# ---- design 1 ----
### Nets reached from selected ports, design 1

Scale: 2 px per µm.
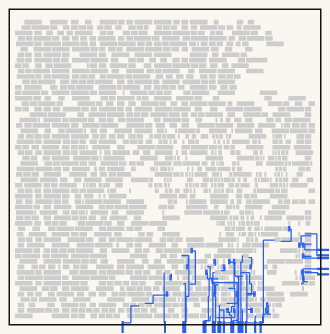

File: config.mk
export PLATFORM = sky130hd
export DESIGN_NAME = cnn_l1_seq_flat
export DESIGN_NICKNAME = d
export VERILOG_FILES = /design/src/rtl/cnn_l1_seq_if.sv /design/src/rtl/cnn_l1_seq.sv /design/src/flat_wrapper.sv
export SDC_FILE = /design/constraint.sdc
export NUM_CORES = 1
export LEC_CHECK = 0
export CORE_AREA = 2 2 153 155
export DETAILED_ROUTE_END_ITERATION = 12
export DIE_AREA = 0 0 155 157
export PLACE_DENSITY = 0.84
export SLEW_MARGIN = 10
export SYNTH_ARGS = -nofsm -noshare
export SYNTH_HDL_FRONTEND = slang
export SYNTH_SLANG_ARGS = --single-unit
File: constraint.sdc
create_clock -name clk -period 3.13 [get_ports clk]
set_input_delay 0.7825 -clock clk [delete_from_list [all_inputs] [get_ports clk]]
set_output_delay 0.7825 -clock clk [all_outputs]
set_load 0.01 [all_outputs]
File: src/rtl/cnn_l1_seq_if.sv
// Bundles the kernel-byte stream, the pixel stream, the cnn_l1 datapath hookup and the result stream.
// slave = the sequencer; master = the DMA / cnn_l1 / result consumer side.
interface cnn_l1_seq_if;
   logic         wt_valid;
   logic [7:0]   wt_data;
   logic         wt_ready;
   logic         pix_valid;
   logic [23:0]  pix_data;
   logic         pix_ready;
   logic         conv_clr;
   logic [7:0]   conv_pxl_0;
   logic [7:0]   conv_pxl_1;
   logic [7:0]   conv_pxl_2;
   logic [215:0] conv_kernel;
   logic         conv_valid;
   logic [15:0]  conv_sum;
   logic         out_valid;
   logic [15:0]  out_data;

   modport master (
      output wt_valid, wt_data, pix_valid, pix_data, conv_valid, conv_sum,
      input  wt_ready, pix_ready, conv_clr, conv_pxl_0, conv_pxl_1, conv_pxl_2,
      input  conv_kernel, out_valid, out_data
   );

   modport slave (
      input  wt_valid, wt_data, pix_valid, pix_data, conv_valid, conv_sum,
      output wt_ready, pix_ready, conv_clr, conv_pxl_0, conv_pxl_1, conv_pxl_2,
      output conv_kernel, out_valid, out_data
   );
endinterface

File: src/rtl/cnn_l1_seq.sv
// Frame sequencer for the 3-channel layer-1 conv datapath: kernel load, clear, pixel stream, result drain.
// Optional build macro CNN_L1_SEQ_RELU_EN clamps negative results to zero on out_data.
module cnn_l1_seq #(
   parameter int IMG_W    = 28,
   parameter int IMG_H    = 28,
   parameter int DRAIN_TO = 64
) (
   input  logic clk,
   input  logic reset,
   input  logic start,
   input  logic reload,
   input  logic abort,
   output logic busy,
   output logic done,
   output logic err,
   cnn_l1_seq_if.slave sif
);
   localparam int PIX_N = IMG_W * IMG_H;
   localparam int RES_N = (IMG_W - 2) * (IMG_H - 2);
   localparam int PW    = $clog2(PIX_N + 1);
   localparam int RW    = $clog2(RES_N + 1);
   localparam int DW    = $clog2(DRAIN_TO + 1);

   typedef enum logic [2:0] {S_IDLE, S_LOAD_WT, S_CLEAR, S_STREAM, S_DRAIN, S_DONE} state_t;

   state_t          state_reg, state_next;
   logic [4:0]      wt_idx_reg, wt_idx_next;
   logic [PW-1:0]   pix_cnt_reg, pix_cnt_next;
   logic [RW-1:0]   res_cnt_reg, res_cnt_next;
   logic [DW-1:0]   drain_cnt_reg, drain_cnt_next;
   logic            err_reg, err_next;
   logic            loaded_reg, loaded_next;
   logic [7:0]      pxl0_reg, pxl1_reg, pxl2_reg;
   logic            out_valid_reg;
   logic [15:0]     out_data_reg;
   logic            wt_we, pix_acc, res_fwd, count_en;
   logic            wt_ready, pix_ready, conv_clr;
   wire  [215:0]    kernel_vec;

   always_comb begin
      state_next     = state_reg;
      wt_idx_next    = wt_idx_reg;
      pix_cnt_next   = pix_cnt_reg;
      res_cnt_next   = res_cnt_reg;
      drain_cnt_next = drain_cnt_reg;
      err_next       = err_reg;
      loaded_next    = loaded_reg;
      wt_ready       = 1'b0;
      pix_ready      = 1'b0;
      conv_clr       = 1'b1;
      busy           = 1'b1;
      done           = 1'b0;
      wt_we          = 1'b0;
      pix_acc        = 1'b0;
      count_en       = 1'b0;
      case (state_reg)
         S_IDLE: begin
            busy = 1'b0;
            if (start) begin
               err_next    = 1'b0;
               wt_idx_next = '0;
               state_next  = (reload || !loaded_reg) ? S_LOAD_WT : S_CLEAR;
            end
         end
         S_LOAD_WT: begin
            wt_ready = 1'b1;
            if (sif.wt_valid) begin
               wt_we       = 1'b1;
               wt_idx_next = wt_idx_reg + 5'd1;
               if (wt_idx_reg == 5'd26) begin
                  loaded_next = 1'b1;
                  state_next  = S_CLEAR;
               end
            end
         end
         S_CLEAR: begin
            pix_cnt_next   = '0;
            res_cnt_next   = '0;
            drain_cnt_next = '0;
            state_next     = S_STREAM;
         end
         S_STREAM: begin
            conv_clr  = 1'b0;
            pix_ready = 1'b1;
            count_en  = 1'b1;
            if (sif.pix_valid) begin
               pix_acc      = 1'b1;
               pix_cnt_next = pix_cnt_reg + 1'b1;
               if (pix_cnt_reg == PW'(PIX_N - 1)) state_next = S_DRAIN;
            end else if (pix_cnt_reg != '0) begin
               // cnn_l1 cannot stall, so a gap mid-frame corrupts the window
               err_next   = 1'b1;
               state_next = S_DONE;
            end
         end
         S_DRAIN: begin
            conv_clr       = 1'b0;
            count_en       = 1'b1;
            drain_cnt_next = drain_cnt_reg + 1'b1;
            if (res_cnt_reg == RW'(RES_N) ||
                (sif.conv_valid && res_cnt_reg == RW'(RES_N - 1))) begin
               state_next = S_DONE;
            end else if (drain_cnt_reg == DW'(DRAIN_TO - 1)) begin
               err_next   = 1'b1;
               state_next = S_DONE;
            end
         end
         S_DONE: begin
            done       = 1'b1;
            state_next = S_IDLE;
         end
         default: state_next = S_IDLE;
      endcase

      res_fwd = count_en && sif.conv_valid && (res_cnt_reg < RW'(RES_N));
      if (res_fwd) res_cnt_next = res_cnt_reg + 1'b1;

      // abort beats start and completion; err is left as it was
      if (abort) begin
         state_next = S_IDLE;
         err_next   = err_reg;
         res_fwd    = 1'b0;
         if (state_reg == S_LOAD_WT) loaded_next = 1'b0;
      end
   end

   always_ff @(posedge clk or negedge reset) begin
      if (!reset) begin
         state_reg     <= S_IDLE;
         wt_idx_reg    <= '0;
         pix_cnt_reg   <= '0;
         res_cnt_reg   <= '0;
         drain_cnt_reg <= '0;
         err_reg       <= 1'b0;
         loaded_reg    <= 1'b0;
         pxl0_reg      <= '0;
         pxl1_reg      <= '0;
         pxl2_reg      <= '0;
         out_valid_reg <= 1'b0;
         out_data_reg  <= '0;
      end else begin
         state_reg     <= state_next;
         wt_idx_reg    <= wt_idx_next;
         pix_cnt_reg   <= pix_cnt_next;
         res_cnt_reg   <= res_cnt_next;
         drain_cnt_reg <= drain_cnt_next;
         err_reg       <= err_next;
         loaded_reg    <= loaded_next;
         out_valid_reg <= res_fwd;
         if (pix_acc) begin
            pxl0_reg <= sif.pix_data[7:0];
            pxl1_reg <= sif.pix_data[15:8];
            pxl2_reg <= sif.pix_data[23:16];
         end
`ifdef CNN_L1_SEQ_RELU_EN
         out_data_reg <= sif.conv_sum[15] ? 16'h0000 : sif.conv_sum;
`else
         out_data_reg <= sif.conv_sum;
`endif
      end
   end

   // one held register per kernel byte, addressed by the load index
   generate
      for (genvar gi = 0; gi < 27; gi++) begin : g_kern
         logic [7:0] byte_reg;
         always_ff @(posedge clk or negedge reset) begin
            if (!reset)                                  byte_reg <= '0;
            else if (wt_we && wt_idx_reg == 5'(gi))      byte_reg <= sif.wt_data;
         end
         assign kernel_vec[8*gi +: 8] = byte_reg;
      end
   endgenerate

   assign err             = err_reg;
   assign sif.wt_ready    = wt_ready;
   assign sif.pix_ready   = pix_ready;
   assign sif.conv_clr    = conv_clr;
   assign sif.conv_pxl_0  = pxl0_reg;
   assign sif.conv_pxl_1  = pxl1_reg;
   assign sif.conv_pxl_2  = pxl2_reg;
   assign sif.conv_kernel = kernel_vec;
   assign sif.out_valid   = out_valid_reg;
   assign sif.out_data    = out_data_reg;
endmodule
File: src/flat_wrapper.sv
// flat-port wrapper written by rule: the top's interface ports become plain ports
module cnn_l1_seq_flat 
#(
   parameter int IMG_W    = 28,
   parameter int IMG_H    = 28,
   parameter int DRAIN_TO = 64
)
  (clk, reset, start, reload, abort, busy, done, err, sif_wt_valid, sif_wt_data, sif_pix_valid, sif_pix_data, sif_conv_valid, sif_conv_sum, sif_wt_ready, sif_pix_ready, sif_conv_clr, sif_conv_pxl_0, sif_conv_pxl_1, sif_conv_pxl_2, sif_conv_kernel, sif_out_valid, sif_out_data);
  cnn_l1_seq_if sif_i ();
  input  logic clk;
  input  logic reset;
  input  logic start;
  input  logic reload;
  input  logic abort;
  output logic busy;
  output logic done;
  output logic err;
  input wire logic [$bits(sif_i.wt_valid)-1:0] sif_wt_valid;
  input wire logic [$bits(sif_i.wt_data)-1:0] sif_wt_data;
  input wire logic [$bits(sif_i.pix_valid)-1:0] sif_pix_valid;
  input wire logic [$bits(sif_i.pix_data)-1:0] sif_pix_data;
  input wire logic [$bits(sif_i.conv_valid)-1:0] sif_conv_valid;
  input wire logic [$bits(sif_i.conv_sum)-1:0] sif_conv_sum;
  output wire logic [$bits(sif_i.wt_ready)-1:0] sif_wt_ready;
  output wire logic [$bits(sif_i.pix_ready)-1:0] sif_pix_ready;
  output wire logic [$bits(sif_i.conv_clr)-1:0] sif_conv_clr;
  output wire logic [$bits(sif_i.conv_pxl_0)-1:0] sif_conv_pxl_0;
  output wire logic [$bits(sif_i.conv_pxl_1)-1:0] sif_conv_pxl_1;
  output wire logic [$bits(sif_i.conv_pxl_2)-1:0] sif_conv_pxl_2;
  output wire logic [$bits(sif_i.conv_kernel)-1:0] sif_conv_kernel;
  output wire logic [$bits(sif_i.out_valid)-1:0] sif_out_valid;
  output wire logic [$bits(sif_i.out_data)-1:0] sif_out_data;
  assign sif_i.wt_valid = sif_wt_valid;
  assign sif_i.wt_data = sif_wt_data;
  assign sif_i.pix_valid = sif_pix_valid;
  assign sif_i.pix_data = sif_pix_data;
  assign sif_i.conv_valid = sif_conv_valid;
  assign sif_i.conv_sum = sif_conv_sum;
  assign sif_wt_ready = sif_i.wt_ready;
  assign sif_pix_ready = sif_i.pix_ready;
  assign sif_conv_clr = sif_i.conv_clr;
  assign sif_conv_pxl_0 = sif_i.conv_pxl_0;
  assign sif_conv_pxl_1 = sif_i.conv_pxl_1;
  assign sif_conv_pxl_2 = sif_i.conv_pxl_2;
  assign sif_conv_kernel = sif_i.conv_kernel;
  assign sif_out_valid = sif_i.out_valid;
  assign sif_out_data = sif_i.out_data;
  cnn_l1_seq #(.IMG_W(IMG_W), .IMG_H(IMG_H), .DRAIN_TO(DRAIN_TO)) u_core (.clk(clk), .reset(reset), .start(start), .reload(reload), .abort(abort), .busy(busy), .done(done), .err(err), .sif(sif_i));
endmodule
# ---- design 2 ----
File: config.mk
export PLATFORM = sky130hd
export DESIGN_NAME = lbp_hist
export DESIGN_NICKNAME = d
export VERILOG_FILES = /design/src/rtl/lbp_pkg.sv /design/src/rtl/lbp_addr_gen.sv /design/src/rtl/lbp_hist.sv
export SDC_FILE = /design/constraint.sdc
export NUM_CORES = 1
export LEC_CHECK = 0
export CAP_MARGIN = 20
export CORE_MARGIN = 2
export CORE_UTILIZATION = 30
export DETAILED_ROUTE_END_ITERATION = 12
export GPL_ROUTABILITY_DRIVEN = 0
export PLACE_DENSITY = 0.44
export SLEW_MARGIN = 20
export SYNTH_ARGS = -nofsm -noshare
export SYNTH_HDL_FRONTEND = slang
export SYNTH_SLANG_ARGS = --single-unit
File: constraint.sdc
create_clock -name clk -period 5.75 [get_ports clk]
set_input_delay 1.725 -clock clk [delete_from_list [all_inputs] [get_ports clk]]
set_output_delay 1.725 -clock clk [all_outputs]
set_load 0.02 [all_outputs]
File: src/rtl/lbp_pkg.sv
// Shared types and constants for the LBP histogram stage and its address generator.
package lbp_pkg;

  localparam int IMG_W          = 8;
  localparam int BINS           = 16;
  localparam int CNT_W          = 6;
  localparam int ADDR_W         = $clog2(IMG_W * IMG_W);
  localparam int BIN_W          = $clog2(BINS);
  localparam int HIST_W         = 8;
  localparam int LBP_FIRST_ADDR = IMG_W + 1;
  localparam int LBP_LAST_ADDR  = (IMG_W - 2) * IMG_W + (IMG_W - 2);

  typedef enum logic [2:0] {
    IDLE,
    READ,
    DRAIN,
    WRITE,
    DONE
  } state_e;

  // Saturating bin increment; holds at all-ones instead of wrapping.
  function automatic logic [CNT_W-1:0] sat_inc(input logic [CNT_W-1:0] v);
    return (v == '1) ? v : v + CNT_W'(1);
  endfunction

endpackage

File: src/rtl/lbp_addr_gen.sv
// Interior-pixel address generator: walks rows/cols 1..IMG_W-2, skipping the
// border columns, and flags the last interior address.
module lbp_addr_gen
  import lbp_pkg::*;
(
  input  logic              clk,
  input  logic              reset,
  input  logic              load,
  input  logic              step,
  input  logic              clear,
  output logic [ADDR_W-1:0] addr,
  output logic              last
);

  localparam int POS_W = $clog2(IMG_W);

  logic [ADDR_W-1:0] addr_q, addr_d;
  logic [POS_W-1:0]  row_q, row_d;
  logic [POS_W-1:0]  col_q, col_d;

  always_comb begin
    addr_d = addr_q;
    row_d  = row_q;
    col_d  = col_q;
    if (load) begin
      addr_d = ADDR_W'(LBP_FIRST_ADDR);
      row_d  = POS_W'(1);
      col_d  = POS_W'(1);
    end else if (clear) begin
      addr_d = '0;
      row_d  = '0;
      col_d  = '0;
    end else if (step) begin
      // At the last interior column, jump over right border and next left border.
      if (col_q == POS_W'(IMG_W - 2)) begin
        addr_d = addr_q + ADDR_W'(3);
        row_d  = row_q + POS_W'(1);
        col_d  = POS_W'(1);
      end else begin
        addr_d = addr_q + ADDR_W'(1);
        col_d  = col_q + POS_W'(1);
      end
    end
  end

  always_ff @(posedge clk or negedge reset) begin
    if (!reset) begin
      addr_q <= '0;
      row_q  <= '0;
      col_q  <= '0;
    end else begin
      addr_q <= addr_d;
      row_q  <= row_d;
      col_q  <= col_d;
    end
  end

  assign addr = addr_q;
  assign last = (row_q == POS_W'(IMG_W - 2)) && (col_q == POS_W'(IMG_W - 2));

endmodule

File: src/rtl/lbp_hist.sv
// Histogram of the upper nibble of the 36 interior LBP codes; writes the 16 bin
// counts out to histogram memory and pulses done.
module lbp_hist
  import lbp_pkg::*;
(
  input  logic              clk,
  input  logic              reset,
  input  logic              start,
  output logic              lbp_req,
  output logic [ADDR_W-1:0] lbp_rd_addr,
  input  logic [7:0]        lbp_rd_data,
  output logic [BIN_W-1:0]  hist_addr,
  output logic              hist_write,
  output logic [HIST_W-1:0] hist_data,
  output logic              busy,
  output logic              done
);

  state_e             state_q, state_d;
  logic [BIN_W-1:0]   idx_q, idx_d;
  logic               rd_valid_q, rd_valid_d;
  logic [CNT_W-1:0]   bin_q [BINS];
  logic [CNT_W-1:0]   bin_d [BINS];
  logic               lbp_req_q, lbp_req_d;
  logic               hist_write_q, hist_write_d;
  logic [BIN_W-1:0]   hist_addr_q, hist_addr_d;
  logic [HIST_W-1:0]  hist_data_q, hist_data_d;
  logic               busy_q, busy_d;
  logic               done_q, done_d;
  logic               ag_load, ag_step, ag_clear, ag_last;
  logic               unused_low_nibble;

  assign unused_low_nibble = ^lbp_rd_data[3:0];

  lbp_addr_gen u_addr_gen (
    .clk   (clk),
    .reset (reset),
    .load  (ag_load),
    .step  (ag_step),
    .clear (ag_clear),
    .addr  (lbp_rd_addr),
    .last  (ag_last)
  );

  always_comb begin
    state_d    = state_q;
    idx_d      = idx_q;
    bin_d      = bin_q;
    ag_load    = 1'b0;
    ag_step    = 1'b0;
    ag_clear   = 1'b0;
    rd_valid_d = (state_q == READ);

    // Read data lands one cycle after each READ cycle, including the DRAIN cycle.
    if (rd_valid_q) begin
      bin_d[lbp_rd_data[7:4]] = sat_inc(bin_q[lbp_rd_data[7:4]]);
    end

    case (state_q)
      IDLE: begin
        if (start) begin
          state_d = READ;
          ag_load = 1'b1;
          for (int i = 0; i < BINS; i++) bin_d[i] = '0;
        end
      end
      READ: begin
        if (ag_last) begin
          state_d  = DRAIN;
          ag_clear = 1'b1;
        end else begin
          ag_step = 1'b1;
        end
      end
      DRAIN: begin
        state_d = WRITE;
        idx_d   = '0;
      end
      WRITE: begin
        if (idx_q == BIN_W'(BINS - 1)) state_d = DONE;
        else                           idx_d   = idx_q + BIN_W'(1);
      end
      DONE:    state_d = IDLE;
      default: state_d = IDLE;
    endcase

    // Outputs are registered, so they are derived from the next state.
    lbp_req_d    = (state_d == READ);
    busy_d       = (state_d == READ) || (state_d == DRAIN) || (state_d == WRITE);
    hist_write_d = (state_d == WRITE);
    hist_addr_d  = hist_write_d ? idx_d : '0;
    hist_data_d  = hist_write_d ? HIST_W'(bin_d[idx_d]) : '0;
    done_d       = (state_d == DONE);
  end

  always_ff @(posedge clk or negedge reset) begin
    if (!reset) begin
      state_q      <= IDLE;
      idx_q        <= '0;
      rd_valid_q   <= 1'b0;
      for (int i = 0; i < BINS; i++) bin_q[i] <= '0;
      lbp_req_q    <= 1'b0;
      hist_write_q <= 1'b0;
      hist_addr_q  <= '0;
      hist_data_q  <= '0;
      busy_q       <= 1'b0;
      done_q       <= 1'b0;
    end else begin
      state_q      <= state_d;
      idx_q        <= idx_d;
      rd_valid_q   <= rd_valid_d;
      bin_q        <= bin_d;
      lbp_req_q    <= lbp_req_d;
      hist_write_q <= hist_write_d;
      hist_addr_q  <= hist_addr_d;
      hist_data_q  <= hist_data_d;
      busy_q       <= busy_d;
      done_q       <= done_d;
    end
  end

  assign lbp_req    = lbp_req_q;
  assign hist_write = hist_write_q;
  assign hist_addr  = hist_addr_q;
  assign hist_data  = hist_data_q;
  assign busy       = busy_q;
  assign done       = done_q;

endmodule

### Gate families picked out, design 1

Scale: 3 px per µm.
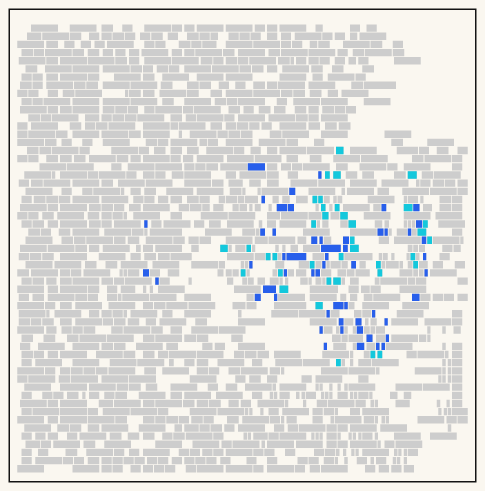
[blue] NOR gates | cells: 54
[cyan] inverting AOI/OAI gates | cells: 37
most common cell after layout, fill and taps aside: sky130_fd_sc_hd__clkdlybuf4s50_1
filler-free cell count of the finished design: 1,501

### Placement density heat map, design 1

Scale: 2 px per µm. The die is cut into 16 by 16 equal tiles; dark purple is low, yellow is high, 0 to 100% covered.
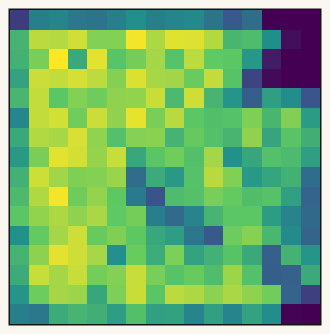
emptiest ninth of the die: north-east
fullest tile: 100%
tiles over 75% full: 43%
mean over tiles: 66%
nearly empty tiles: 3.9%
core region area: 22,500 µm²
fin util: 0.726
Init Core Util: 0.518

## Picture notes: 'Nets reached from selected ports' of design 1
[blue] sif_pix_data | bits: 24 | direction: input | edge: 19 south, 5 east | end cells: 24 | wire: 697 µm
total I/O pin count: 319
# port buffers: 318

==> run_summary.xml, design 1 <==
<?xml version="1.0" encoding="UTF-8"?>
<metrics>
  <group name="run">
    <metric name="stage_log_warnings" unit="">31</metric>
  </group>
  <group name="global_route">
    <metric name="total_routing_usage_gr" unit="">0.267</metric>
    <metric name="globalRouteMet3Util" unit="">0.0790</metric>
  </group>
  <group name="synthesis">
    <metric name="synth_area_leader_cell" unit="">sky130_fd_sc_hd__dfrtp_1</metric>
    <metric name="synth_nets" unit="">916</metric>
    <metric name="synthAdderAreaFrac" unit="">0.0107</metric>
  </group>
  <group name="clock_network">
    <metric name="cts.clk_slew.worst_paths" unit="ns">0.06</metric>
    <metric name="cts_hold_repair.buffers" unit="">0</metric>
  </group>
  <group name="critical_path">
    <metric name="reg2reg_slack" unit="ns">0.76</metric>
    <metric name="cp_data_arrival_time" unit="ns">2.16</metric>
  </group>
  <group name="timing">
    <metric name="final-max-slew-violation-count" unit="">0</metric>
    <metric name="skew" unit="ns">0.0183</metric>
    <metric name="worst-slew-pin-transition" unit="ns">0.626</metric>
    <metric name="worst_slack" unit="ns">0.190</metric>
  </group>
  <group name="finish">
    <metric name="stdcell_area" unit="µm²">16300</metric>
    <metric name="num-multi-input-gates" unit="">511</metric>
  </group>
  <group name="outcome">
    <metric name="run_status" unit="">finished, final reports clean</metric>
  </group>
  <group name="placement">
    <metric name="placed_cells" unit="">1445</metric>
  </group>
  <group name="routing">
    <metric name="m1WireLength" unit="mm">12.7</metric>
  </group>
</metrics>
design 1: worst max path at each step:
stage	start	endpoint	slack, ns	cells after the start
2_1_floorplan	sif_wt_valid	u_core.g_kern[25].byte_reg[0]	0.93	6
3_3_place_gp	sif_wt_valid	u_core.g_kern[25].byte_reg[7]	0.24	6
3_5_place_dp	sif_wt_valid	u_core.g_kern[25].byte_reg[7]	0.21	6
4_1_cts	u_core.state_reg[2]	sif_conv_clr	0.05	3
5_1_grt	u_core.state_reg[0]	sif_conv_clr	0.09	3
6_report	u_core.state_reg[0]	sif_conv_clr	0.19	3
design 1: power by group:
group	total [mW]	switching [mW]	leakage, nW	internal, mW
Combinational	1.76	0.836	3.25	0.922
Sequential	4.38	0.244	4.01	4.14
Clock	3.71	1.46	0.507	2.25
Total	9.85	2.54	7.76	7.31
design 1: worst register-to-register path, cell delays in order, from the launching register on:
cell and delay, ns:
sky130_fd_sc_hd__dfrtp_1 0.42, sky130_fd_sc_hd__inv_1 0.11, sky130_fd_sc_hd__ha_1 0.29, sky130_fd_sc_hd__nand3b_1 0.12
sky130_fd_sc_hd__nor3b_2 0.44, sky130_fd_sc_hd__nand3_1 0.46, sky130_fd_sc_hd__mux2_2 0.43
### Gate families picked out, design 2

Scale: 3 px per µm.
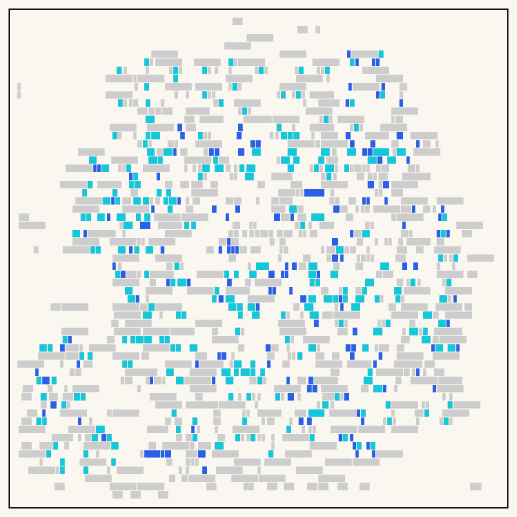
[blue] NOR gates | cells: 141
[cyan] inverting AOI/OAI gates | cells: 240
combinational fraction of the cell area: 0.454
most common cell after layout, fill and taps aside: sky130_fd_sc_hd__nand2_1
filler-free cell count of the finished design: 1,289

==> run_summary.xml, design 2 <==
<?xml version="1.0" encoding="UTF-8"?>
<metrics>
  <group name="clock_network">
    <metric name="cts.clk_slew.worst_paths" unit="ns">0.07</metric>
    <metric name="cts_repair_resize_count" unit="">0</metric>
  </group>
  <group name="die">
    <metric name="well_tap_count" unit="">335</metric>
  </group>
  <group name="finish">
    <metric name="stdcell_area" unit="µm²">9200</metric>
    <metric name="antenna_cells" unit="">0</metric>
    <metric name="fillers" unit="">2692</metric>
  </group>
  <group name="synthesis">
    <metric name="yosysUniqueCellTypes" unit="">73</metric>
    <metric name="ys_top_cells_by_count" unit="">178 x sky130_fd_sc_hd__nand2_1, 130 x sky130_fd_sc_hd__dfrtp_1, 96 x sky130_fd_sc_hd__a21oi_1</metric>
  </group>
  <group name="timing">
    <metric name="final-max-slew-violation-count" unit="">0</metric>
  </group>
  <group name="outcome">
    <metric name="run_status" unit="">finished, final reports clean</metric>
  </group>
  <group name="global_route">
    <metric name="globalRouteMet3Util" unit="">0.0313</metric>
  </group>
  <group name="critical_path">
    <metric name="worst_path_dominant_cell_family" unit="">buffers and inverters</metric>
  </group>
  <group name="pwr">
    <metric name="powerDensity" unit="nW/µm²">462</metric>
  </group>
  <group name="routing">
    <metric name="met2WireLength" unit="mm">13.1</metric>
  </group>
  <group name="worst_hold_path">
    <metric name="type_of_the_worst_min_delay_path" unit="">flip-flop to flip-flop</metric>
  </group>
</metrics>
## design 2: placed cells by master, fill, tap and decap left out, types with 10 or more instances in the layout
cell type / netlist / routed
sky130_fd_sc_hd__nand2_1: 178 / 178
sky130_fd_sc_hd__dfrtp_1: 130 / 130
sky130_fd_sc_hd__a21oi_1: 96 / 96
sky130_fd_sc_hd__nor2_1: 85 / 85
sky130_fd_sc_hd__o21ai_0: 48 / 48
sky130_fd_sc_hd__buf_4: 7 / 48
sky130_fd_sc_hd__nor3_1: 38 / 38
sky130_fd_sc_hd__nand3_1: 35 / 35
sky130_fd_sc_hd__a211oi_1: 24 / 24
sky130_fd_sc_hd__clkdlybuf4s50_1: 0 / 23
sky130_fd_sc_hd__clkbuf_16: 0 / 17
sky130_fd_sc_hd__inv_1: 16 / 16
sky130_fd_sc_hd__mux4_2: 16 / 16
sky130_fd_sc_hd__mux2i_1: 14 / 12
sky130_fd_sc_hd__and3_1: 10 / 10
## design 2: flip-flops by register name, summed over array words and instances, names as in the netlist
signal,flops
bin_q,96
busy,1
done,1
hist_addr,4
hist_data,6
hist_write,1
idx_q,4
lbp_req,1
rd_valid_q,1
state_q,3
u_addr_gen.addr,6
u_addr_gen.col_q,3
u_addr_gen.row_q,3

# ---- design 3 ----
### Sequential cells grouped by signal name, design 3

Scale: 3 px per µm.
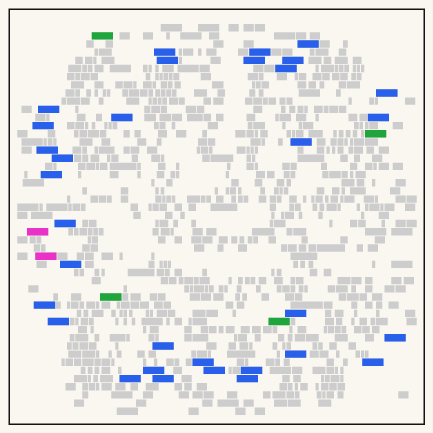

**src/rtl/regbus_matrix_pkg.sv**
```systemverilog
// Shared op codes and helpers for the register-file / internal-bus interconnect.
package regbus_matrix_pkg;

  localparam int REGBUS_OP_W = 3;

  typedef enum logic [REGBUS_OP_W-1:0] {
    REGBUS_IDLE  = 3'd0,
    REGBUS_LOAD  = 3'd1,
    REGBUS_DRIVE = 3'd2,
    REGBUS_INC   = 3'd3,
    REGBUS_DEC   = 3'd4
  } regbus_op_e;

  // A single bus still needs a one-bit select field.
  function automatic int bsel_width(input int num_buses);
    return (num_buses > 1) ? $clog2(num_buses) : 1;
  endfunction

endpackage

```
**src/rtl/regbus_bus_mux.sv**
```systemverilog
// One internal bus: priority select (external source, then lowest-index DRIVE register)
// and multi-driver detection. Purely combinational.
module regbus_bus_mux
  import regbus_matrix_pkg::*;
#(
  parameter int DATA_W   = 8,
  parameter int NUM_REGS = 4,
  parameter int BSEL_W   = 1,
  parameter int BUS_IDX  = 0
) (
  input  logic                          ext_drive,
  input  logic [DATA_W-1:0]             ext_data,
  input  logic [NUM_REGS*REGBUS_OP_W-1:0] reg_op,
  input  logic [NUM_REGS*BSEL_W-1:0]    reg_bsel,
  input  logic [NUM_REGS*DATA_W-1:0]    reg_q,
  output logic [DATA_W-1:0]             bus_val,
  output logic                          multi_drive
);

  localparam logic [BSEL_W-1:0] IDX = BSEL_W'(BUS_IDX);

  logic              seen;
  logic              found;
  logic [DATA_W-1:0] reg_val;

  always_comb begin
    seen        = ext_drive;
    found       = 1'b0;
    multi_drive = 1'b0;
    reg_val     = '0;
    for (int i = 0; i < NUM_REGS; i++) begin
      if (reg_op[i*REGBUS_OP_W +: REGBUS_OP_W] == REGBUS_DRIVE &&
          reg_bsel[i*BSEL_W +: BSEL_W] == IDX) begin
        // A second driver of any kind makes this a conflict.
        multi_drive = multi_drive | seen;
        seen        = 1'b1;
        if (!found) reg_val = reg_q[i*DATA_W +: DATA_W];
        found = 1'b1;
      end
    end
    bus_val = ext_drive ? ext_data : reg_val;
  end

endmodule

```
**src/rtl/regbus_matrix.sv**
```systemverilog
// Register file on NUM_BUSES internal buses: LOAD/INC/DEC land one cycle later,
// rdy=0 freezes registers (buses and contention flags keep working).
module regbus_matrix
  import regbus_matrix_pkg::*;
#(
  parameter int                DATA_W    = 8,
  parameter int                NUM_REGS  = 4,
  parameter int                NUM_BUSES = 2,
  parameter int                SP_INDEX  = 3,
  parameter logic [DATA_W-1:0] SP_RESET  = 8'hFF,
  parameter int                BSEL_W    = bsel_width(NUM_BUSES)
) (
  input  logic                            clk,
  input  logic                            rst_n,
  input  logic                            rdy,
  input  logic [NUM_REGS*REGBUS_OP_W-1:0] reg_op,
  input  logic [NUM_REGS*BSEL_W-1:0]      reg_bsel,
  input  logic [NUM_BUSES-1:0]            ext_drive,
  input  logic [NUM_BUSES*DATA_W-1:0]     ext_data,
  input  logic                            clr_err,
  output logic [NUM_BUSES*DATA_W-1:0]     bus_out,
  output logic [NUM_REGS*DATA_W-1:0]      reg_q,
  output logic [NUM_REGS-1:0]             reg_updated,
  output logic [NUM_BUSES-1:0]            contention
);

  // One extra bit so selects past the last bus compare correctly.
  localparam logic [BSEL_W:0] BUS_LIM = (BSEL_W+1)'(NUM_BUSES);

  logic [DATA_W-1:0]    bus_val [NUM_BUSES];
  logic [NUM_BUSES-1:0] multi;

  for (genvar b = 0; b < NUM_BUSES; b++) begin : g_bus
    regbus_bus_mux #(
      .DATA_W  (DATA_W),
      .NUM_REGS(NUM_REGS),
      .BSEL_W  (BSEL_W),
      .BUS_IDX (b)
    ) u_mux (
      .ext_drive  (ext_drive[b]),
      .ext_data   (ext_data[b*DATA_W +: DATA_W]),
      .reg_op     (reg_op),
      .reg_bsel   (reg_bsel),
      .reg_q      (reg_q),
      .bus_val    (bus_val[b]),
      .multi_drive(multi[b])
    );
    assign bus_out[b*DATA_W +: DATA_W] = bus_val[b];
  end

  for (genvar i = 0; i < NUM_REGS; i++) begin : g_reg
    localparam logic [DATA_W-1:0] RST_VAL = (i == SP_INDEX) ? SP_RESET : '0;

    logic [REGBUS_OP_W-1:0] op;
    logic [BSEL_W-1:0]      bsel;
    logic [DATA_W-1:0]      q;
    logic [DATA_W-1:0]      nxt;

    assign op   = reg_op[i*REGBUS_OP_W +: REGBUS_OP_W];
    assign bsel = reg_bsel[i*BSEL_W +: BSEL_W];

    always_comb begin
      nxt = q;
      case (op)
        REGBUS_LOAD: if ({1'b0, bsel} < BUS_LIM) nxt = bus_val[bsel];
        REGBUS_INC:  nxt = q + DATA_W'(1);
        REGBUS_DEC:  nxt = q - DATA_W'(1);
        default:     nxt = q;
      endcase
    end

    always_ff @(posedge clk) begin
      if (!rst_n) begin
        q              <= RST_VAL;
        reg_updated[i] <= 1'b0;
      end else if (rdy) begin
        q              <= nxt;
        reg_updated[i] <= (nxt != q);
      end else begin
        reg_updated[i] <= 1'b0;
      end
    end

    assign reg_q[i*DATA_W +: DATA_W] = q;
  end

  // New conflicts take priority over a same-cycle clear.
  always_ff @(posedge clk) begin
    if (!rst_n) contention <= '0;
    else        contention <= (contention & ~{NUM_BUSES{clr_err}}) | multi;
  end

endmodule

```
**config.mk**
```make
export PLATFORM = sky130hd
export DESIGN_NAME = regbus_matrix
export DESIGN_NICKNAME = d
export VERILOG_FILES = /design/src/rtl/regbus_matrix_pkg.sv /design/src/rtl/regbus_bus_mux.sv /design/src/rtl/regbus_matrix.sv
export SDC_FILE = /design/constraint.sdc
export NUM_CORES = 1
export LEC_CHECK = 0
export ABC_CLOCK_PERIOD_IN_PS = 4600
export CORE_MARGIN = 2
export CORE_UTILIZATION = 30
export DETAILED_ROUTE_END_ITERATION = 7
export PLACE_DENSITY = 0.51
export SYNTH_ARGS = -nofsm -noshare
export SYNTH_HDL_FRONTEND = slang
export SYNTH_SLANG_ARGS = --single-unit
```
**constraint.sdc**
```tcl
create_clock -name clk -period 4.6 [get_ports clk]
set_input_delay 0.92 -clock clk [delete_from_list [all_inputs] [get_ports clk]]
set_output_delay 0.92 -clock clk [all_outputs]
set_load 0.1 [all_outputs]
```
# ---- design 4 ----
--- src/rtl/button_event_decoder.sv ---
// Classifies debounced press/release pulses into SHORT, LONG and REPEAT events
// and queues them in a 4-deep FIFO popped by a valid/ack consumer.
module button_event_decoder #(
    parameter int LONG_TICKS   = 2000,
    parameter int REPEAT_TICKS = 400
) (
    input  logic       i_Clk_2kHz,
    input  logic       i_Reset,
    input  logic       i_ButtonDown,
    input  logic       i_ButtonUp,
    input  logic       i_Ack,
    output logic       o_Valid,
    output logic [1:0] o_EventCode,
    output logic [2:0] o_Count,
    output logic       o_Overflow,
    output logic       o_Held
);
    // state   | meaning
    // IDLE    | button released, waiting for a press
    // PRESSED | pressed, timing toward LONG
    // HELD    | LONG fired, emitting REPEAT every REPEAT_TICKS
    typedef enum logic [1:0] {
        IDLE    = 2'd0,
        PRESSED = 2'd1,
        HELD    = 2'd2
    } state_t;

    localparam int MAX_TICKS = (LONG_TICKS > REPEAT_TICKS) ? LONG_TICKS : REPEAT_TICKS;
    localparam int CNT_W     = $clog2(MAX_TICKS);
    localparam logic [CNT_W-1:0] LONG_LAST   = CNT_W'(LONG_TICKS - 1);
    localparam logic [CNT_W-1:0] REPEAT_LAST = CNT_W'(REPEAT_TICKS - 1);

    localparam logic [1:0] EV_SHORT  = 2'b01;
    localparam logic [1:0] EV_LONG   = 2'b10;
    localparam logic [1:0] EV_REPEAT = 2'b11;

    state_t           r_state;
    state_t           w_state_next;
    logic [CNT_W-1:0] r_cnt;
    logic [CNT_W-1:0] w_cnt_next;
    logic             w_push;
    logic [1:0]       w_push_code;

    // Down and Up together cancel each other out.
    logic w_down;
    logic w_up;
    assign w_down = i_ButtonDown & ~i_ButtonUp;
    assign w_up   = i_ButtonUp & ~i_ButtonDown;

    always_ff @(posedge i_Clk_2kHz or posedge i_Reset) begin
        if (i_Reset) begin
            r_state <= IDLE;
            r_cnt   <= '0;
        end else begin
            r_state <= w_state_next;
            r_cnt   <= w_cnt_next;
        end
    end

    always_comb begin
        w_state_next = r_state;
        w_cnt_next   = r_cnt;
        w_push       = 1'b0;
        w_push_code  = 2'b00;
        case (r_state)
            IDLE: begin
                if (w_down) begin
                    w_state_next = PRESSED;
                    w_cnt_next   = '0;
                end
            end
            PRESSED: begin
                if (w_up) begin
                    w_push       = 1'b1;
                    w_push_code  = EV_SHORT;
                    w_state_next = IDLE;
                end else if (r_cnt == LONG_LAST) begin
                    w_push       = 1'b1;
                    w_push_code  = EV_LONG;
                    w_state_next = HELD;
                    w_cnt_next   = '0;
                end else begin
                    w_cnt_next = r_cnt + 1'b1;
                end
            end
            HELD: begin
                if (w_up) begin
                    w_state_next = IDLE;
                end else if (r_cnt == REPEAT_LAST) begin
                    w_push      = 1'b1;
                    w_push_code = EV_REPEAT;
                    w_cnt_next  = '0;
                end else begin
                    w_cnt_next = r_cnt + 1'b1;
                end
            end
            default: begin
                w_state_next = IDLE;
                w_cnt_next   = '0;
            end
        endcase
    end

    logic [1:0] r_mem [0:3];
    logic [1:0] r_wr_ptr;
    logic [1:0] r_rd_ptr;
    logic [2:0] r_count;
    logic       r_overflow;
    logic       w_full;
    logic       w_pop;
    logic       w_wr_en;

    assign w_full  = (r_count == 3'd4);
    assign w_pop   = o_Valid & i_Ack;
    // A simultaneous pop frees the slot, so a push into a full FIFO still lands.
    assign w_wr_en = w_push & (~w_full | w_pop);

    always_ff @(posedge i_Clk_2kHz or posedge i_Reset) begin
        if (i_Reset) begin
            for (int i = 0; i < 4; i++) r_mem[i] <= 2'b00;
            r_wr_ptr   <= 2'd0;
            r_rd_ptr   <= 2'd0;
            r_count    <= 3'd0;
            r_overflow <= 1'b0;
        end else begin
            if (w_wr_en) begin
                r_mem[r_wr_ptr] <= w_push_code;
                r_wr_ptr        <= r_wr_ptr + 2'd1;
            end
            if (w_pop) begin
                r_rd_ptr <= r_rd_ptr + 2'd1;
            end
            case ({w_wr_en, w_pop})
                2'b10:   r_count <= r_count + 3'd1;
                2'b01:   r_count <= r_count - 3'd1;
                default: r_count <= r_count;
            endcase
            if (w_push & w_full & ~w_pop) begin
                r_overflow <= 1'b1;
            end
        end
    end

    assign o_Valid     = (r_count != 3'd0);
    assign o_EventCode = o_Valid ? r_mem[r_rd_ptr] : 2'b00;
    assign o_Count     = r_count;
    assign o_Overflow  = r_overflow;
    assign o_Held      = (r_state != IDLE);

endmodule
--- config.mk ---
export PLATFORM = sky130hd
export DESIGN_NAME = button_event_decoder
export DESIGN_NICKNAME = d
export VERILOG_FILES = /design/src/rtl/button_event_decoder.sv
export SDC_FILE = /design/constraint.sdc
export NUM_CORES = 1
export LEC_CHECK = 0
export ABC_AREA = 1
export ABC_CLOCK_PERIOD_IN_PS = 2950
export CAP_MARGIN = 20
export CORE_MARGIN = 10
export CORE_UTILIZATION = 48
export DETAILED_ROUTE_END_ITERATION = 7
export PLACE_DENSITY = 0.76
export SLEW_MARGIN = 20
export SYNTH_ARGS = -nofsm -noshare
export SYNTH_HDL_FRONTEND = slang
export SYNTH_SLANG_ARGS = --single-unit
--- constraint.sdc ---
create_clock -name i_Clk_2kHz -period 2.95 [get_ports i_Clk_2kHz]
set_clock_uncertainty 0.2 [all_clocks]
set_input_delay 0.4425 -clock i_Clk_2kHz [delete_from_list [all_inputs] [get_ports i_Clk_2kHz]]
set_output_delay 0.4425 -clock i_Clk_2kHz [all_outputs]
set_load 0.005 [all_outputs]
# ---- design 5 ----
### src/rtl/my_pkg.sv
// Shared constants for the arbitrated datapath blocks.
package my_pkg;
    // Default operand/result width of the shared AND unit.
    localparam int N = 8;
endpackage

### src/rtl/and_unit_arbiter.sv
// and_unit_arbiter
// Round-robin arbiter that shares one W-bit bitwise-AND datapath between
// NUM_REQ requesters. Each request port and the single response port use a
// valid/ready handshake. The result is registered and tagged with the ID of
// the requester that was granted. The grant pointer moves one past the
// requester that was just granted, so no requester waits for more than
// NUM_REQ-1 grants to other requesters.
// Optional feature: define ARB_PERF_CNT_EN to add the grant_cnt port. This
// adds one saturating 16-bit grant counter per requester.
module and_unit_arbiter
    import my_pkg::*;
#(
    parameter  int W       = N,
    parameter  int NUM_REQ = 4,
    localparam int IDW     = $clog2(NUM_REQ)
) (
    input  logic                   clk,
    input  logic                   rst,
    input  logic [NUM_REQ-1:0]     req_valid,
    output logic [NUM_REQ-1:0]     req_ready,
    input  logic [NUM_REQ*W-1:0]   req_a,
    input  logic [NUM_REQ*W-1:0]   req_b,
    output logic                   rsp_valid,
    input  logic                   rsp_ready,
    output logic [W-1:0]           rsp_data,
    output logic [IDW-1:0]         rsp_id,
    output logic                   busy
`ifdef ARB_PERF_CNT_EN
    ,
    output logic [NUM_REQ*16-1:0]  grant_cnt
`endif
);

    typedef enum logic {
        IDLE = 1'b0,
        RESP = 1'b1
    } state_t;

    state_t           state_q, state_d;
    logic [IDW-1:0]   rr_ptr_q, rr_ptr_d;
    logic [W-1:0]     rsp_data_q, rsp_data_d;
    logic [IDW-1:0]   rsp_id_q, rsp_id_d;

    logic [NUM_REQ-1:0]            at_or_after_ptr;
    logic [NUM_REQ-1:0]            masked_valid;
    logic [NUM_REQ-1:0]            search_valid;
    logic [NUM_REQ-1:0]            gnt_oh;
    logic [IDW-1:0][NUM_REQ-1:0]   id_cols;
    logic [W-1:0][NUM_REQ-1:0]     res_cols;
    logic [IDW-1:0]                grant_idx;
    logic [W-1:0]                  grant_res;

    // Requesters at or above the pointer take priority. If none of them is
    // valid, the search wraps around to the lowest-index valid requester.
    for (genvar gi = 0; gi < NUM_REQ; gi++) begin : g_ptr_mask
        assign at_or_after_ptr[gi] = (IDW'(gi) >= rr_ptr_q);
    end

    assign masked_valid = req_valid & at_or_after_ptr;
    assign search_valid = (|masked_valid) ? masked_valid : req_valid;
    // Isolate the lowest set bit to get a one-hot grant (zero if nothing is valid).
    assign gnt_oh       = search_valid & (~search_valid + NUM_REQ'(1));

    // Encode the grant and mux the AND result with AND-OR trees.
    // A one-hot select lets each output bit be a plain OR reduction.
    for (genvar gi = 0; gi < NUM_REQ; gi++) begin : g_req
        for (genvar bi = 0; bi < IDW; bi++) begin : g_id_bit
            localparam bit ID_BIT = ((gi >> bi) & 1) != 0;
            assign id_cols[bi][gi] = gnt_oh[gi] & ID_BIT;
        end
        for (genvar wi = 0; wi < W; wi++) begin : g_res_bit
            assign res_cols[wi][gi] = gnt_oh[gi] & req_a[gi*W + wi] & req_b[gi*W + wi];
        end
    end

    for (genvar bi = 0; bi < IDW; bi++) begin : g_id_reduce
        assign grant_idx[bi] = |id_cols[bi];
    end

    for (genvar wi = 0; wi < W; wi++) begin : g_res_reduce
        assign grant_res[wi] = |res_cols[wi];
    end

    // Next-state logic, request acceptance and response capture.
    always_comb begin
        state_d    = state_q;
        rr_ptr_d   = rr_ptr_q;
        rsp_data_d = rsp_data_q;
        rsp_id_d   = rsp_id_q;
        req_ready  = '0;
        case (state_q)
            IDLE: begin
                req_ready = gnt_oh;
                if (|req_valid) begin
                    state_d    = RESP;
                    rsp_data_d = grant_res;
                    rsp_id_d   = grant_idx;
                    rr_ptr_d   = (grant_idx == IDW'(NUM_REQ - 1)) ? '0 : grant_idx + IDW'(1);
                end
            end
            RESP: begin
                if (rsp_ready) begin
                    state_d = IDLE;
                end
            end
            default: begin
                state_d = IDLE;
            end
        endcase
    end

    // State, pointer and response registers. Reset discards any pending result.
    always_ff @(posedge clk) begin
        if (rst) begin
            state_q    <= IDLE;
            rr_ptr_q   <= '0;
            rsp_data_q <= '0;
            rsp_id_q   <= '0;
        end else begin
            state_q    <= state_d;
            rr_ptr_q   <= rr_ptr_d;
            rsp_data_q <= rsp_data_d;
            rsp_id_q   <= rsp_id_d;
        end
    end

    assign rsp_valid = (state_q == RESP);
    assign busy      = (state_q == RESP);
    assign rsp_data  = rsp_data_q;
    assign rsp_id    = rsp_id_q;

`ifdef ARB_PERF_CNT_EN
    for (genvar gi = 0; gi < NUM_REQ; gi++) begin : g_perf
        logic [15:0] cnt_q, cnt_d;

        // Count each accept for this requester, holding at the maximum value.
        always_comb begin
            cnt_d = cnt_q;
            if (req_ready[gi] && (cnt_q != 16'hFFFF)) begin
                cnt_d = cnt_q + 16'd1;
            end
        end

        // Counter register, cleared on reset.
        always_ff @(posedge clk) begin
            if (rst) begin
                cnt_q <= '0;
            end else begin
                cnt_q <= cnt_d;
            end
        end

        assign grant_cnt[gi*16 +: 16] = cnt_q;
    end
`endif

endmodule
### config.mk
export PLATFORM = sky130hd
export DESIGN_NAME = and_unit_arbiter
export DESIGN_NICKNAME = d
export VERILOG_FILES = /design/src/rtl/my_pkg.sv /design/src/rtl/and_unit_arbiter.sv
export SDC_FILE = /design/constraint.sdc
export NUM_CORES = 1
export LEC_CHECK = 0
export ABC_AREA = 1
export CAP_MARGIN = 20
export CORE_ASPECT_RATIO = 0.8
export CORE_MARGIN = 1
export CORE_UTILIZATION = 34
export CTS_CLUSTER_SIZE = 40
export DETAILED_ROUTE_END_ITERATION = 10
export GPL_ROUTABILITY_DRIVEN = 0
export HOLD_SLACK_MARGIN = 0.15
export PLACE_DENSITY_LB_ADDON = 0.3
export REMOVE_ABC_BUFFERS = 1
export SETUP_SLACK_MARGIN = 0.05
export SLEW_MARGIN = 0
export SYNTH_ARGS = -nofsm -noshare
export SYNTH_HDL_FRONTEND = slang
export SYNTH_SLANG_ARGS = --single-unit
### constraint.sdc
create_clock -name clk -period 1.65 [get_ports clk]
set_clock_uncertainty 0.05 [all_clocks]
set_input_delay 0.33 -clock clk [delete_from_list [all_inputs] [get_ports clk]]
set_output_delay 0.33 -clock clk [all_outputs]
set_load 0.02 [all_outputs]
### The clock network, design 5

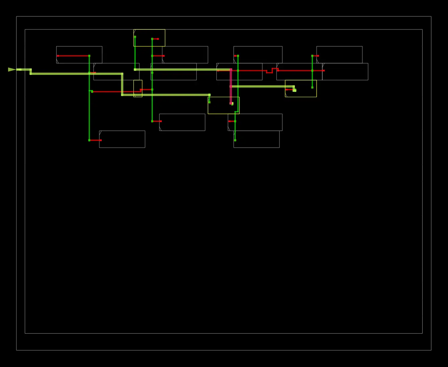
clock buf count: 4
Late-Pin Clk Latency: 0.24 ns
sequential cells: 13

==> run_summary.xml, design 5 <==
<?xml version="1.0" encoding="UTF-8"?>
<metrics>
  <group name="timing">
    <metric name="timing.final.setup_violations" unit="">7</metric>
    <metric name="worst_slack" unit="ns">-0.202</metric>
  </group>
  <group name="synthesis">
    <metric name="synthesis.area" unit="µm²">1140</metric>
    <metric name="ys_top_cells_by_area" unit="">sky130_fd_sc_hd__dfxtp_1 23%, sky130_fd_sc_hd__nand2_1 22%, sky130_fd_sc_hd__nor2_1 14%, sky130_fd_sc_hd__inv_1 13%, sky130_fd_sc_hd__nand4_1 9.9%</metric>
  </group>
  <group name="outcome">
    <metric name="violated_checks" unit="">setup timing</metric>
    <metric name="run_status" unit="">finished with violations</metric>
  </group>
  <group name="pwr">
    <metric name="seq_power" unit="mW">0.380</metric>
    <metric name="power.ir.vdd_worst" unit="V">0.000525</metric>
  </group>
  <group name="critical_path">
    <metric name="worstPathMaxFanout" unit="">5</metric>
    <metric name="timing.critical_path.slowest_cell_delay" unit="ns">0.35</metric>
  </group>
  <group name="finish">
    <metric name="nonClockInverterCount" unit="">44</metric>
    <metric name="layout.area.seq" unit="µm²">265</metric>
    <metric name="stdcell_area" unit="µm²">2280</metric>
  </group>
  <group name="die">
    <metric name="chip_area" unit="µm²">3590</metric>
  </group>
  <group name="routing">
    <metric name="postRouteAntennaNets" unit="">0</metric>
  </group>
  <group name="global_route">
    <metric name="vias_in_the_first_global_route" unit="">1658</metric>
  </group>
  <group name="clock_network">
    <metric name="cts_inserted_buffers" unit="">3</metric>
  </group>
</metrics>
[design 5: metal layers]
layer,global-route usage,vias up
met5,0,-
met4,0.0603,0
met3,0.0742,7
met2,0.495,59
met1,0.240,752
li1,-,855
[design 5: Yosys cell counts, drive strengths merged]
cell type  instances
a21oi              3
a31oi              2
a41oi              1
buf                7
clkbuf             1
dfxtp             13
inv               44
nand2             67
nand3             12
nand4             18
nor2              42
o21ai              2
[design 5: tightest hold or removal path, cell delays in order, from the launching register on]
cell,delay (ns)
sky130_fd_sc_hd__dfxtp_1,0.30
sky130_fd_sc_hd__nor2_1,0.09
sky130_fd_sc_hd__nor2_1,0.05
[design 5: repair_timing]
| item | in CTS | in global routing |
|---|---|---|
| pin swaps | 10 | 6 |
| setup buffers | 10 | 2 |
| hold buffers | 0 | 0 |
| resized | 41 | 9 |
| gates cloned | 0 | 0 |
| setup endpoints to repair | 18 | 19 |
[design 5: state kept, by name (all words and copies together) (netlist names)]
signal	cells
rsp_id	2
rsp_data	8
busy	1
rr_ptr_q	2
[design 5: cell families after synthesis]
group,count (synthesis)
compound gates,8
buf+inv,52
flops,13
simple gates,139
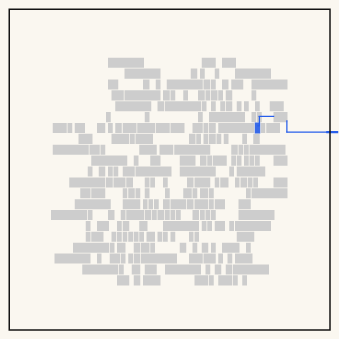
*Nets reached from selected ports, design 4*
Scale: 4 px per µm.
[blue] o_Valid | bits: 1 | direction: output | edge: east | end cells: 1 | wire: 19.9 µm
# port buffers: 12
total I/O pin count: 13

==> run_summary.xml, design 4 <==
<?xml version="1.0" encoding="UTF-8"?>
<metrics>
  <group name="outcome">
    <metric name="run_status" unit="">finished, final reports clean</metric>
  </group>
  <group name="critical_path">
    <metric name="setup.worst_path.end_class" unit="">flip-flop</metric>
    <metric name="reg2regPathDepth" unit="">17</metric>
    <metric name="worstPathCellList" unit="">ha_1, nand2_2, nor2_2, inv_2, nor2_4, nand3_2, nand2_2, nand2_4, nand3_2, inv_1, fa_1, inv_1, nand2_1, nand2_1, nand2_1, nand2_1, inv_1</metric>
    <metric name="critical_path_required" unit="ns">2.98</metric>
  </group>
  <group name="synthesis">
    <metric name="top_count_cell_post_synth" unit="">sky130_fd_sc_hd__nand2_1</metric>
    <metric name="ys_seq_share" unit="">0.422</metric>
    <metric name="yosys_register_bits" unit="">29</metric>
    <metric name="synth.yosys.chip_area" unit="µm²">1720</metric>
    <metric name="synthTopLogicFamily" unit="">simple AND/OR/NAND/NOR gates</metric>
    <metric name="syn_inst" unit="">212</metric>
    <metric name="yosys_warnings" unit="">0</metric>
  </group>
  <group name="timing">
    <metric name="rsz0062_at_grt" unit="">false</metric>
    <metric name="final_critical_period" unit="ns">2.44</metric>
  </group>
  <group name="finish">
    <metric name="stdcell_count" unit="">277</metric>
    <metric name="antenna_cells" unit="">0</metric>
  </group>
  <group name="clock_network">
    <metric name="clock_path_buffers" unit="">2</metric>
    <metric name="cts_setup_buffers" unit="">0</metric>
  </group>
  <group name="routing">
    <metric name="dr_total_vias" unit="">1367</metric>
  </group>
  <group name="placement">
    <metric name="dp_hpwl" unit="mm">2.41</metric>
  </group>
  <group name="run">
    <metric name="drv_cap" unit="">0</metric>
  </group>
</metrics>
[design 4: metal layers]
metal | up-vias | part of all wire | track usage
li1 | 715 | - | -
met1 | 628 | 0.50 | 0.138
met2 | 19 | 0.44 | 0.177
met3 | 5 | 0.040 | 0.0405
met4 | 0 | 0.019 | 0.0528
met5 | - | 0 | 0
[design 4: power by group]
part | total, mW | switching, mW | internal (mW)
combinational | 0.666 | 0.373 | 0.293
clock | 0.230 | 0.135 | 0.0948
sequential | 0.579 | 0.0922 | 0.486
total | 1.47 | 0.601 | 0.874
[design 4: worst max-delay path: cells and delay by family (launching register included)]
kind | cells | cell delay [ns]
flip-flops | 1 | 0.41
adder cells (fa/ha/maj) | 2 | 0.64
AND/OR/NAND/NOR | 11 | 0.87
buffers and inverters | 4 | 0.21
[design 4: final cells by class]
| cell class | instances | area, µm² | share of cell area |
|---|---|---|---|
| multi-input cells | 152 | 871 | 0.449 |
| well taps | 46 | 57.6 | 0.0297 |
| repair buffers | 13 | 128 | 0.0658 |
| flip-flops and latches | 29 | 726 | 0.374 |
| clock buffers | 8 | 48.8 | 0.0252 |
| inverters | 29 | 109 | 0.0561 |
### Nets reached from selected ports, design 3

Scale: 3 px per µm.
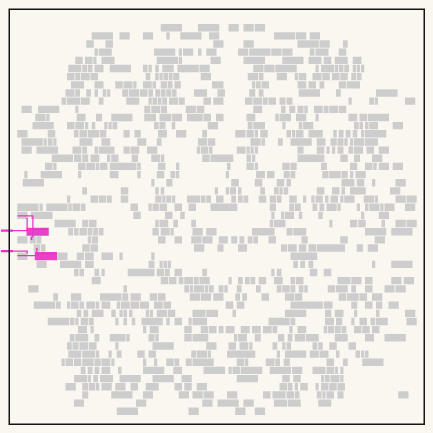
[magenta] contention | bits: 2 | direction: output | edge: west | end cells: 2 | wire: 49.5 µm
# port buffers: 91
total I/O pin count: 92

Notes on 'Sequential cells grouped by signal name' of design 3 above:
[green] reg_updated | sequential cells: 4
[magenta] contention | sequential cells: 2
[blue] g_reg.q | sequential cells: 32 | where: all over the die
fin util: 0.403
fraction of area in registers: 0.109
power dissipated in sequential cells: 0.407 mW

==> run_summary.xml, design 3 <==
<?xml version="1.0" encoding="UTF-8"?>
<metrics>
  <group name="timing">
    <metric name="final_critical_period" unit="ns">4.47</metric>
    <metric name="rsz0062_at_grt" unit="">false</metric>
    <metric name="final-max-slew-violation-count" unit="">0</metric>
  </group>
  <group name="pwr">
    <metric name="power_frac_comb" unit="">0.511</metric>
    <metric name="net-switching-power" unit="mW">0.783</metric>
    <metric name="power.ir.vdd_worst" unit="V">0.000125</metric>
  </group>
  <group name="critical_path">
    <metric name="worstReg2RegStart" unit="">g_reg[3].q[0]</metric>
  </group>
  <group name="routing">
    <metric name="drt_pre_antenna_iters" unit="">5</metric>
    <metric name="vias_per_cell" unit="">6.01</metric>
  </group>
  <group name="synthesis">
    <metric name="yosys_warnings" unit="">0</metric>
    <metric name="ys_cells" unit="">740</metric>
    <metric name="synth-edff-count" unit="">0</metric>
    <metric name="synthAdderAreaFrac" unit="">0.0708</metric>
  </group>
  <group name="finish">
    <metric name="clock_cell_area_share" unit="">0.0241</metric>
    <metric name="nonClockBufferCount" unit="">139</metric>
  </group>
  <group name="global_route">
    <metric name="grt_use_met1" unit="">0.341</metric>
    <metric name="grt_max_degree" unit="">25</metric>
  </group>
  <group name="clock_network">
    <metric name="cts-root-buf" unit="">sky130_fd_sc_hd__clkbuf_16</metric>
    <metric name="cts_hold_repair.buffers" unit="">0</metric>
  </group>
  <group name="outcome">
    <metric name="run_status" unit="">finished, final reports clean</metric>
  </group>
</metrics>
design 3: per-stage QoR:
| stage | cells | instance area (µm²) | worst slack [ns] | total power, mW |
|---|---|---|---|---|
| final | 1062 | 7010 | 0.131 | 1.70 |
| after global routing | 1061 | 7010 | 0.0506 | 1.77 |
| after global placement | 1054 | 6840 | 0.248 | 1.27 |
| after CTS | 1061 | 7010 | 0.204 | 1.70 |
| after floorplan | 740 | 5370 | 0.587 | 0.979 |
| after detailed placement | 1054 | 6840 | 0.131 | 1.27 |
design 3: Yosys cell counts, types with 17 or more instances:
master	number
sky130_fd_sc_hd__nor2_1	80
sky130_fd_sc_hd__a21oi_1	63
sky130_fd_sc_hd__nand2_1	63
sky130_fd_sc_hd__o21ai_0	49
sky130_fd_sc_hd__a211oi_1	39
sky130_fd_sc_hd__dfxtp_1	38
sky130_fd_sc_hd__inv_1	29
sky130_fd_sc_hd__clkbuf_1	27
sky130_fd_sc_hd__ha_1	24
sky130_fd_sc_hd__mux2i_1	19
sky130_fd_sc_hd__nand3_1	19
sky130_fd_sc_hd__xnor2_1	17
design 3: state kept, by name, indices dropped and copies added (netlist names):
| signal | cells |
|---|---|
| g.q | 32 |
| contention | 2 |
| reg_updated | 4 |

# ---- design 6 ----
$ cat src/rtl/reg_ctrl_seq.sv
// Micro-sequencer for the 4-entry register bank: takes instruction beats over valid/ready,
// then issues timed read/write/clear strobes and computes the MOV/LDI/ADD write data.
module reg_ctrl_seq #(
    parameter int DATA_W  = 8,
    parameter int RD_WAIT = 1
) (
    input  logic              clk,
    input  logic              reset,
    input  logic              instr_valid,
    input  logic [DATA_W-1:0] instr_data,
    output logic              instr_ready,
    output logic [1:0]        rb_sel,
    output logic              rb_en,
    output logic              rb_load,
    output logic              rb_reset,
    output logic [DATA_W-1:0] rb_wdata,
    input  logic [DATA_W-1:0] rb_rdata,
    output logic              carry,
    output logic              busy,
    output logic              done
);

    // state | meaning
    // IDLE  | waiting for an instruction beat
    // RD_S  | read strobe on rs
    // CAP_S | rs held, source operand captured after RD_WAIT cycles
    // RD_D  | read strobe on rd (ADD only)
    // CAP_D | destination operand captured after RD_WAIT cycles
    // IMM   | waiting for the LDI immediate beat
    // WR    | write strobe on rd, instruction retires
    // CLR   | clear-all strobe, instruction retires
    localparam logic [2:0] ST_IDLE  = 3'd0;
    localparam logic [2:0] ST_RD_S  = 3'd1;
    localparam logic [2:0] ST_CAP_S = 3'd2;
    localparam logic [2:0] ST_RD_D  = 3'd3;
    localparam logic [2:0] ST_CAP_D = 3'd4;
    localparam logic [2:0] ST_IMM   = 3'd5;
    localparam logic [2:0] ST_WR    = 3'd6;
    localparam logic [2:0] ST_CLR   = 3'd7;

    localparam logic [1:0] OP_MOV = 2'b00;
    localparam logic [1:0] OP_LDI = 2'b01;
    localparam logic [1:0] OP_CLR = 2'b10;
    localparam logic [1:0] OP_ADD = 2'b11;

    localparam int               CNT_W    = (RD_WAIT > 1) ? $clog2(RD_WAIT) : 1;
    localparam logic [CNT_W-1:0] CNT_LOAD = CNT_W'(RD_WAIT - 1);

    logic [2:0]        state;
    logic [1:0]        op;
    logic [1:0]        rd;
    logic [1:0]        rs;
    logic [DATA_W-1:0] op_a;
    logic [DATA_W-1:0] op_b;
    logic [CNT_W-1:0]  wait_cnt;
    logic [DATA_W:0]   sum;
    logic              xfer;

    assign sum         = {1'b0, op_a} + {1'b0, op_b};
    // Ready is forced low while reset is asserted so no beat can slip in that cycle.
    assign instr_ready = !reset && ((state == ST_IDLE) || (state == ST_IMM));
    assign xfer        = instr_valid && instr_ready;

    assign busy     = (state != ST_IDLE);
    assign done     = (state == ST_WR) || (state == ST_CLR);
    assign rb_en    = (state == ST_RD_S) || (state == ST_RD_D);
    assign rb_load  = (state == ST_WR);
    assign rb_reset = (state == ST_CLR);
    assign rb_wdata = (state != ST_WR) ? '0 :
                      (op == OP_ADD)   ? sum[DATA_W-1:0] : op_a;

    always_comb begin
        rb_sel = 2'b00;
        case (state)
            ST_RD_S, ST_CAP_S:        rb_sel = rs;
            ST_RD_D, ST_CAP_D, ST_WR: rb_sel = rd;
            default:                  rb_sel = 2'b00;
        endcase
    end

    always_ff @(posedge clk) begin
        if (reset) begin
            state    <= ST_IDLE;
            op       <= OP_MOV;
            rd       <= 2'b00;
            rs       <= 2'b00;
            op_a     <= '0;
            op_b     <= '0;
            wait_cnt <= '0;
            carry    <= 1'b0;
        end else begin
            case (state)
                ST_IDLE: begin
                    if (xfer) begin
                        op <= instr_data[DATA_W-1:DATA_W-2];
                        rd <= instr_data[DATA_W-3:DATA_W-4];
                        rs <= instr_data[DATA_W-5:DATA_W-6];
                        case (instr_data[DATA_W-1:DATA_W-2])
                            OP_LDI:  state <= ST_IMM;
                            OP_CLR:  state <= ST_CLR;
                            default: state <= ST_RD_S;
                        endcase
                    end
                end
                ST_RD_S: begin
                    wait_cnt <= CNT_LOAD;
                    state    <= ST_CAP_S;
                end
                ST_CAP_S: begin
                    if (wait_cnt == '0) begin
                        op_a  <= rb_rdata;
                        state <= (op == OP_ADD) ? ST_RD_D : ST_WR;
                    end else begin
                        wait_cnt <= wait_cnt - 1'b1;
                    end
                end
                ST_RD_D: begin
                    wait_cnt <= CNT_LOAD;
                    state    <= ST_CAP_D;
                end
                ST_CAP_D: begin
                    if (wait_cnt == '0) begin
                        op_b  <= rb_rdata;
                        state <= ST_WR;
                    end else begin
                        wait_cnt <= wait_cnt - 1'b1;
                    end
                end
                ST_IMM: begin
                    if (xfer) begin
                        op_a  <= instr_data;
                        state <= ST_WR;
                    end
                end
                ST_WR: begin
                    if (op == OP_ADD) begin
                        carry <= sum[DATA_W];
                    end
                    state <= ST_IDLE;
                end
                ST_CLR: begin
                    carry <= 1'b0;
                    state <= ST_IDLE;
                end
                default: state <= ST_IDLE;
            endcase
        end
    end

endmodule
$ cat config.mk
export PLATFORM = sky130hd
export DESIGN_NAME = reg_ctrl_seq
export DESIGN_NICKNAME = d
export VERILOG_FILES = /design/src/rtl/reg_ctrl_seq.sv
export SDC_FILE = /design/constraint.sdc
export NUM_CORES = 1
export LEC_CHECK = 0
export CORE_MARGIN = 2
export CORE_UTILIZATION = 47
export DETAILED_ROUTE_END_ITERATION = 8
export PLACE_DENSITY = 0.72
export RECOVER_POWER = 50
export SYNTH_ARGS = -nofsm -noshare
export SYNTH_HDL_FRONTEND = slang
export SYNTH_SLANG_ARGS = --single-unit
$ cat constraint.sdc
create_clock -name clk -period 6 [get_ports clk]
set_clock_uncertainty 0.2 [all_clocks]
set_input_delay 0.6 -clock clk [delete_from_list [all_inputs] [get_ports clk]]
set_output_delay 0.6 -clock clk [all_outputs]
set_load 0.03 [all_outputs]
# ---- design 7 ----
File: config.mk
export PLATFORM = sky130hd
export DESIGN_NAME = cim_column_driver_flat
export DESIGN_NICKNAME = d
export VERILOG_FILES = /design/src/rtl/cim_column_driver_if.sv /design/src/rtl/cim_column_driver.sv /design/src/flat_wrapper.sv
export SDC_FILE = /design/constraint.sdc
export NUM_CORES = 2
export LEC_CHECK = 0
export CAP_MARGIN = 20
export CORE_AREA = 10 10 353 355
export DETAILED_ROUTE_END_ITERATION = 6
export DIE_AREA = 0 0 363 365
export SYNTH_ARGS = -nofsm -noshare
export SYNTH_HDL_FRONTEND = slang
export SYNTH_SLANG_ARGS = --single-unit
File: constraint.sdc
create_clock -name clk -period 2.95 [get_ports clk]
set_input_delay 0.59 -clock clk [delete_from_list [all_inputs] [get_ports clk]]
set_output_delay 0.59 -clock clk [all_outputs]
set_load 0.01 [all_outputs]
File: src/rtl/cim_column_driver_if.sv
// Valid/ready bundle between tile controller and CIM column driver.
// Channels: weight stream (w_*), compute command (cmd_*), result (r_*).
interface cim_column_driver_if #(
    parameter int DATA_WIDTH  = 9,
    parameter int NUM_ROWS    = 32,
    parameter int ODATA_WIDTH = 21
);
    logic                             w_valid;
    logic                             w_ready;
    logic [DATA_WIDTH-1:0]            w_data;
    logic                             cmd_valid;
    logic                             cmd_ready;
    logic [NUM_ROWS*DATA_WIDTH-1:0]   cmd_act;
    logic                             r_valid;
    logic                             r_ready;
    logic [ODATA_WIDTH-1:0]           r_data;
    logic                             r_timeout;

    modport master (
        output w_valid, w_data, cmd_valid, cmd_act, r_ready,
        input  w_ready, cmd_ready, r_valid, r_data, r_timeout
    );

    modport slave (
        input  w_valid, w_data, cmd_valid, cmd_act, r_ready,
        output w_ready, cmd_ready, r_valid, r_data, r_timeout
    );
endinterface

File: src/rtl/cim_column_driver.sv
// Host-side sequencer for one CIM column: loads NUM_ROWS weights, writes
// them in one column cycle, then runs compute commands and returns MAC sums.
// Ports: clk, rst (sync, active-high); bus (slave: w_*, cmd_*, r_*);
//   busy_o; col_en_o, col_sel_o, col_write_en_o, col_data_lines_o,
//   col_data_lines_n_o to the column; col_result_i, col_acc_ready_i from it.
// Option: define CIM_DRV_TIMEOUT_EN to abort COMPUTE after TIMEOUT_CYCLES.
module cim_column_driver #(
    parameter int DATA_WIDTH     = 9,
    parameter int NUM_ROWS       = 32,
    parameter int ODATA_WIDTH    = 21,
    parameter int TIMEOUT_CYCLES = 64
) (
    input  logic                           clk,
    input  logic                           rst,
    cim_column_driver_if.slave             bus,
    output logic                           busy_o,
    output logic                           col_en_o,
    output logic                           col_sel_o,
    output logic                           col_write_en_o,
    output logic [NUM_ROWS*DATA_WIDTH-1:0] col_data_lines_o,
    output logic [NUM_ROWS*DATA_WIDTH-1:0] col_data_lines_n_o,
    input  logic [ODATA_WIDTH-1:0]         col_result_i,
    input  logic                           col_acc_ready_i
);
    localparam int VW    = NUM_ROWS * DATA_WIDTH;
    localparam int ROW_W = (NUM_ROWS > 1) ? $clog2(NUM_ROWS) : 1;

    typedef enum logic [2:0] {
        S_IDLE,
        S_LOAD,
        S_WRITE,
        S_COMPUTE,
        S_RESP
    } state_e;

    state_e                 state_q, state_d;
    logic [ROW_W-1:0]       row_q, row_d;
    logic                   loaded_q, loaded_d;
    logic [VW-1:0]          wsh_q, wsh_d;
    logic [VW-1:0]          act_q, act_d;
    logic [VW-1:0]          lines_q, lines_d;
    logic                   col_on_q, col_on_d;
    logic                   col_we_q, col_we_d;
    logic [ODATA_WIDTH-1:0] rdata_q, rdata_d;
    logic                   rvalid_q, rvalid_d;
    logic                   w_rdy, c_rdy, w_fire, c_fire;

`ifdef CIM_DRV_TIMEOUT_EN
    localparam int TW = (TIMEOUT_CYCLES > 1) ? $clog2(TIMEOUT_CYCLES) : 1;
    logic [TW-1:0] tcnt_q, tcnt_d;
    logic          rto_q, rto_d;
`else
    logic          unused_to;
    assign unused_to = ^TIMEOUT_CYCLES;
`endif

    // A weight beat in IDLE takes priority over a waiting command.
    assign w_rdy  = (state_q == S_IDLE) || (state_q == S_LOAD);
    assign c_rdy  = (state_q == S_IDLE) && loaded_q && !bus.w_valid;
    assign w_fire = bus.w_valid && w_rdy;
    assign c_fire = bus.cmd_valid && c_rdy;

    always_comb begin
        state_d  = state_q;
        row_d    = row_q;
        loaded_d = loaded_q;
        wsh_d    = wsh_q;
        act_d    = act_q;
        rdata_d  = rdata_q;
`ifdef CIM_DRV_TIMEOUT_EN
        tcnt_d   = tcnt_q;
        rto_d    = rto_q;
`endif
        unique case (state_q)
            S_IDLE: begin
                if (w_fire) begin
                    wsh_d[0 +: DATA_WIDTH] = bus.w_data;
                    row_d    = ROW_W'(1);
                    loaded_d = 1'b0;
                    state_d  = S_LOAD;
                end else if (c_fire) begin
                    act_d   = bus.cmd_act;
                    state_d = S_COMPUTE;
`ifdef CIM_DRV_TIMEOUT_EN
                    tcnt_d  = '0;
`endif
                end
            end
            S_LOAD: begin
                if (w_fire) begin
                    wsh_d[row_q*DATA_WIDTH +: DATA_WIDTH] = bus.w_data;
                    if (row_q == ROW_W'(NUM_ROWS - 1)) begin
                        row_d   = '0;
                        state_d = S_WRITE;
                    end else begin
                        row_d = row_q + ROW_W'(1);
                    end
                end
            end
            S_WRITE: begin
                loaded_d = 1'b1;
                state_d  = S_IDLE;
            end
            S_COMPUTE: begin
                if (col_acc_ready_i) begin
                    rdata_d = col_result_i;
`ifdef CIM_DRV_TIMEOUT_EN
                    rto_d   = 1'b0;
`endif
                    state_d = S_RESP;
                end
`ifdef CIM_DRV_TIMEOUT_EN
                // acc_ready on the last allowed cycle wins (checked first).
                else if (tcnt_q == TW'(TIMEOUT_CYCLES - 1)) begin
                    rdata_d = '0;
                    rto_d   = 1'b1;
                    state_d = S_RESP;
                end else begin
                    tcnt_d = tcnt_q + TW'(1);
                end
`endif
            end
            S_RESP: begin
                if (bus.r_ready) begin
                    state_d = S_IDLE;
                end
            end
            default: state_d = S_IDLE;
        endcase
    end

    // Column outputs are registered from the next state so they line up
    // with the cycle the FSM spends in WRITE/COMPUTE.
    always_comb begin
        col_on_d = (state_d == S_WRITE) || (state_d == S_COMPUTE);
        col_we_d = (state_d == S_WRITE);
        rvalid_d = (state_d == S_RESP);
        lines_d  = lines_q;
        if (state_d == S_WRITE) begin
            lines_d = wsh_d;
        end else if (state_d == S_COMPUTE) begin
            lines_d = act_d;
        end
    end

    always_ff @(posedge clk) begin
        if (rst) begin
            state_q  <= S_IDLE;
            row_q    <= '0;
            loaded_q <= 1'b0;
            wsh_q    <= '0;
            act_q    <= '0;
            lines_q  <= '0;
            col_on_q <= 1'b0;
            col_we_q <= 1'b0;
            rdata_q  <= '0;
            rvalid_q <= 1'b0;
        end else begin
            state_q  <= state_d;
            row_q    <= row_d;
            loaded_q <= loaded_d;
            wsh_q    <= wsh_d;
            act_q    <= act_d;
            lines_q  <= lines_d;
            col_on_q <= col_on_d;
            col_we_q <= col_we_d;
            rdata_q  <= rdata_d;
            rvalid_q <= rvalid_d;
        end
    end

`ifdef CIM_DRV_TIMEOUT_EN
    always_ff @(posedge clk) begin
        if (rst) begin
            tcnt_q <= '0;
            rto_q  <= 1'b0;
        end else begin
            tcnt_q <= tcnt_d;
            rto_q  <= rto_d;
        end
    end
    assign bus.r_timeout = rto_q;
`else
    assign bus.r_timeout = 1'b0;
`endif

    assign bus.w_ready        = w_rdy;
    assign bus.cmd_ready      = c_rdy;
    assign bus.r_valid        = rvalid_q;
    assign bus.r_data         = rdata_q;
    assign busy_o             = (state_q != S_IDLE);
    assign col_en_o           = col_on_q;
    assign col_sel_o          = col_on_q;
    assign col_write_en_o     = col_we_q;
    assign col_data_lines_o   = lines_q;
    assign col_data_lines_n_o = ~lines_q;
endmodule

File: src/flat_wrapper.sv
// flat-port wrapper written by rule: the top's interface ports become plain ports
module cim_column_driver_flat 
#(
    parameter int DATA_WIDTH     = 9,
    parameter int NUM_ROWS       = 32,
    parameter int ODATA_WIDTH    = 21,
    parameter int TIMEOUT_CYCLES = 64
)
  (clk, rst, busy_o, col_en_o, col_sel_o, col_write_en_o, col_data_lines_o, col_data_lines_n_o, col_result_i, col_acc_ready_i, bus_w_valid, bus_w_data, bus_cmd_valid, bus_cmd_act, bus_r_ready, bus_w_ready, bus_cmd_ready, bus_r_valid, bus_r_data, bus_r_timeout);
  cim_column_driver_if #(.DATA_WIDTH(DATA_WIDTH), .NUM_ROWS(NUM_ROWS), .ODATA_WIDTH(ODATA_WIDTH)) bus_i ();
  input  logic clk;
  input  logic rst;
  output logic busy_o;
  output logic col_en_o;
  output logic col_sel_o;
  output logic col_write_en_o;
  output logic [NUM_ROWS*DATA_WIDTH-1:0] col_data_lines_o;
  output logic [NUM_ROWS*DATA_WIDTH-1:0] col_data_lines_n_o;
  input  logic [ODATA_WIDTH-1:0] col_result_i;
  input  logic col_acc_ready_i;
  input wire logic [$bits(bus_i.w_valid)-1:0] bus_w_valid;
  input wire logic [$bits(bus_i.w_data)-1:0] bus_w_data;
  input wire logic [$bits(bus_i.cmd_valid)-1:0] bus_cmd_valid;
  input wire logic [$bits(bus_i.cmd_act)-1:0] bus_cmd_act;
  input wire logic [$bits(bus_i.r_ready)-1:0] bus_r_ready;
  output wire logic [$bits(bus_i.w_ready)-1:0] bus_w_ready;
  output wire logic [$bits(bus_i.cmd_ready)-1:0] bus_cmd_ready;
  output wire logic [$bits(bus_i.r_valid)-1:0] bus_r_valid;
  output wire logic [$bits(bus_i.r_data)-1:0] bus_r_data;
  output wire logic [$bits(bus_i.r_timeout)-1:0] bus_r_timeout;
  assign bus_i.w_valid = bus_w_valid;
  assign bus_i.w_data = bus_w_data;
  assign bus_i.cmd_valid = bus_cmd_valid;
  assign bus_i.cmd_act = bus_cmd_act;
  assign bus_i.r_ready = bus_r_ready;
  assign bus_w_ready = bus_i.w_ready;
  assign bus_cmd_ready = bus_i.cmd_ready;
  assign bus_r_valid = bus_i.r_valid;
  assign bus_r_data = bus_i.r_data;
  assign bus_r_timeout = bus_i.r_timeout;
  cim_column_driver #(.DATA_WIDTH(DATA_WIDTH), .NUM_ROWS(NUM_ROWS), .ODATA_WIDTH(ODATA_WIDTH), .TIMEOUT_CYCLES(TIMEOUT_CYCLES)) u_core (.clk(clk), .rst(rst), .bus(bus_i), .busy_o(busy_o), .col_en_o(col_en_o), .col_sel_o(col_sel_o), .col_write_en_o(col_write_en_o), .col_data_lines_o(col_data_lines_o), .col_data_lines_n_o(col_data_lines_n_o), .col_result_i(col_result_i), .col_acc_ready_i(col_acc_ready_i));
endmodule
# ---- design 8 ----
File: src/rtl/uart_pkg.sv
// Shared definitions for the parametrised UART receiver: parity modes,
// receiver states and the 2-of-3 vote used for every bit decision.
package uart_pkg;

    localparam logic [1:0] PAR_NONE = 2'b00;
    localparam logic [1:0] PAR_EVEN = 2'b01;
    localparam logic [1:0] PAR_ODD  = 2'b10;

    typedef enum logic [2:0] {
        IDLE   = 3'd0,
        START  = 3'd1,
        DATA   = 3'd2,
        PARITY = 3'd3,
        STOP   = 3'd4
    } rx_state_t;

    function automatic logic majority3(input logic a, input logic b, input logic c);
        return (a & b) | (a & c) | (b & c);
    endfunction

endpackage

File: src/rtl/uart_sync.sv
// Multi-flop synchroniser for the asynchronous rx line; resets to the idle
// (high) level so reset never looks like a start bit.
module uart_sync #(
    parameter int STAGES = 2
) (
    input  logic clk,
    input  logic reset,
    input  logic d,
    output logic q
);

    logic [STAGES-1:0] r_sync;

    always_ff @(posedge clk or posedge reset) begin
        if (reset) begin
            r_sync <= '1;
        end else begin
            r_sync <= {r_sync[STAGES-2:0], d};
        end
    end

    assign q = r_sync[STAGES-1];

endmodule

File: src/rtl/uart_rx_param.sv
// Parametrised UART receiver: 5..9 data bits, optional parity, 1 or 2 stop bits,
// 3-sample majority voting, break/overrun reporting. States: IDLE START DATA PARITY STOP.
module uart_rx_param
    import uart_pkg::*;
#(
    parameter int DATA_BITS   = 8,
    parameter int STOP_BITS   = 1,
    parameter int OVERSAMPLE  = 16,
    parameter int SYNC_STAGES = 2
) (
    input  logic                 clk,
    input  logic                 reset,
    input  logic                 baud_tick,
    input  logic                 rx,
    input  logic [1:0]           parity_mode,
    output logic [DATA_BITS-1:0] rx_data,
    output logic                 rx_valid,
    input  logic                 rx_ready,
    output logic                 frame_err,
    output logic                 parity_err,
    output logic                 break_det,
    output logic                 overrun,
    output logic                 busy
);

    localparam int             TW          = $clog2(OVERSAMPLE);
    localparam int             M           = OVERSAMPLE / 2;
    localparam logic [TW-1:0]  T_LO        = TW'(M - 1);
    localparam logic [TW-1:0]  T_MID       = TW'(M);
    localparam logic [TW-1:0]  T_HI        = TW'(M + 1);
    localparam logic [TW-1:0]  T_LAST      = TW'(OVERSAMPLE - 1);
    localparam logic [3:0]     B_LAST_DATA = 4'(DATA_BITS - 1);
    localparam logic [3:0]     B_LAST_STOP = 4'(STOP_BITS - 1);

    logic                 w_rx_s;
    logic                 w_vote;
    logic                 w_par_en;
    logic                 w_complete;
    logic                 w_stop0;
    logic                 w_frame_err;
    logic                 w_par_err;
    logic                 w_break;

    rx_state_t            r_state;
    logic [TW-1:0]        r_tick;
    logic [3:0]           r_bit;
    logic                 r_s0;
    logic                 r_s1;
    logic [DATA_BITS-1:0] r_shift;
    logic [1:0]           r_par_mode;
    logic                 r_par_bit;
    logic                 r_stop_err;
    logic                 r_stop0;
    logic                 r_rearm;
    logic                 r_busy;

    logic [DATA_BITS-1:0] r_data;
    logic                 r_valid;
    logic                 r_frame_err;
    logic                 r_par_err;
    logic                 r_break;
    logic                 r_overrun;

    uart_sync #(
        .STAGES (SYNC_STAGES)
    ) u_sync (
        .clk   (clk),
        .reset (reset),
        .d     (rx),
        .q     (w_rx_s)
    );

    assign w_vote   = majority3(r_s0, r_s1, w_rx_s);
    assign w_par_en = (r_par_mode == PAR_EVEN) || (r_par_mode == PAR_ODD);

    assign w_complete  = baud_tick && (r_state == STOP) && (r_tick == T_HI)
                         && (r_bit == B_LAST_STOP);
    assign w_stop0     = (r_bit == 4'd0) ? w_vote : r_stop0;
    assign w_frame_err = r_stop_err | ~w_vote;
    assign w_par_err   = w_par_en && ((^r_shift ^ r_par_bit) != (r_par_mode == PAR_ODD));
    assign w_break     = (r_shift == '0) && (!w_par_en || !r_par_bit) && !w_stop0;

    always_ff @(posedge clk or posedge reset) begin
        if (reset) begin
            r_state    <= IDLE;
            r_tick     <= '0;
            r_bit      <= '0;
            r_s0       <= 1'b1;
            r_s1       <= 1'b1;
            r_shift    <= '0;
            r_par_mode <= PAR_NONE;
            r_par_bit  <= 1'b0;
            r_stop_err <= 1'b0;
            r_stop0    <= 1'b1;
            r_rearm    <= 1'b1;
            r_busy     <= 1'b0;
        end else if (baud_tick) begin
            if (r_tick == T_LO) r_s0 <= w_rx_s;
            if (r_tick == T_MID) r_s1 <= w_rx_s;

            case (r_state)
                IDLE: begin
                    // After a break the line must be seen high once before a new start is accepted.
                    if (w_rx_s) begin
                        r_rearm <= 1'b1;
                    end else if (r_rearm) begin
                        r_state    <= START;
                        r_busy     <= 1'b1;
                        r_tick     <= '0;
                        r_bit      <= '0;
                        r_par_mode <= parity_mode;
                        r_stop_err <= 1'b0;
                    end
                end

                START: begin
                    r_tick <= r_tick + TW'(1);
                    if (r_tick == T_LAST) begin
                        r_tick  <= '0;
                        r_bit   <= '0;
                        r_state <= DATA;
                    end
                    if ((r_tick == T_HI) && w_vote) begin
                        r_state <= IDLE;
                        r_busy  <= 1'b0;
                        r_tick  <= '0;
                    end
                end

                DATA: begin
                    r_tick <= r_tick + TW'(1);
                    if (r_tick == T_HI) r_shift <= {w_vote, r_shift[DATA_BITS-1:1]};
                    if (r_tick == T_LAST) begin
                        r_tick <= '0;
                        if (r_bit == B_LAST_DATA) begin
                            r_bit   <= '0;
                            r_state <= w_par_en ? PARITY : STOP;
                        end else begin
                            r_bit <= r_bit + 4'd1;
                        end
                    end
                end

                PARITY: begin
                    r_tick <= r_tick + TW'(1);
                    if (r_tick == T_HI) r_par_bit <= w_vote;
                    if (r_tick == T_LAST) begin
                        r_tick  <= '0;
                        r_bit   <= '0;
                        r_state <= STOP;
                    end
                end

                STOP: begin
                    r_tick <= r_tick + TW'(1);
                    if (r_tick == T_LAST) begin
                        r_tick <= '0;
                        r_bit  <= r_bit + 4'd1;
                    end
                    if (r_tick == T_HI) begin
                        if (!w_vote) r_stop_err <= 1'b1;
                        if (r_bit == 4'd0) r_stop0 <= w_vote;
                        // Final stop bit ends at its sample point so back-to-back frames are caught.
                        if (r_bit == B_LAST_STOP) begin
                            r_state <= IDLE;
                            r_busy  <= 1'b0;
                            r_tick  <= '0;
                            r_bit   <= '0;
                            if (w_break) r_rearm <= 1'b0;
                        end
                    end
                end

                default: begin
                    r_state <= IDLE;
                    r_busy  <= 1'b0;
                    r_tick  <= '0;
                    r_bit   <= '0;
                end
            endcase
        end
    end

    always_ff @(posedge clk or posedge reset) begin
        if (reset) begin
            r_data      <= '0;
            r_valid     <= 1'b0;
            r_frame_err <= 1'b0;
            r_par_err   <= 1'b0;
            r_break     <= 1'b0;
            r_overrun   <= 1'b0;
        end else begin
            r_overrun <= 1'b0;
            if (w_complete) begin
                if (!r_valid || rx_ready) begin
                    r_data      <= r_shift;
                    r_frame_err <= w_frame_err;
                    r_par_err   <= w_par_err;
                    r_break     <= w_break;
                    r_valid     <= 1'b1;
                end else begin
                    r_overrun <= 1'b1;
                end
            end else if (r_valid && rx_ready) begin
                r_valid <= 1'b0;
            end
        end
    end

    assign rx_data    = r_data;
    assign rx_valid   = r_valid;
    assign frame_err  = r_frame_err;
    assign parity_err = r_par_err;
    assign break_det  = r_break;
    assign overrun    = r_overrun;
    assign busy       = r_busy;

endmodule

File: config.mk
export PLATFORM = sky130hd
export DESIGN_NAME = uart_rx_param
export DESIGN_NICKNAME = d
export VERILOG_FILES = /design/src/rtl/uart_pkg.sv /design/src/rtl/uart_sync.sv /design/src/rtl/uart_rx_param.sv
export SDC_FILE = /design/constraint.sdc
export NUM_CORES = 1
export LEC_CHECK = 0
export ABC_CLOCK_PERIOD_IN_PS = 2650
export CAP_MARGIN = 10
export CORE_ASPECT_RATIO = 1.5
export CORE_UTILIZATION = 57
export CTS_BUF_LIST = sky130_fd_sc_hd__clkbuf_16
export DETAILED_ROUTE_END_ITERATION = 6
export PLACE_DENSITY = 0.81
export SYNTH_ARGS = -nofsm -noshare
export SYNTH_HDL_FRONTEND = slang
export SYNTH_SLANG_ARGS = --single-unit
File: constraint.sdc
create_clock -name clk -period 2.65 [get_ports clk]
set_clock_uncertainty 0.15 [all_clocks]
set_input_delay 0.265 -clock clk [delete_from_list [all_inputs] [get_ports clk]]
set_output_delay 0.265 -clock clk [all_outputs]
set_load 0.005 [all_outputs]
# ---- design 9 ----
**src/rtl/dca_matrix_walk_controller.sv**
```systemverilog
// DCA matrix walk controller: walks a 2-D matrix region and emits one element
// address per accepted request beat, with inner-dimension and end-of-walk flags.
// Optional multi-pass walking is enabled by defining DCA_MATRIX_WALK_REPEAT_EN.
module dca_matrix_walk_controller #(
  parameter int unsigned BW_ADDR    = 32,
  parameter int unsigned BW_NUM_ROW = 8,
  parameter int unsigned BW_NUM_COL = 8,
  parameter int unsigned BW_STRIDE  = 16
) (
  input  logic                  clk,
  input  logic                  rstnn,
  input  logic                  clear,
  input  logic                  start,
  input  logic                  cfg_is_col_first,
  input  logic [BW_ADDR-1:0]    cfg_base_addr,
  input  logic [BW_STRIDE-1:0]  cfg_row_stride,
  input  logic [BW_STRIDE-1:0]  cfg_elem_stride,
  input  logic [BW_NUM_ROW-1:0] cfg_num_row_m1,
  input  logic [BW_NUM_COL-1:0] cfg_num_col_m1,
`ifdef DCA_MATRIX_WALK_REPEAT_EN
  input  logic [7:0]            cfg_num_repeat_m1,
  output logic                  req_last_pass,
`endif
  output logic                  busy,
  output logic                  done,
  output logic                  req_valid,
  input  logic                  req_ready,
  output logic [BW_ADDR-1:0]    req_addr,
  output logic [BW_NUM_ROW-1:0] req_row,
  output logic [BW_NUM_COL-1:0] req_col,
  output logic                  req_first_x,
  output logic                  req_last_x,
  output logic                  req_last
);

  localparam int unsigned BW_REPEAT = 8;

  typedef enum logic {ST_IDLE, ST_RUN} state_t;

  state_t                  state_q;
  logic                    col_first_q;
  logic [BW_ADDR-1:0]      base_q;
  logic [BW_ADDR-1:0]      line_q;
  logic [BW_STRIDE-1:0]    row_stride_q;
  logic [BW_STRIDE-1:0]    elem_stride_q;
  logic [BW_NUM_ROW-1:0]   num_row_m1_q;
  logic [BW_NUM_COL-1:0]   num_col_m1_q;
`ifdef DCA_MATRIX_WALK_REPEAT_EN
  logic [BW_REPEAT-1:0]    num_repeat_m1_q;
  logic [BW_REPEAT-1:0]    pass_q;
  logic [BW_REPEAT-1:0]    pass_d;
`endif

  logic                    xfer_c;
  logic                    end_pos_c;
  logic [BW_NUM_ROW-1:0]   row_d;
  logic [BW_NUM_COL-1:0]   col_d;
  logic [BW_ADDR-1:0]      addr_d;
  logic [BW_ADDR-1:0]      line_d;
  logic                    first_x_d;
  logic                    last_x_d;
  logic                    end_pos_d;

  assign xfer_c    = req_valid & req_ready;
  assign end_pos_c = (req_row == num_row_m1_q) && (req_col == num_col_m1_q);
`ifdef DCA_MATRIX_WALK_REPEAT_EN
  assign pass_d    = BW_REPEAT'(pass_q + BW_REPEAT'(1));
`endif

  // Next position in the walk: step the inner index, or wrap it and start a new outer line.
  always_comb begin
    row_d  = req_row;
    col_d  = req_col;
    addr_d = req_addr;
    line_d = line_q;
    if (col_first_q) begin
      if (req_col == num_col_m1_q) begin
        col_d  = '0;
        row_d  = BW_NUM_ROW'(req_row + BW_NUM_ROW'(1));
        addr_d = BW_ADDR'(line_q + BW_ADDR'(row_stride_q));
        line_d = BW_ADDR'(line_q + BW_ADDR'(row_stride_q));
      end else begin
        col_d  = BW_NUM_COL'(req_col + BW_NUM_COL'(1));
        addr_d = BW_ADDR'(req_addr + BW_ADDR'(elem_stride_q));
      end
    end else begin
      if (req_row == num_row_m1_q) begin
        row_d  = '0;
        col_d  = BW_NUM_COL'(req_col + BW_NUM_COL'(1));
        addr_d = BW_ADDR'(line_q + BW_ADDR'(elem_stride_q));
        line_d = BW_ADDR'(line_q + BW_ADDR'(elem_stride_q));
      end else begin
        row_d  = BW_NUM_ROW'(req_row + BW_NUM_ROW'(1));
        addr_d = BW_ADDR'(req_addr + BW_ADDR'(row_stride_q));
      end
    end
  end

  // Position flags belonging to the next position.
  always_comb begin
    first_x_d = col_first_q ? (col_d == '0) : (row_d == '0);
    last_x_d  = col_first_q ? (col_d == num_col_m1_q) : (row_d == num_row_m1_q);
    end_pos_d = (row_d == num_row_m1_q) && (col_d == num_col_m1_q);
  end

  // Command FSM, latched configuration and registered request stream.
  always_ff @(posedge clk or negedge rstnn) begin
    if (!rstnn) begin
      state_q       <= ST_IDLE;
      col_first_q   <= 1'b0;
      base_q        <= '0;
      line_q        <= '0;
      row_stride_q  <= '0;
      elem_stride_q <= '0;
      num_row_m1_q  <= '0;
      num_col_m1_q  <= '0;
      busy          <= 1'b0;
      done          <= 1'b0;
      req_valid     <= 1'b0;
      req_addr      <= '0;
      req_row       <= '0;
      req_col       <= '0;
      req_first_x   <= 1'b0;
      req_last_x    <= 1'b0;
      req_last      <= 1'b0;
`ifdef DCA_MATRIX_WALK_REPEAT_EN
      num_repeat_m1_q <= '0;
      pass_q          <= '0;
      req_last_pass   <= 1'b0;
`endif
    end else begin
      done <= 1'b0;
      if (clear) begin
        state_q     <= ST_IDLE;
        busy        <= 1'b0;
        req_valid   <= 1'b0;
        req_addr    <= '0;
        req_row     <= '0;
        req_col     <= '0;
        req_first_x <= 1'b0;
        req_last_x  <= 1'b0;
        req_last    <= 1'b0;
`ifdef DCA_MATRIX_WALK_REPEAT_EN
        req_last_pass <= 1'b0;
`endif
      end else begin
        case (state_q)
          ST_IDLE: begin
            if (start) begin
              state_q       <= ST_RUN;
              col_first_q   <= cfg_is_col_first;
              base_q        <= cfg_base_addr;
              line_q        <= cfg_base_addr;
              row_stride_q  <= cfg_row_stride;
              elem_stride_q <= cfg_elem_stride;
              num_row_m1_q  <= cfg_num_row_m1;
              num_col_m1_q  <= cfg_num_col_m1;
              busy          <= 1'b1;
              req_valid     <= 1'b1;
              req_addr      <= cfg_base_addr;
              req_row       <= '0;
              req_col       <= '0;
              req_first_x   <= 1'b1;
              req_last_x    <= cfg_is_col_first ? (cfg_num_col_m1 == '0) : (cfg_num_row_m1 == '0);
`ifdef DCA_MATRIX_WALK_REPEAT_EN
              num_repeat_m1_q <= cfg_num_repeat_m1;
              pass_q          <= '0;
              req_last_pass   <= (cfg_num_repeat_m1 == '0);
              req_last        <= (cfg_num_row_m1 == '0) && (cfg_num_col_m1 == '0) &&
                                 (cfg_num_repeat_m1 == '0);
`else
              req_last        <= (cfg_num_row_m1 == '0) && (cfg_num_col_m1 == '0);
`endif
            end
          end
          ST_RUN: begin
            if (xfer_c) begin
              if (req_last) begin
                state_q     <= ST_IDLE;
                busy        <= 1'b0;
                done        <= 1'b1;
                req_valid   <= 1'b0;
                req_addr    <= '0;
                req_row     <= '0;
                req_col     <= '0;
                req_first_x <= 1'b0;
                req_last_x  <= 1'b0;
                req_last    <= 1'b0;
`ifdef DCA_MATRIX_WALK_REPEAT_EN
                req_last_pass <= 1'b0;
              end else if (end_pos_c) begin
                // End of a non-final pass: restart at base with no bubble.
                pass_q        <= pass_d;
                req_last_pass <= (pass_d == num_repeat_m1_q);
                line_q        <= base_q;
                req_addr      <= base_q;
                req_row       <= '0;
                req_col       <= '0;
                req_first_x   <= 1'b1;
                req_last_x    <= col_first_q ? (num_col_m1_q == '0) : (num_row_m1_q == '0);
                req_last      <= (num_row_m1_q == '0) && (num_col_m1_q == '0) &&
                                 (pass_d == num_repeat_m1_q);
`endif
              end else begin
                line_q      <= line_d;
                req_addr    <= addr_d;
                req_row     <= row_d;
                req_col     <= col_d;
                req_first_x <= first_x_d;
                req_last_x  <= last_x_d;
`ifdef DCA_MATRIX_WALK_REPEAT_EN
                req_last    <= end_pos_d & req_last_pass;
`else
                req_last    <= end_pos_d;
`endif
              end
            end
          end
          default: state_q <= ST_IDLE;
        endcase
      end
    end
  end

endmodule

```
**config.mk**
```make
export PLATFORM = sky130hd
export DESIGN_NAME = dca_matrix_walk_controller
export DESIGN_NICKNAME = d
export VERILOG_FILES = /design/src/rtl/dca_matrix_walk_controller.sv
export SDC_FILE = /design/constraint.sdc
export NUM_CORES = 1
export LEC_CHECK = 0
export ABC_AREA = 0
export ABC_CLOCK_PERIOD_IN_PS = 3650
export CAP_MARGIN = 5
export CORE_ASPECT_RATIO = 1.25
export CORE_MARGIN = 2
export CORE_UTILIZATION = 55
export CTS_BUF_LIST = sky130_fd_sc_hd__clkbuf_16
export DETAILED_ROUTE_END_ITERATION = 8
export PLACE_DENSITY = 0.78
export SLEW_MARGIN = 25
export SYNTH_ARGS = -nofsm -noshare
export SYNTH_HDL_FRONTEND = slang
export SYNTH_SLANG_ARGS = --single-unit
```
**constraint.sdc**
```tcl
create_clock -name clk -period 3.65 [get_ports clk]
set_input_delay 1.095 -clock clk [delete_from_list [all_inputs] [get_ports clk]]
set_output_delay 1.095 -clock clk [all_outputs]
set_load 0.01 [all_outputs]
```
### The clock network, design 9

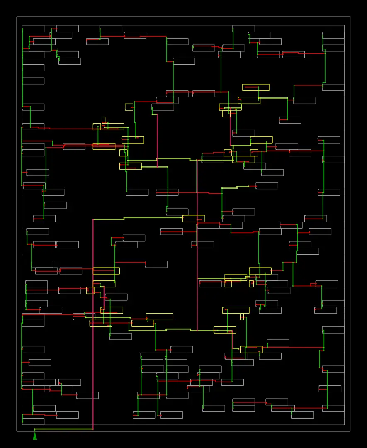
power dissipated in the clock network: 1.92 mW
Max Clock Skew: 0.0138 ns

==> run_summary.xml, design 9 <==
<?xml version="1.0" encoding="UTF-8"?>
<metrics>
  <group name="clock_network">
    <metric name="cts.clk_slew.worst_paths" unit="ns">0.07</metric>
    <metric name="cts_repair_resize_count" unit="">0</metric>
  </group>
  <group name="critical_path">
    <metric name="criticalPathCategory" unit="">flip-flop to flip-flop</metric>
    <metric name="critical_path_required" unit="ns">3.97</metric>
  </group>
  <group name="synthesis">
    <metric name="syn_inst" unit="">1572</metric>
    <metric name="synth_largest_type_area_fraction" unit="">0.271</metric>
    <metric name="syn_area_per_cell" unit="µm²">7.92</metric>
  </group>
  <group name="global_route">
    <metric name="total_routing_usage_gr" unit="">0.388</metric>
  </group>
  <group name="pwr">
    <metric name="clockPowerShare" unit="">0.238</metric>
    <metric name="seq_power_share" unit="">0.266</metric>
    <metric name="power.group.top" unit="">combinational cells</metric>
  </group>
  <group name="timing">
    <metric name="final_critical_period" unit="ns">3.38</metric>
    <metric name="max_slew_margin" unit="">0.354</metric>
  </group>
  <group name="die">
    <metric name="io_pins" unit="">140</metric>
    <metric name="std_cell_rows" unit="">61</metric>
    <metric name="fp.coreArea" unit="µm²">22200</metric>
  </group>
  <group name="outcome">
    <metric name="run_status" unit="">finished, final reports clean</metric>
  </group>
  <group name="routing">
    <metric name="detail_route.iter0.violations" unit="">1569</metric>
    <metric name="routed_wire_length_per_instance" unit="µm">23.6</metric>
  </group>
  <group name="finish">
    <metric name="nonClockBufferCount" unit="">204</metric>
    <metric name="multiInputGateArea" unit="µm²">8530</metric>
  </group>
</metrics>
-- design 9: critical path, delay by kind of cell, from the launching register on --
family	cells	cell delay [ns]
compound gates	6	1.70
fa+ha+maj	1	0.34
buf+inv	1	0.16
flops	1	0.47
mux	1	0.13
simple gates	2	0.46
-- design 9: worst paths after layout --
| path | endpoint | from |
|---|---|---|
| min in group asynchronous | row_stride_q[0] | rstnn |
| setup / recovery | line_q[31] | line_q[1] |
| setup reg to reg | line_q[31] | line_q[1] |
| hold / removal | line_q[8] | line_q[8] |
| max in group asynchronous | state_q | rstnn |
| hold reg to reg | line_q[8] | line_q[8] |
-- design 9: layer usage --
layer | up-vias | wire length [µm] | global-route usage
met5 | - | 0 | 0
met4 | 0 | 2220 | 0.188
met3 | 176 | 3830 | 0.0595
met2 | 810 | 22000 | 0.657
met1 | 6497 | 18700 | 0.489
li1 | 6109 | - | -
-- design 9: cell families (layout without fill, tap and decap cells) --
family / count (synthesis) / count (layout) / synth area share
compound gates: 528 / 528 / 0.277
buf+inv: 143 / 268 / 0.0450
simple gates: 533 / 533 / 0.208
mux: 61 / 61 / 0.0540
xor+xnor: 102 / 102 / 0.0718
flops: 135 / 135 / 0.271
fa+ha+maj: 70 / 70 / 0.0728
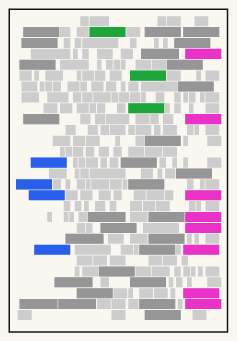
*Sequential cells grouped by signal name, design 8*
Scale: 4 px per µm.
[green] r_state | sequential cells: 3
[magenta] rx_data | sequential cells: 8
[blue] r_tick | sequential cells: 4 | where: west
power dissipated in sequential cells: 0.834 mW
fraction of area in registers: 0.401
FF/Latch Area: 1080 µm²

==> run_summary.xml, design 8 <==
<?xml version="1.0" encoding="UTF-8"?>
<metrics>
  <group name="pwr">
    <metric name="p_int" unit="mW">1.29</metric>
    <metric name="power.ir.vdd_worst" unit="V">0.000582</metric>
  </group>
  <group name="finish">
    <metric name="stdcell_area" unit="µm²">2700</metric>
    <metric name="syn2layout_area_growth" unit="%">15.9</metric>
  </group>
  <group name="synthesis">
    <metric name="synth_nets" unit="">237</metric>
    <metric name="ys_cells" unit="">220</metric>
    <metric name="synth_xor_xnor_area_share" unit="">0.0188</metric>
    <metric name="postSynth.asyncResetShare" unit="">1.00</metric>
    <metric name="synthAdderAreaFrac" unit="">0.0580</metric>
  </group>
  <group name="clock_network">
    <metric name="cts_repair_resize_count" unit="">0</metric>
    <metric name="cts_inserted_buffers" unit="">5</metric>
  </group>
  <group name="placement">
    <metric name="port-buffer-count" unit="">20</metric>
    <metric name="gpl.final_weighted_congestion" unit="">0.819</metric>
    <metric name="dp_slack" unit="ns">0.519</metric>
  </group>
  <group name="outcome">
    <metric name="run_status" unit="">finished, final reports clean</metric>
  </group>
  <group name="critical_path">
    <metric name="setup.worst_path.end_class" unit="">flip-flop</metric>
  </group>
  <group name="worst_hold_path">
    <metric name="type_of_the_worst_min_delay_path" unit="">flip-flop to flip-flop</metric>
  </group>
  <group name="global_route">
    <metric name="met2_usage" unit="">0.379</metric>
  </group>
  <group name="timing">
    <metric name="worst_slack" unit="ns">0.525</metric>
    <metric name="timing.hold.ws" unit="ns">0.204</metric>
    <metric name="final_critical_period" unit="ns">2.12</metric>
  </group>
  <group name="routing">
    <metric name="routed_wire_length_per_instance" unit="µm">15.1</metric>
    <metric name="drt_pre_antenna_iters" unit="">4</metric>
  </group>
</metrics>
design 8: area by class of cell:
type                       count  area, µm²  share of cell area
multi-input combinational    149       1130               0.418
sequential                    43       1080               0.401
timing repair buffer          24        230              0.0852
clock buffer                   5        125              0.0463
inverter                      17       63.8              0.0236
tap                           45       56.3              0.0208
clock inverter                 3       15.0             0.00556
design 8: worst paths after layout:
kind                                  start               end  slack [ns]  cells after the start
max                                r_bit[0]              busy        0.53                      6
max in group asynchronous             reset           r_stop0        1.71                      3
min reg2reg                u_sync.r_sync[0]  u_sync.r_sync[1]        0.20                      0
min                        u_sync.r_sync[0]  u_sync.r_sync[1]        0.20                      0
max reg2reg                        r_bit[0]              busy        0.53                      6
min in group asynchronous             reset        r_shift[5]        0.26                      3
design 8: power groups by stage:
stage / registers (mW) / logic, mW / clock network [mW]
3_3_place_gp: 0.842 / 0.467 / 0
6_report: 0.834 / 0.476 / 0.589
2_1_floorplan: 0.791 / 0.400 / 0
3_5_place_dp: 0.846 / 0.474 / 0
4_1_cts: 0.834 / 0.478 / 0.596
5_1_grt: 0.848 / 0.534 / 0.627
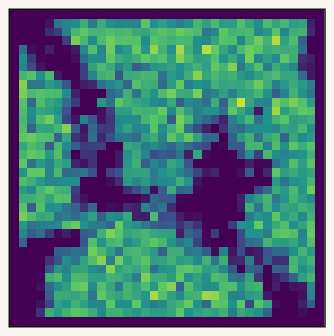
*Placement density heat map, design 7*
The die is cut into 36 by 36 equal tiles; dark purple is low, yellow is high, 0 to 100% covered.
densest ninth of the die: north
mean over tiles: 38%
nearly empty tiles: 23%
fullest tile: 93%
tiles over 75% full: 4.0%
Init Core Util: 0.306
fin util: 0.445
core region area: 117,000 µm²

==> run_summary.xml, design 7 <==
<?xml version="1.0" encoding="UTF-8"?>
<metrics>
  <group name="outcome">
    <metric name="run_status" unit="">finished, final reports clean</metric>
  </group>
  <group name="clock_network">
    <metric name="cts_tree" unit="">built</metric>
    <metric name="cts_setup_buffers" unit="">0</metric>
  </group>
  <group name="synthesis">
    <metric name="synthTopLogicFamily" unit="">AND-OR/OR-AND gates</metric>
    <metric name="syn_inst" unit="">3846</metric>
    <metric name="yosys_register_bits" unit="">897</metric>
    <metric name="synthAoiAreaFrac" unit="">0.158</metric>
  </group>
  <group name="routing">
    <metric name="post-route-drc-count" unit="">0</metric>
    <metric name="drt_pre_antenna_iters" unit="">7</metric>
    <metric name="met2WireLength" unit="mm">80.8</metric>
  </group>
  <group name="critical_path">
    <metric name="critical_path_required" unit="ns">3.58</metric>
    <metric name="crit_top_cell" unit="">sky130_fd_sc_hd__buf_4</metric>
    <metric name="cp_data_arrival_time" unit="ns">3.52</metric>
    <metric name="critical_path_cell_count" unit="">12</metric>
  </group>
  <group name="global_route">
    <metric name="globalRouteMet3Util" unit="">0.0440</metric>
    <metric name="grt-busiest-layer" unit="">met2</metric>
  </group>
  <group name="die">
    <metric name="die-width" unit="µm">363</metric>
  </group>
  <group name="finish">
    <metric name="nNetsFinal" unit="">5160</metric>
    <metric name="stdcell_area" unit="µm²">52300</metric>
  </group>
  <group name="timing">
    <metric name="worst-slew-pin-transition" unit="ns">0.771</metric>
  </group>
  <group name="placement">
    <metric name="dp_slack" unit="ns">-0.213</metric>
  </group>
</metrics>
design 7: per-stage QoR:
stage                     hold WS, ns  TNS (ns)  power, mW  std cells
after floorplan                 0.436         0       12.9       3846
after global placement          0.441     -3.86       13.8       6262
after detailed placement        0.446     -6.56       13.8       6262
after CTS                       0.295         0       27.4       6450
after global routing            0.340  -0.00403       27.9       6463
final                           0.288         0       27.1       6465
design 7: area by class of cell:
| type | count | area (µm²) | share of cell area |
|---|---|---|---|
| Antenna cell | 14 | 35.0 | 0.000670 |
| Clock buffer | 144 | 3020 | 0.0578 |
| Clock inverter | 44 | 594 | 0.0114 |
| Inverter | 301 | 1130 | 0.0217 |
| Multi-Input combinational cell | 2319 | 15500 | 0.297 |
| Sequential cell | 897 | 18000 | 0.343 |
| Tap cell | 1536 | 1920 | 0.0368 |
| Timing Repair Buffer | 1210 | 12100 | 0.231 |
design 7: power groups by stage:
stage | logic, mW | registers, mW | clock network, mW
floorplan | 0.494 | 12.4 | 0
global placement | 1.35 | 12.4 | 0
detailed placement | 1.36 | 12.4 | 0
CTS | 1.37 | 12.1 | 13.9
global route | 1.44 | 12.1 | 14.4
finish | 1.37 | 12.1 | 13.6
### Nets reached from selected ports, design 6

Scale: 6 px per µm.
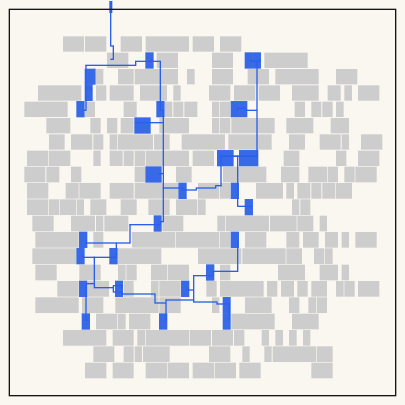
[blue] reset | bits: 1 | direction: input | edge: north | end cells: 29 | wire: 210 µm
total I/O pin count: 36
# port buffers: 35

==> run_summary.xml, design 6 <==
<?xml version="1.0" encoding="UTF-8"?>
<metrics>
  <group name="global_route">
    <metric name="grt_use_met1" unit="">0.279</metric>
    <metric name="globalRouteMet3Util" unit="">0.0229</metric>
  </group>
  <group name="outcome">
    <metric name="run_status" unit="">finished with violations</metric>
    <metric name="violated_checks" unit="">capacitance limit, slew limit</metric>
  </group>
  <group name="routing">
    <metric name="postRouteAntennaNets" unit="">0</metric>
  </group>
  <group name="critical_path">
    <metric name="critical_path_cell_count" unit="">9</metric>
    <metric name="worstReg2RegStart" unit="">state[2]</metric>
    <metric name="critical-path-slowest-cell" unit="">sky130_fd_sc_hd__clkdlybuf4s50_1</metric>
    <metric name="criticalPathCategory" unit="">flip-flop to output port</metric>
  </group>
  <group name="finish">
    <metric name="fillers" unit="">334</metric>
    <metric name="comb_area_share" unit="">0.517</metric>
    <metric name="layout.cells.most_common_list" unit="">43 x sky130_fd_sc_hd__nor2_1, 31 x sky130_fd_sc_hd__clkdlybuf4s50_1, 26 x sky130_fd_sc_hd__dfxtp_1</metric>
    <metric name="sequential_cell_total" unit="">26</metric>
  </group>
  <group name="run">
    <metric name="drv_cap" unit="">1</metric>
  </group>
  <group name="pwr">
    <metric name="clock_power" unit="mW">0.0878</metric>
    <metric name="sw_frac_of_total" unit="">0.346</metric>
  </group>
  <group name="timing">
    <metric name="final-max-slew-violation-count" unit="">10</metric>
    <metric name="timing.final.setup_violations" unit="">0</metric>
  </group>
  <group name="placement">
    <metric name="dp_hpwl" unit="mm">2.79</metric>
  </group>
</metrics>
==> design 6: kinds of logic after synthesis <==
kind of cell / count (synthesis)
XOR/XNOR: 1
adder cells (fa/ha/maj): 10
AND/OR/NAND/NOR: 84
AND-OR/OR-AND: 43
multiplexers: 24
buffers and inverters: 18
flip-flops: 26
==> design 6: stage by stage <==
stage                     setup slack [ns]  hold WS, ns
after floorplan                       3.26        0.265
after global placement                2.60        0.285
after detailed placement              2.56        0.301
after CTS                             2.18        0.325
after global routing                  1.91        0.352
final                                 2.16        0.319
==> design 6: synth_stat cells (all sizes together), types with 3 or more instances <==
cell type	n	area, µm²
nor2	43	161
dfxtp	26	521
a21oi	21	105
mux2i	21	210
nand2	11	48.8
ha	9	113
buf	7	56.3
o21ai	7	35.0
inv	6	22.5
clkbuf	5	18.8
nand3	5	25.0
and2b	4	32.5
nor3	4	31.3
a211oi	3	22.5
and2	3	18.8
mux2	3	33.8
nor2b	3	18.8
==> design 6: sequential cells by signal, indices dropped and copies added (netlist names) <==
signal and flops:
op_b 8, carry 1, rs 2, rd 2
state 3, op 2, op_a 8


## Gallery

Gate families picked out.
image #1
Scale: 8 px per µm.
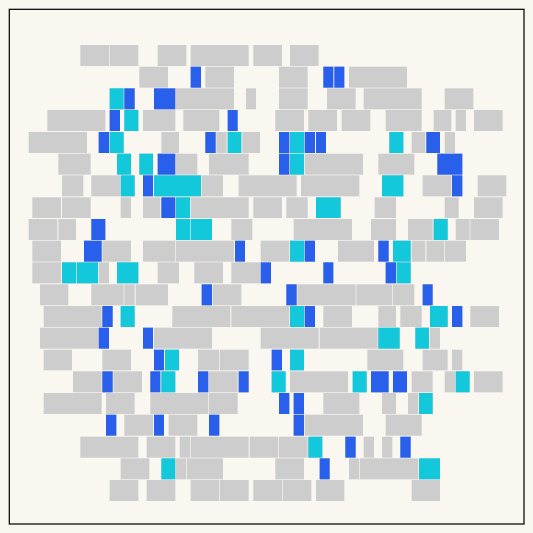
image #2
Scale: 6 px per µm.
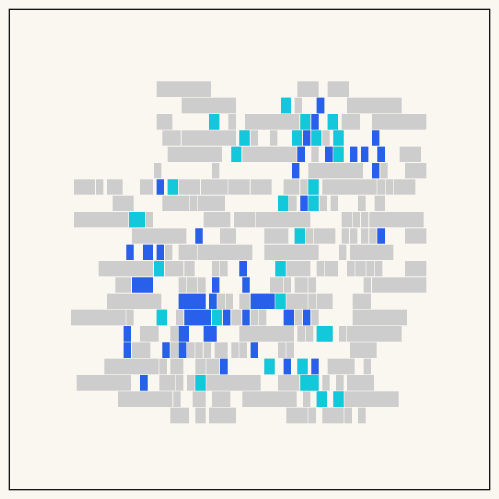
image #3
Scale: 3 px per µm.
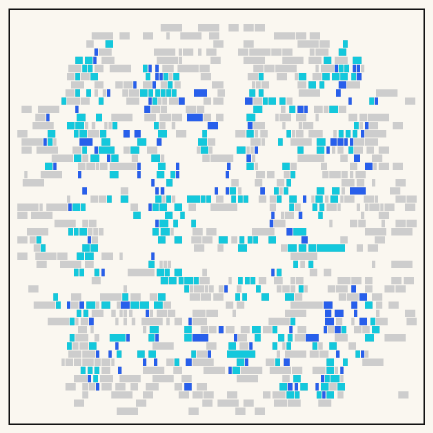
image #4
Scale: 8 px per µm.
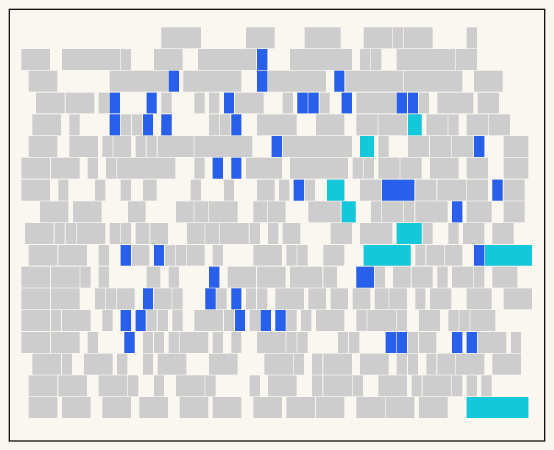
image #5
Scale: 3 px per µm.
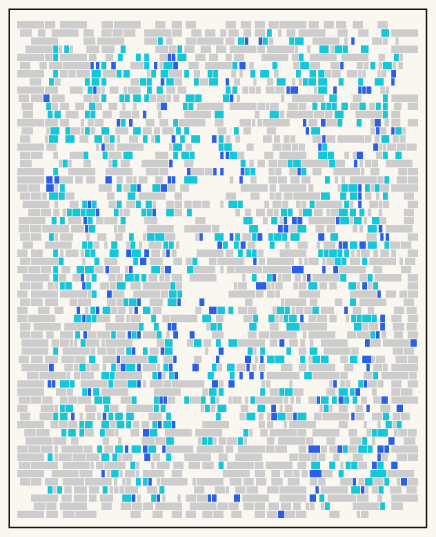
image #6
Scale: 6 px per µm.
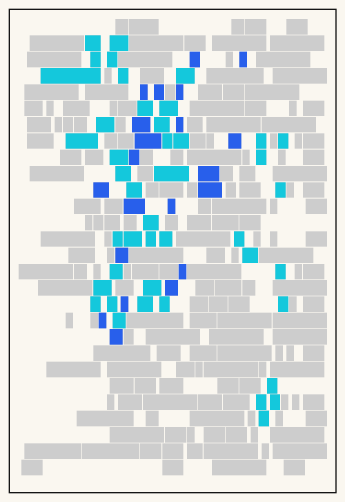
For design 8, see image #6.
For design 9, see image #5.
For design 3, see image #3.
For design 5, see image #4.
For design 4, see image #2.
For design 6, see image #1.
The one with the most cells is image #5.
The one with the largest die is image #5.

Key to image #3:
[blue] NOR gates | cells: 124 | where: all over the die
[cyan] inverting AOI/OAI gates | cells: 240 | where: all over the die


==> notes/layouts.md <==
Pictures saved along the way, in no particular order.

The clock network.
Plate I
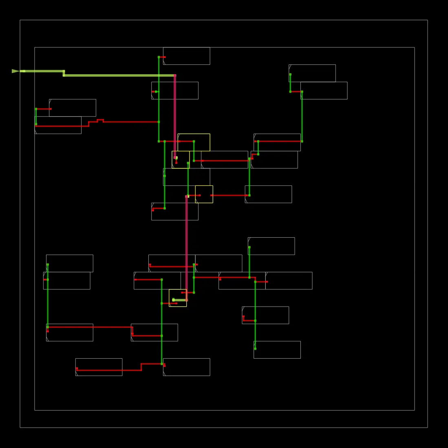
Plate II
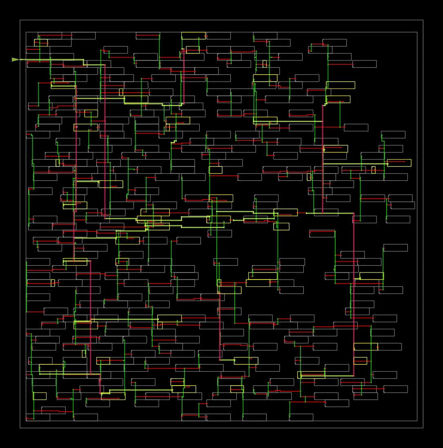
Plate III
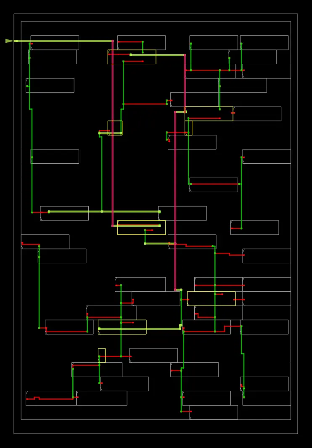
Plate IV
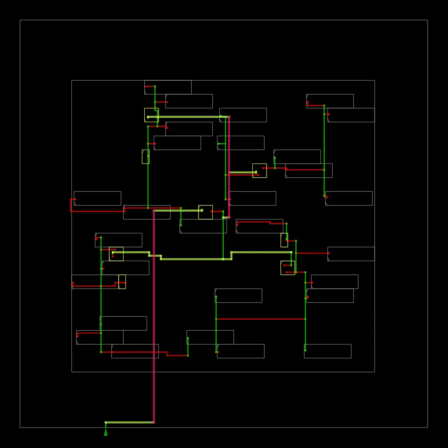
Plate V
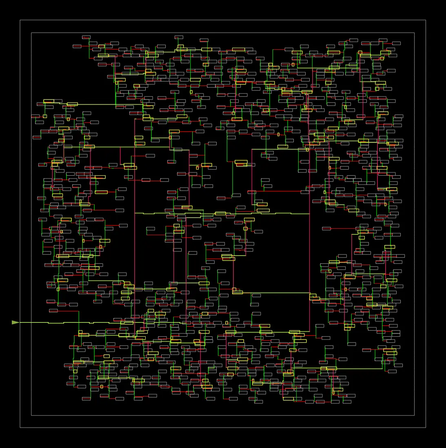
Plate VI
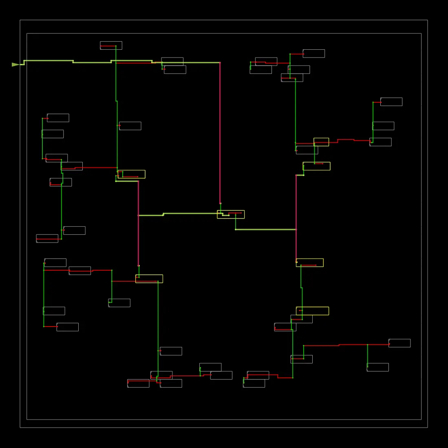
| from | picture |
|---|---|
| design 3 | Plate VI |
| design 7 | Plate V |
| design 1 | Plate II |
| design 6 | Plate I |
| design 4 | Plate IV |
| design 8 | Plate III |

Power figures rest on the tool's default switching activity, not on a simulated workload.
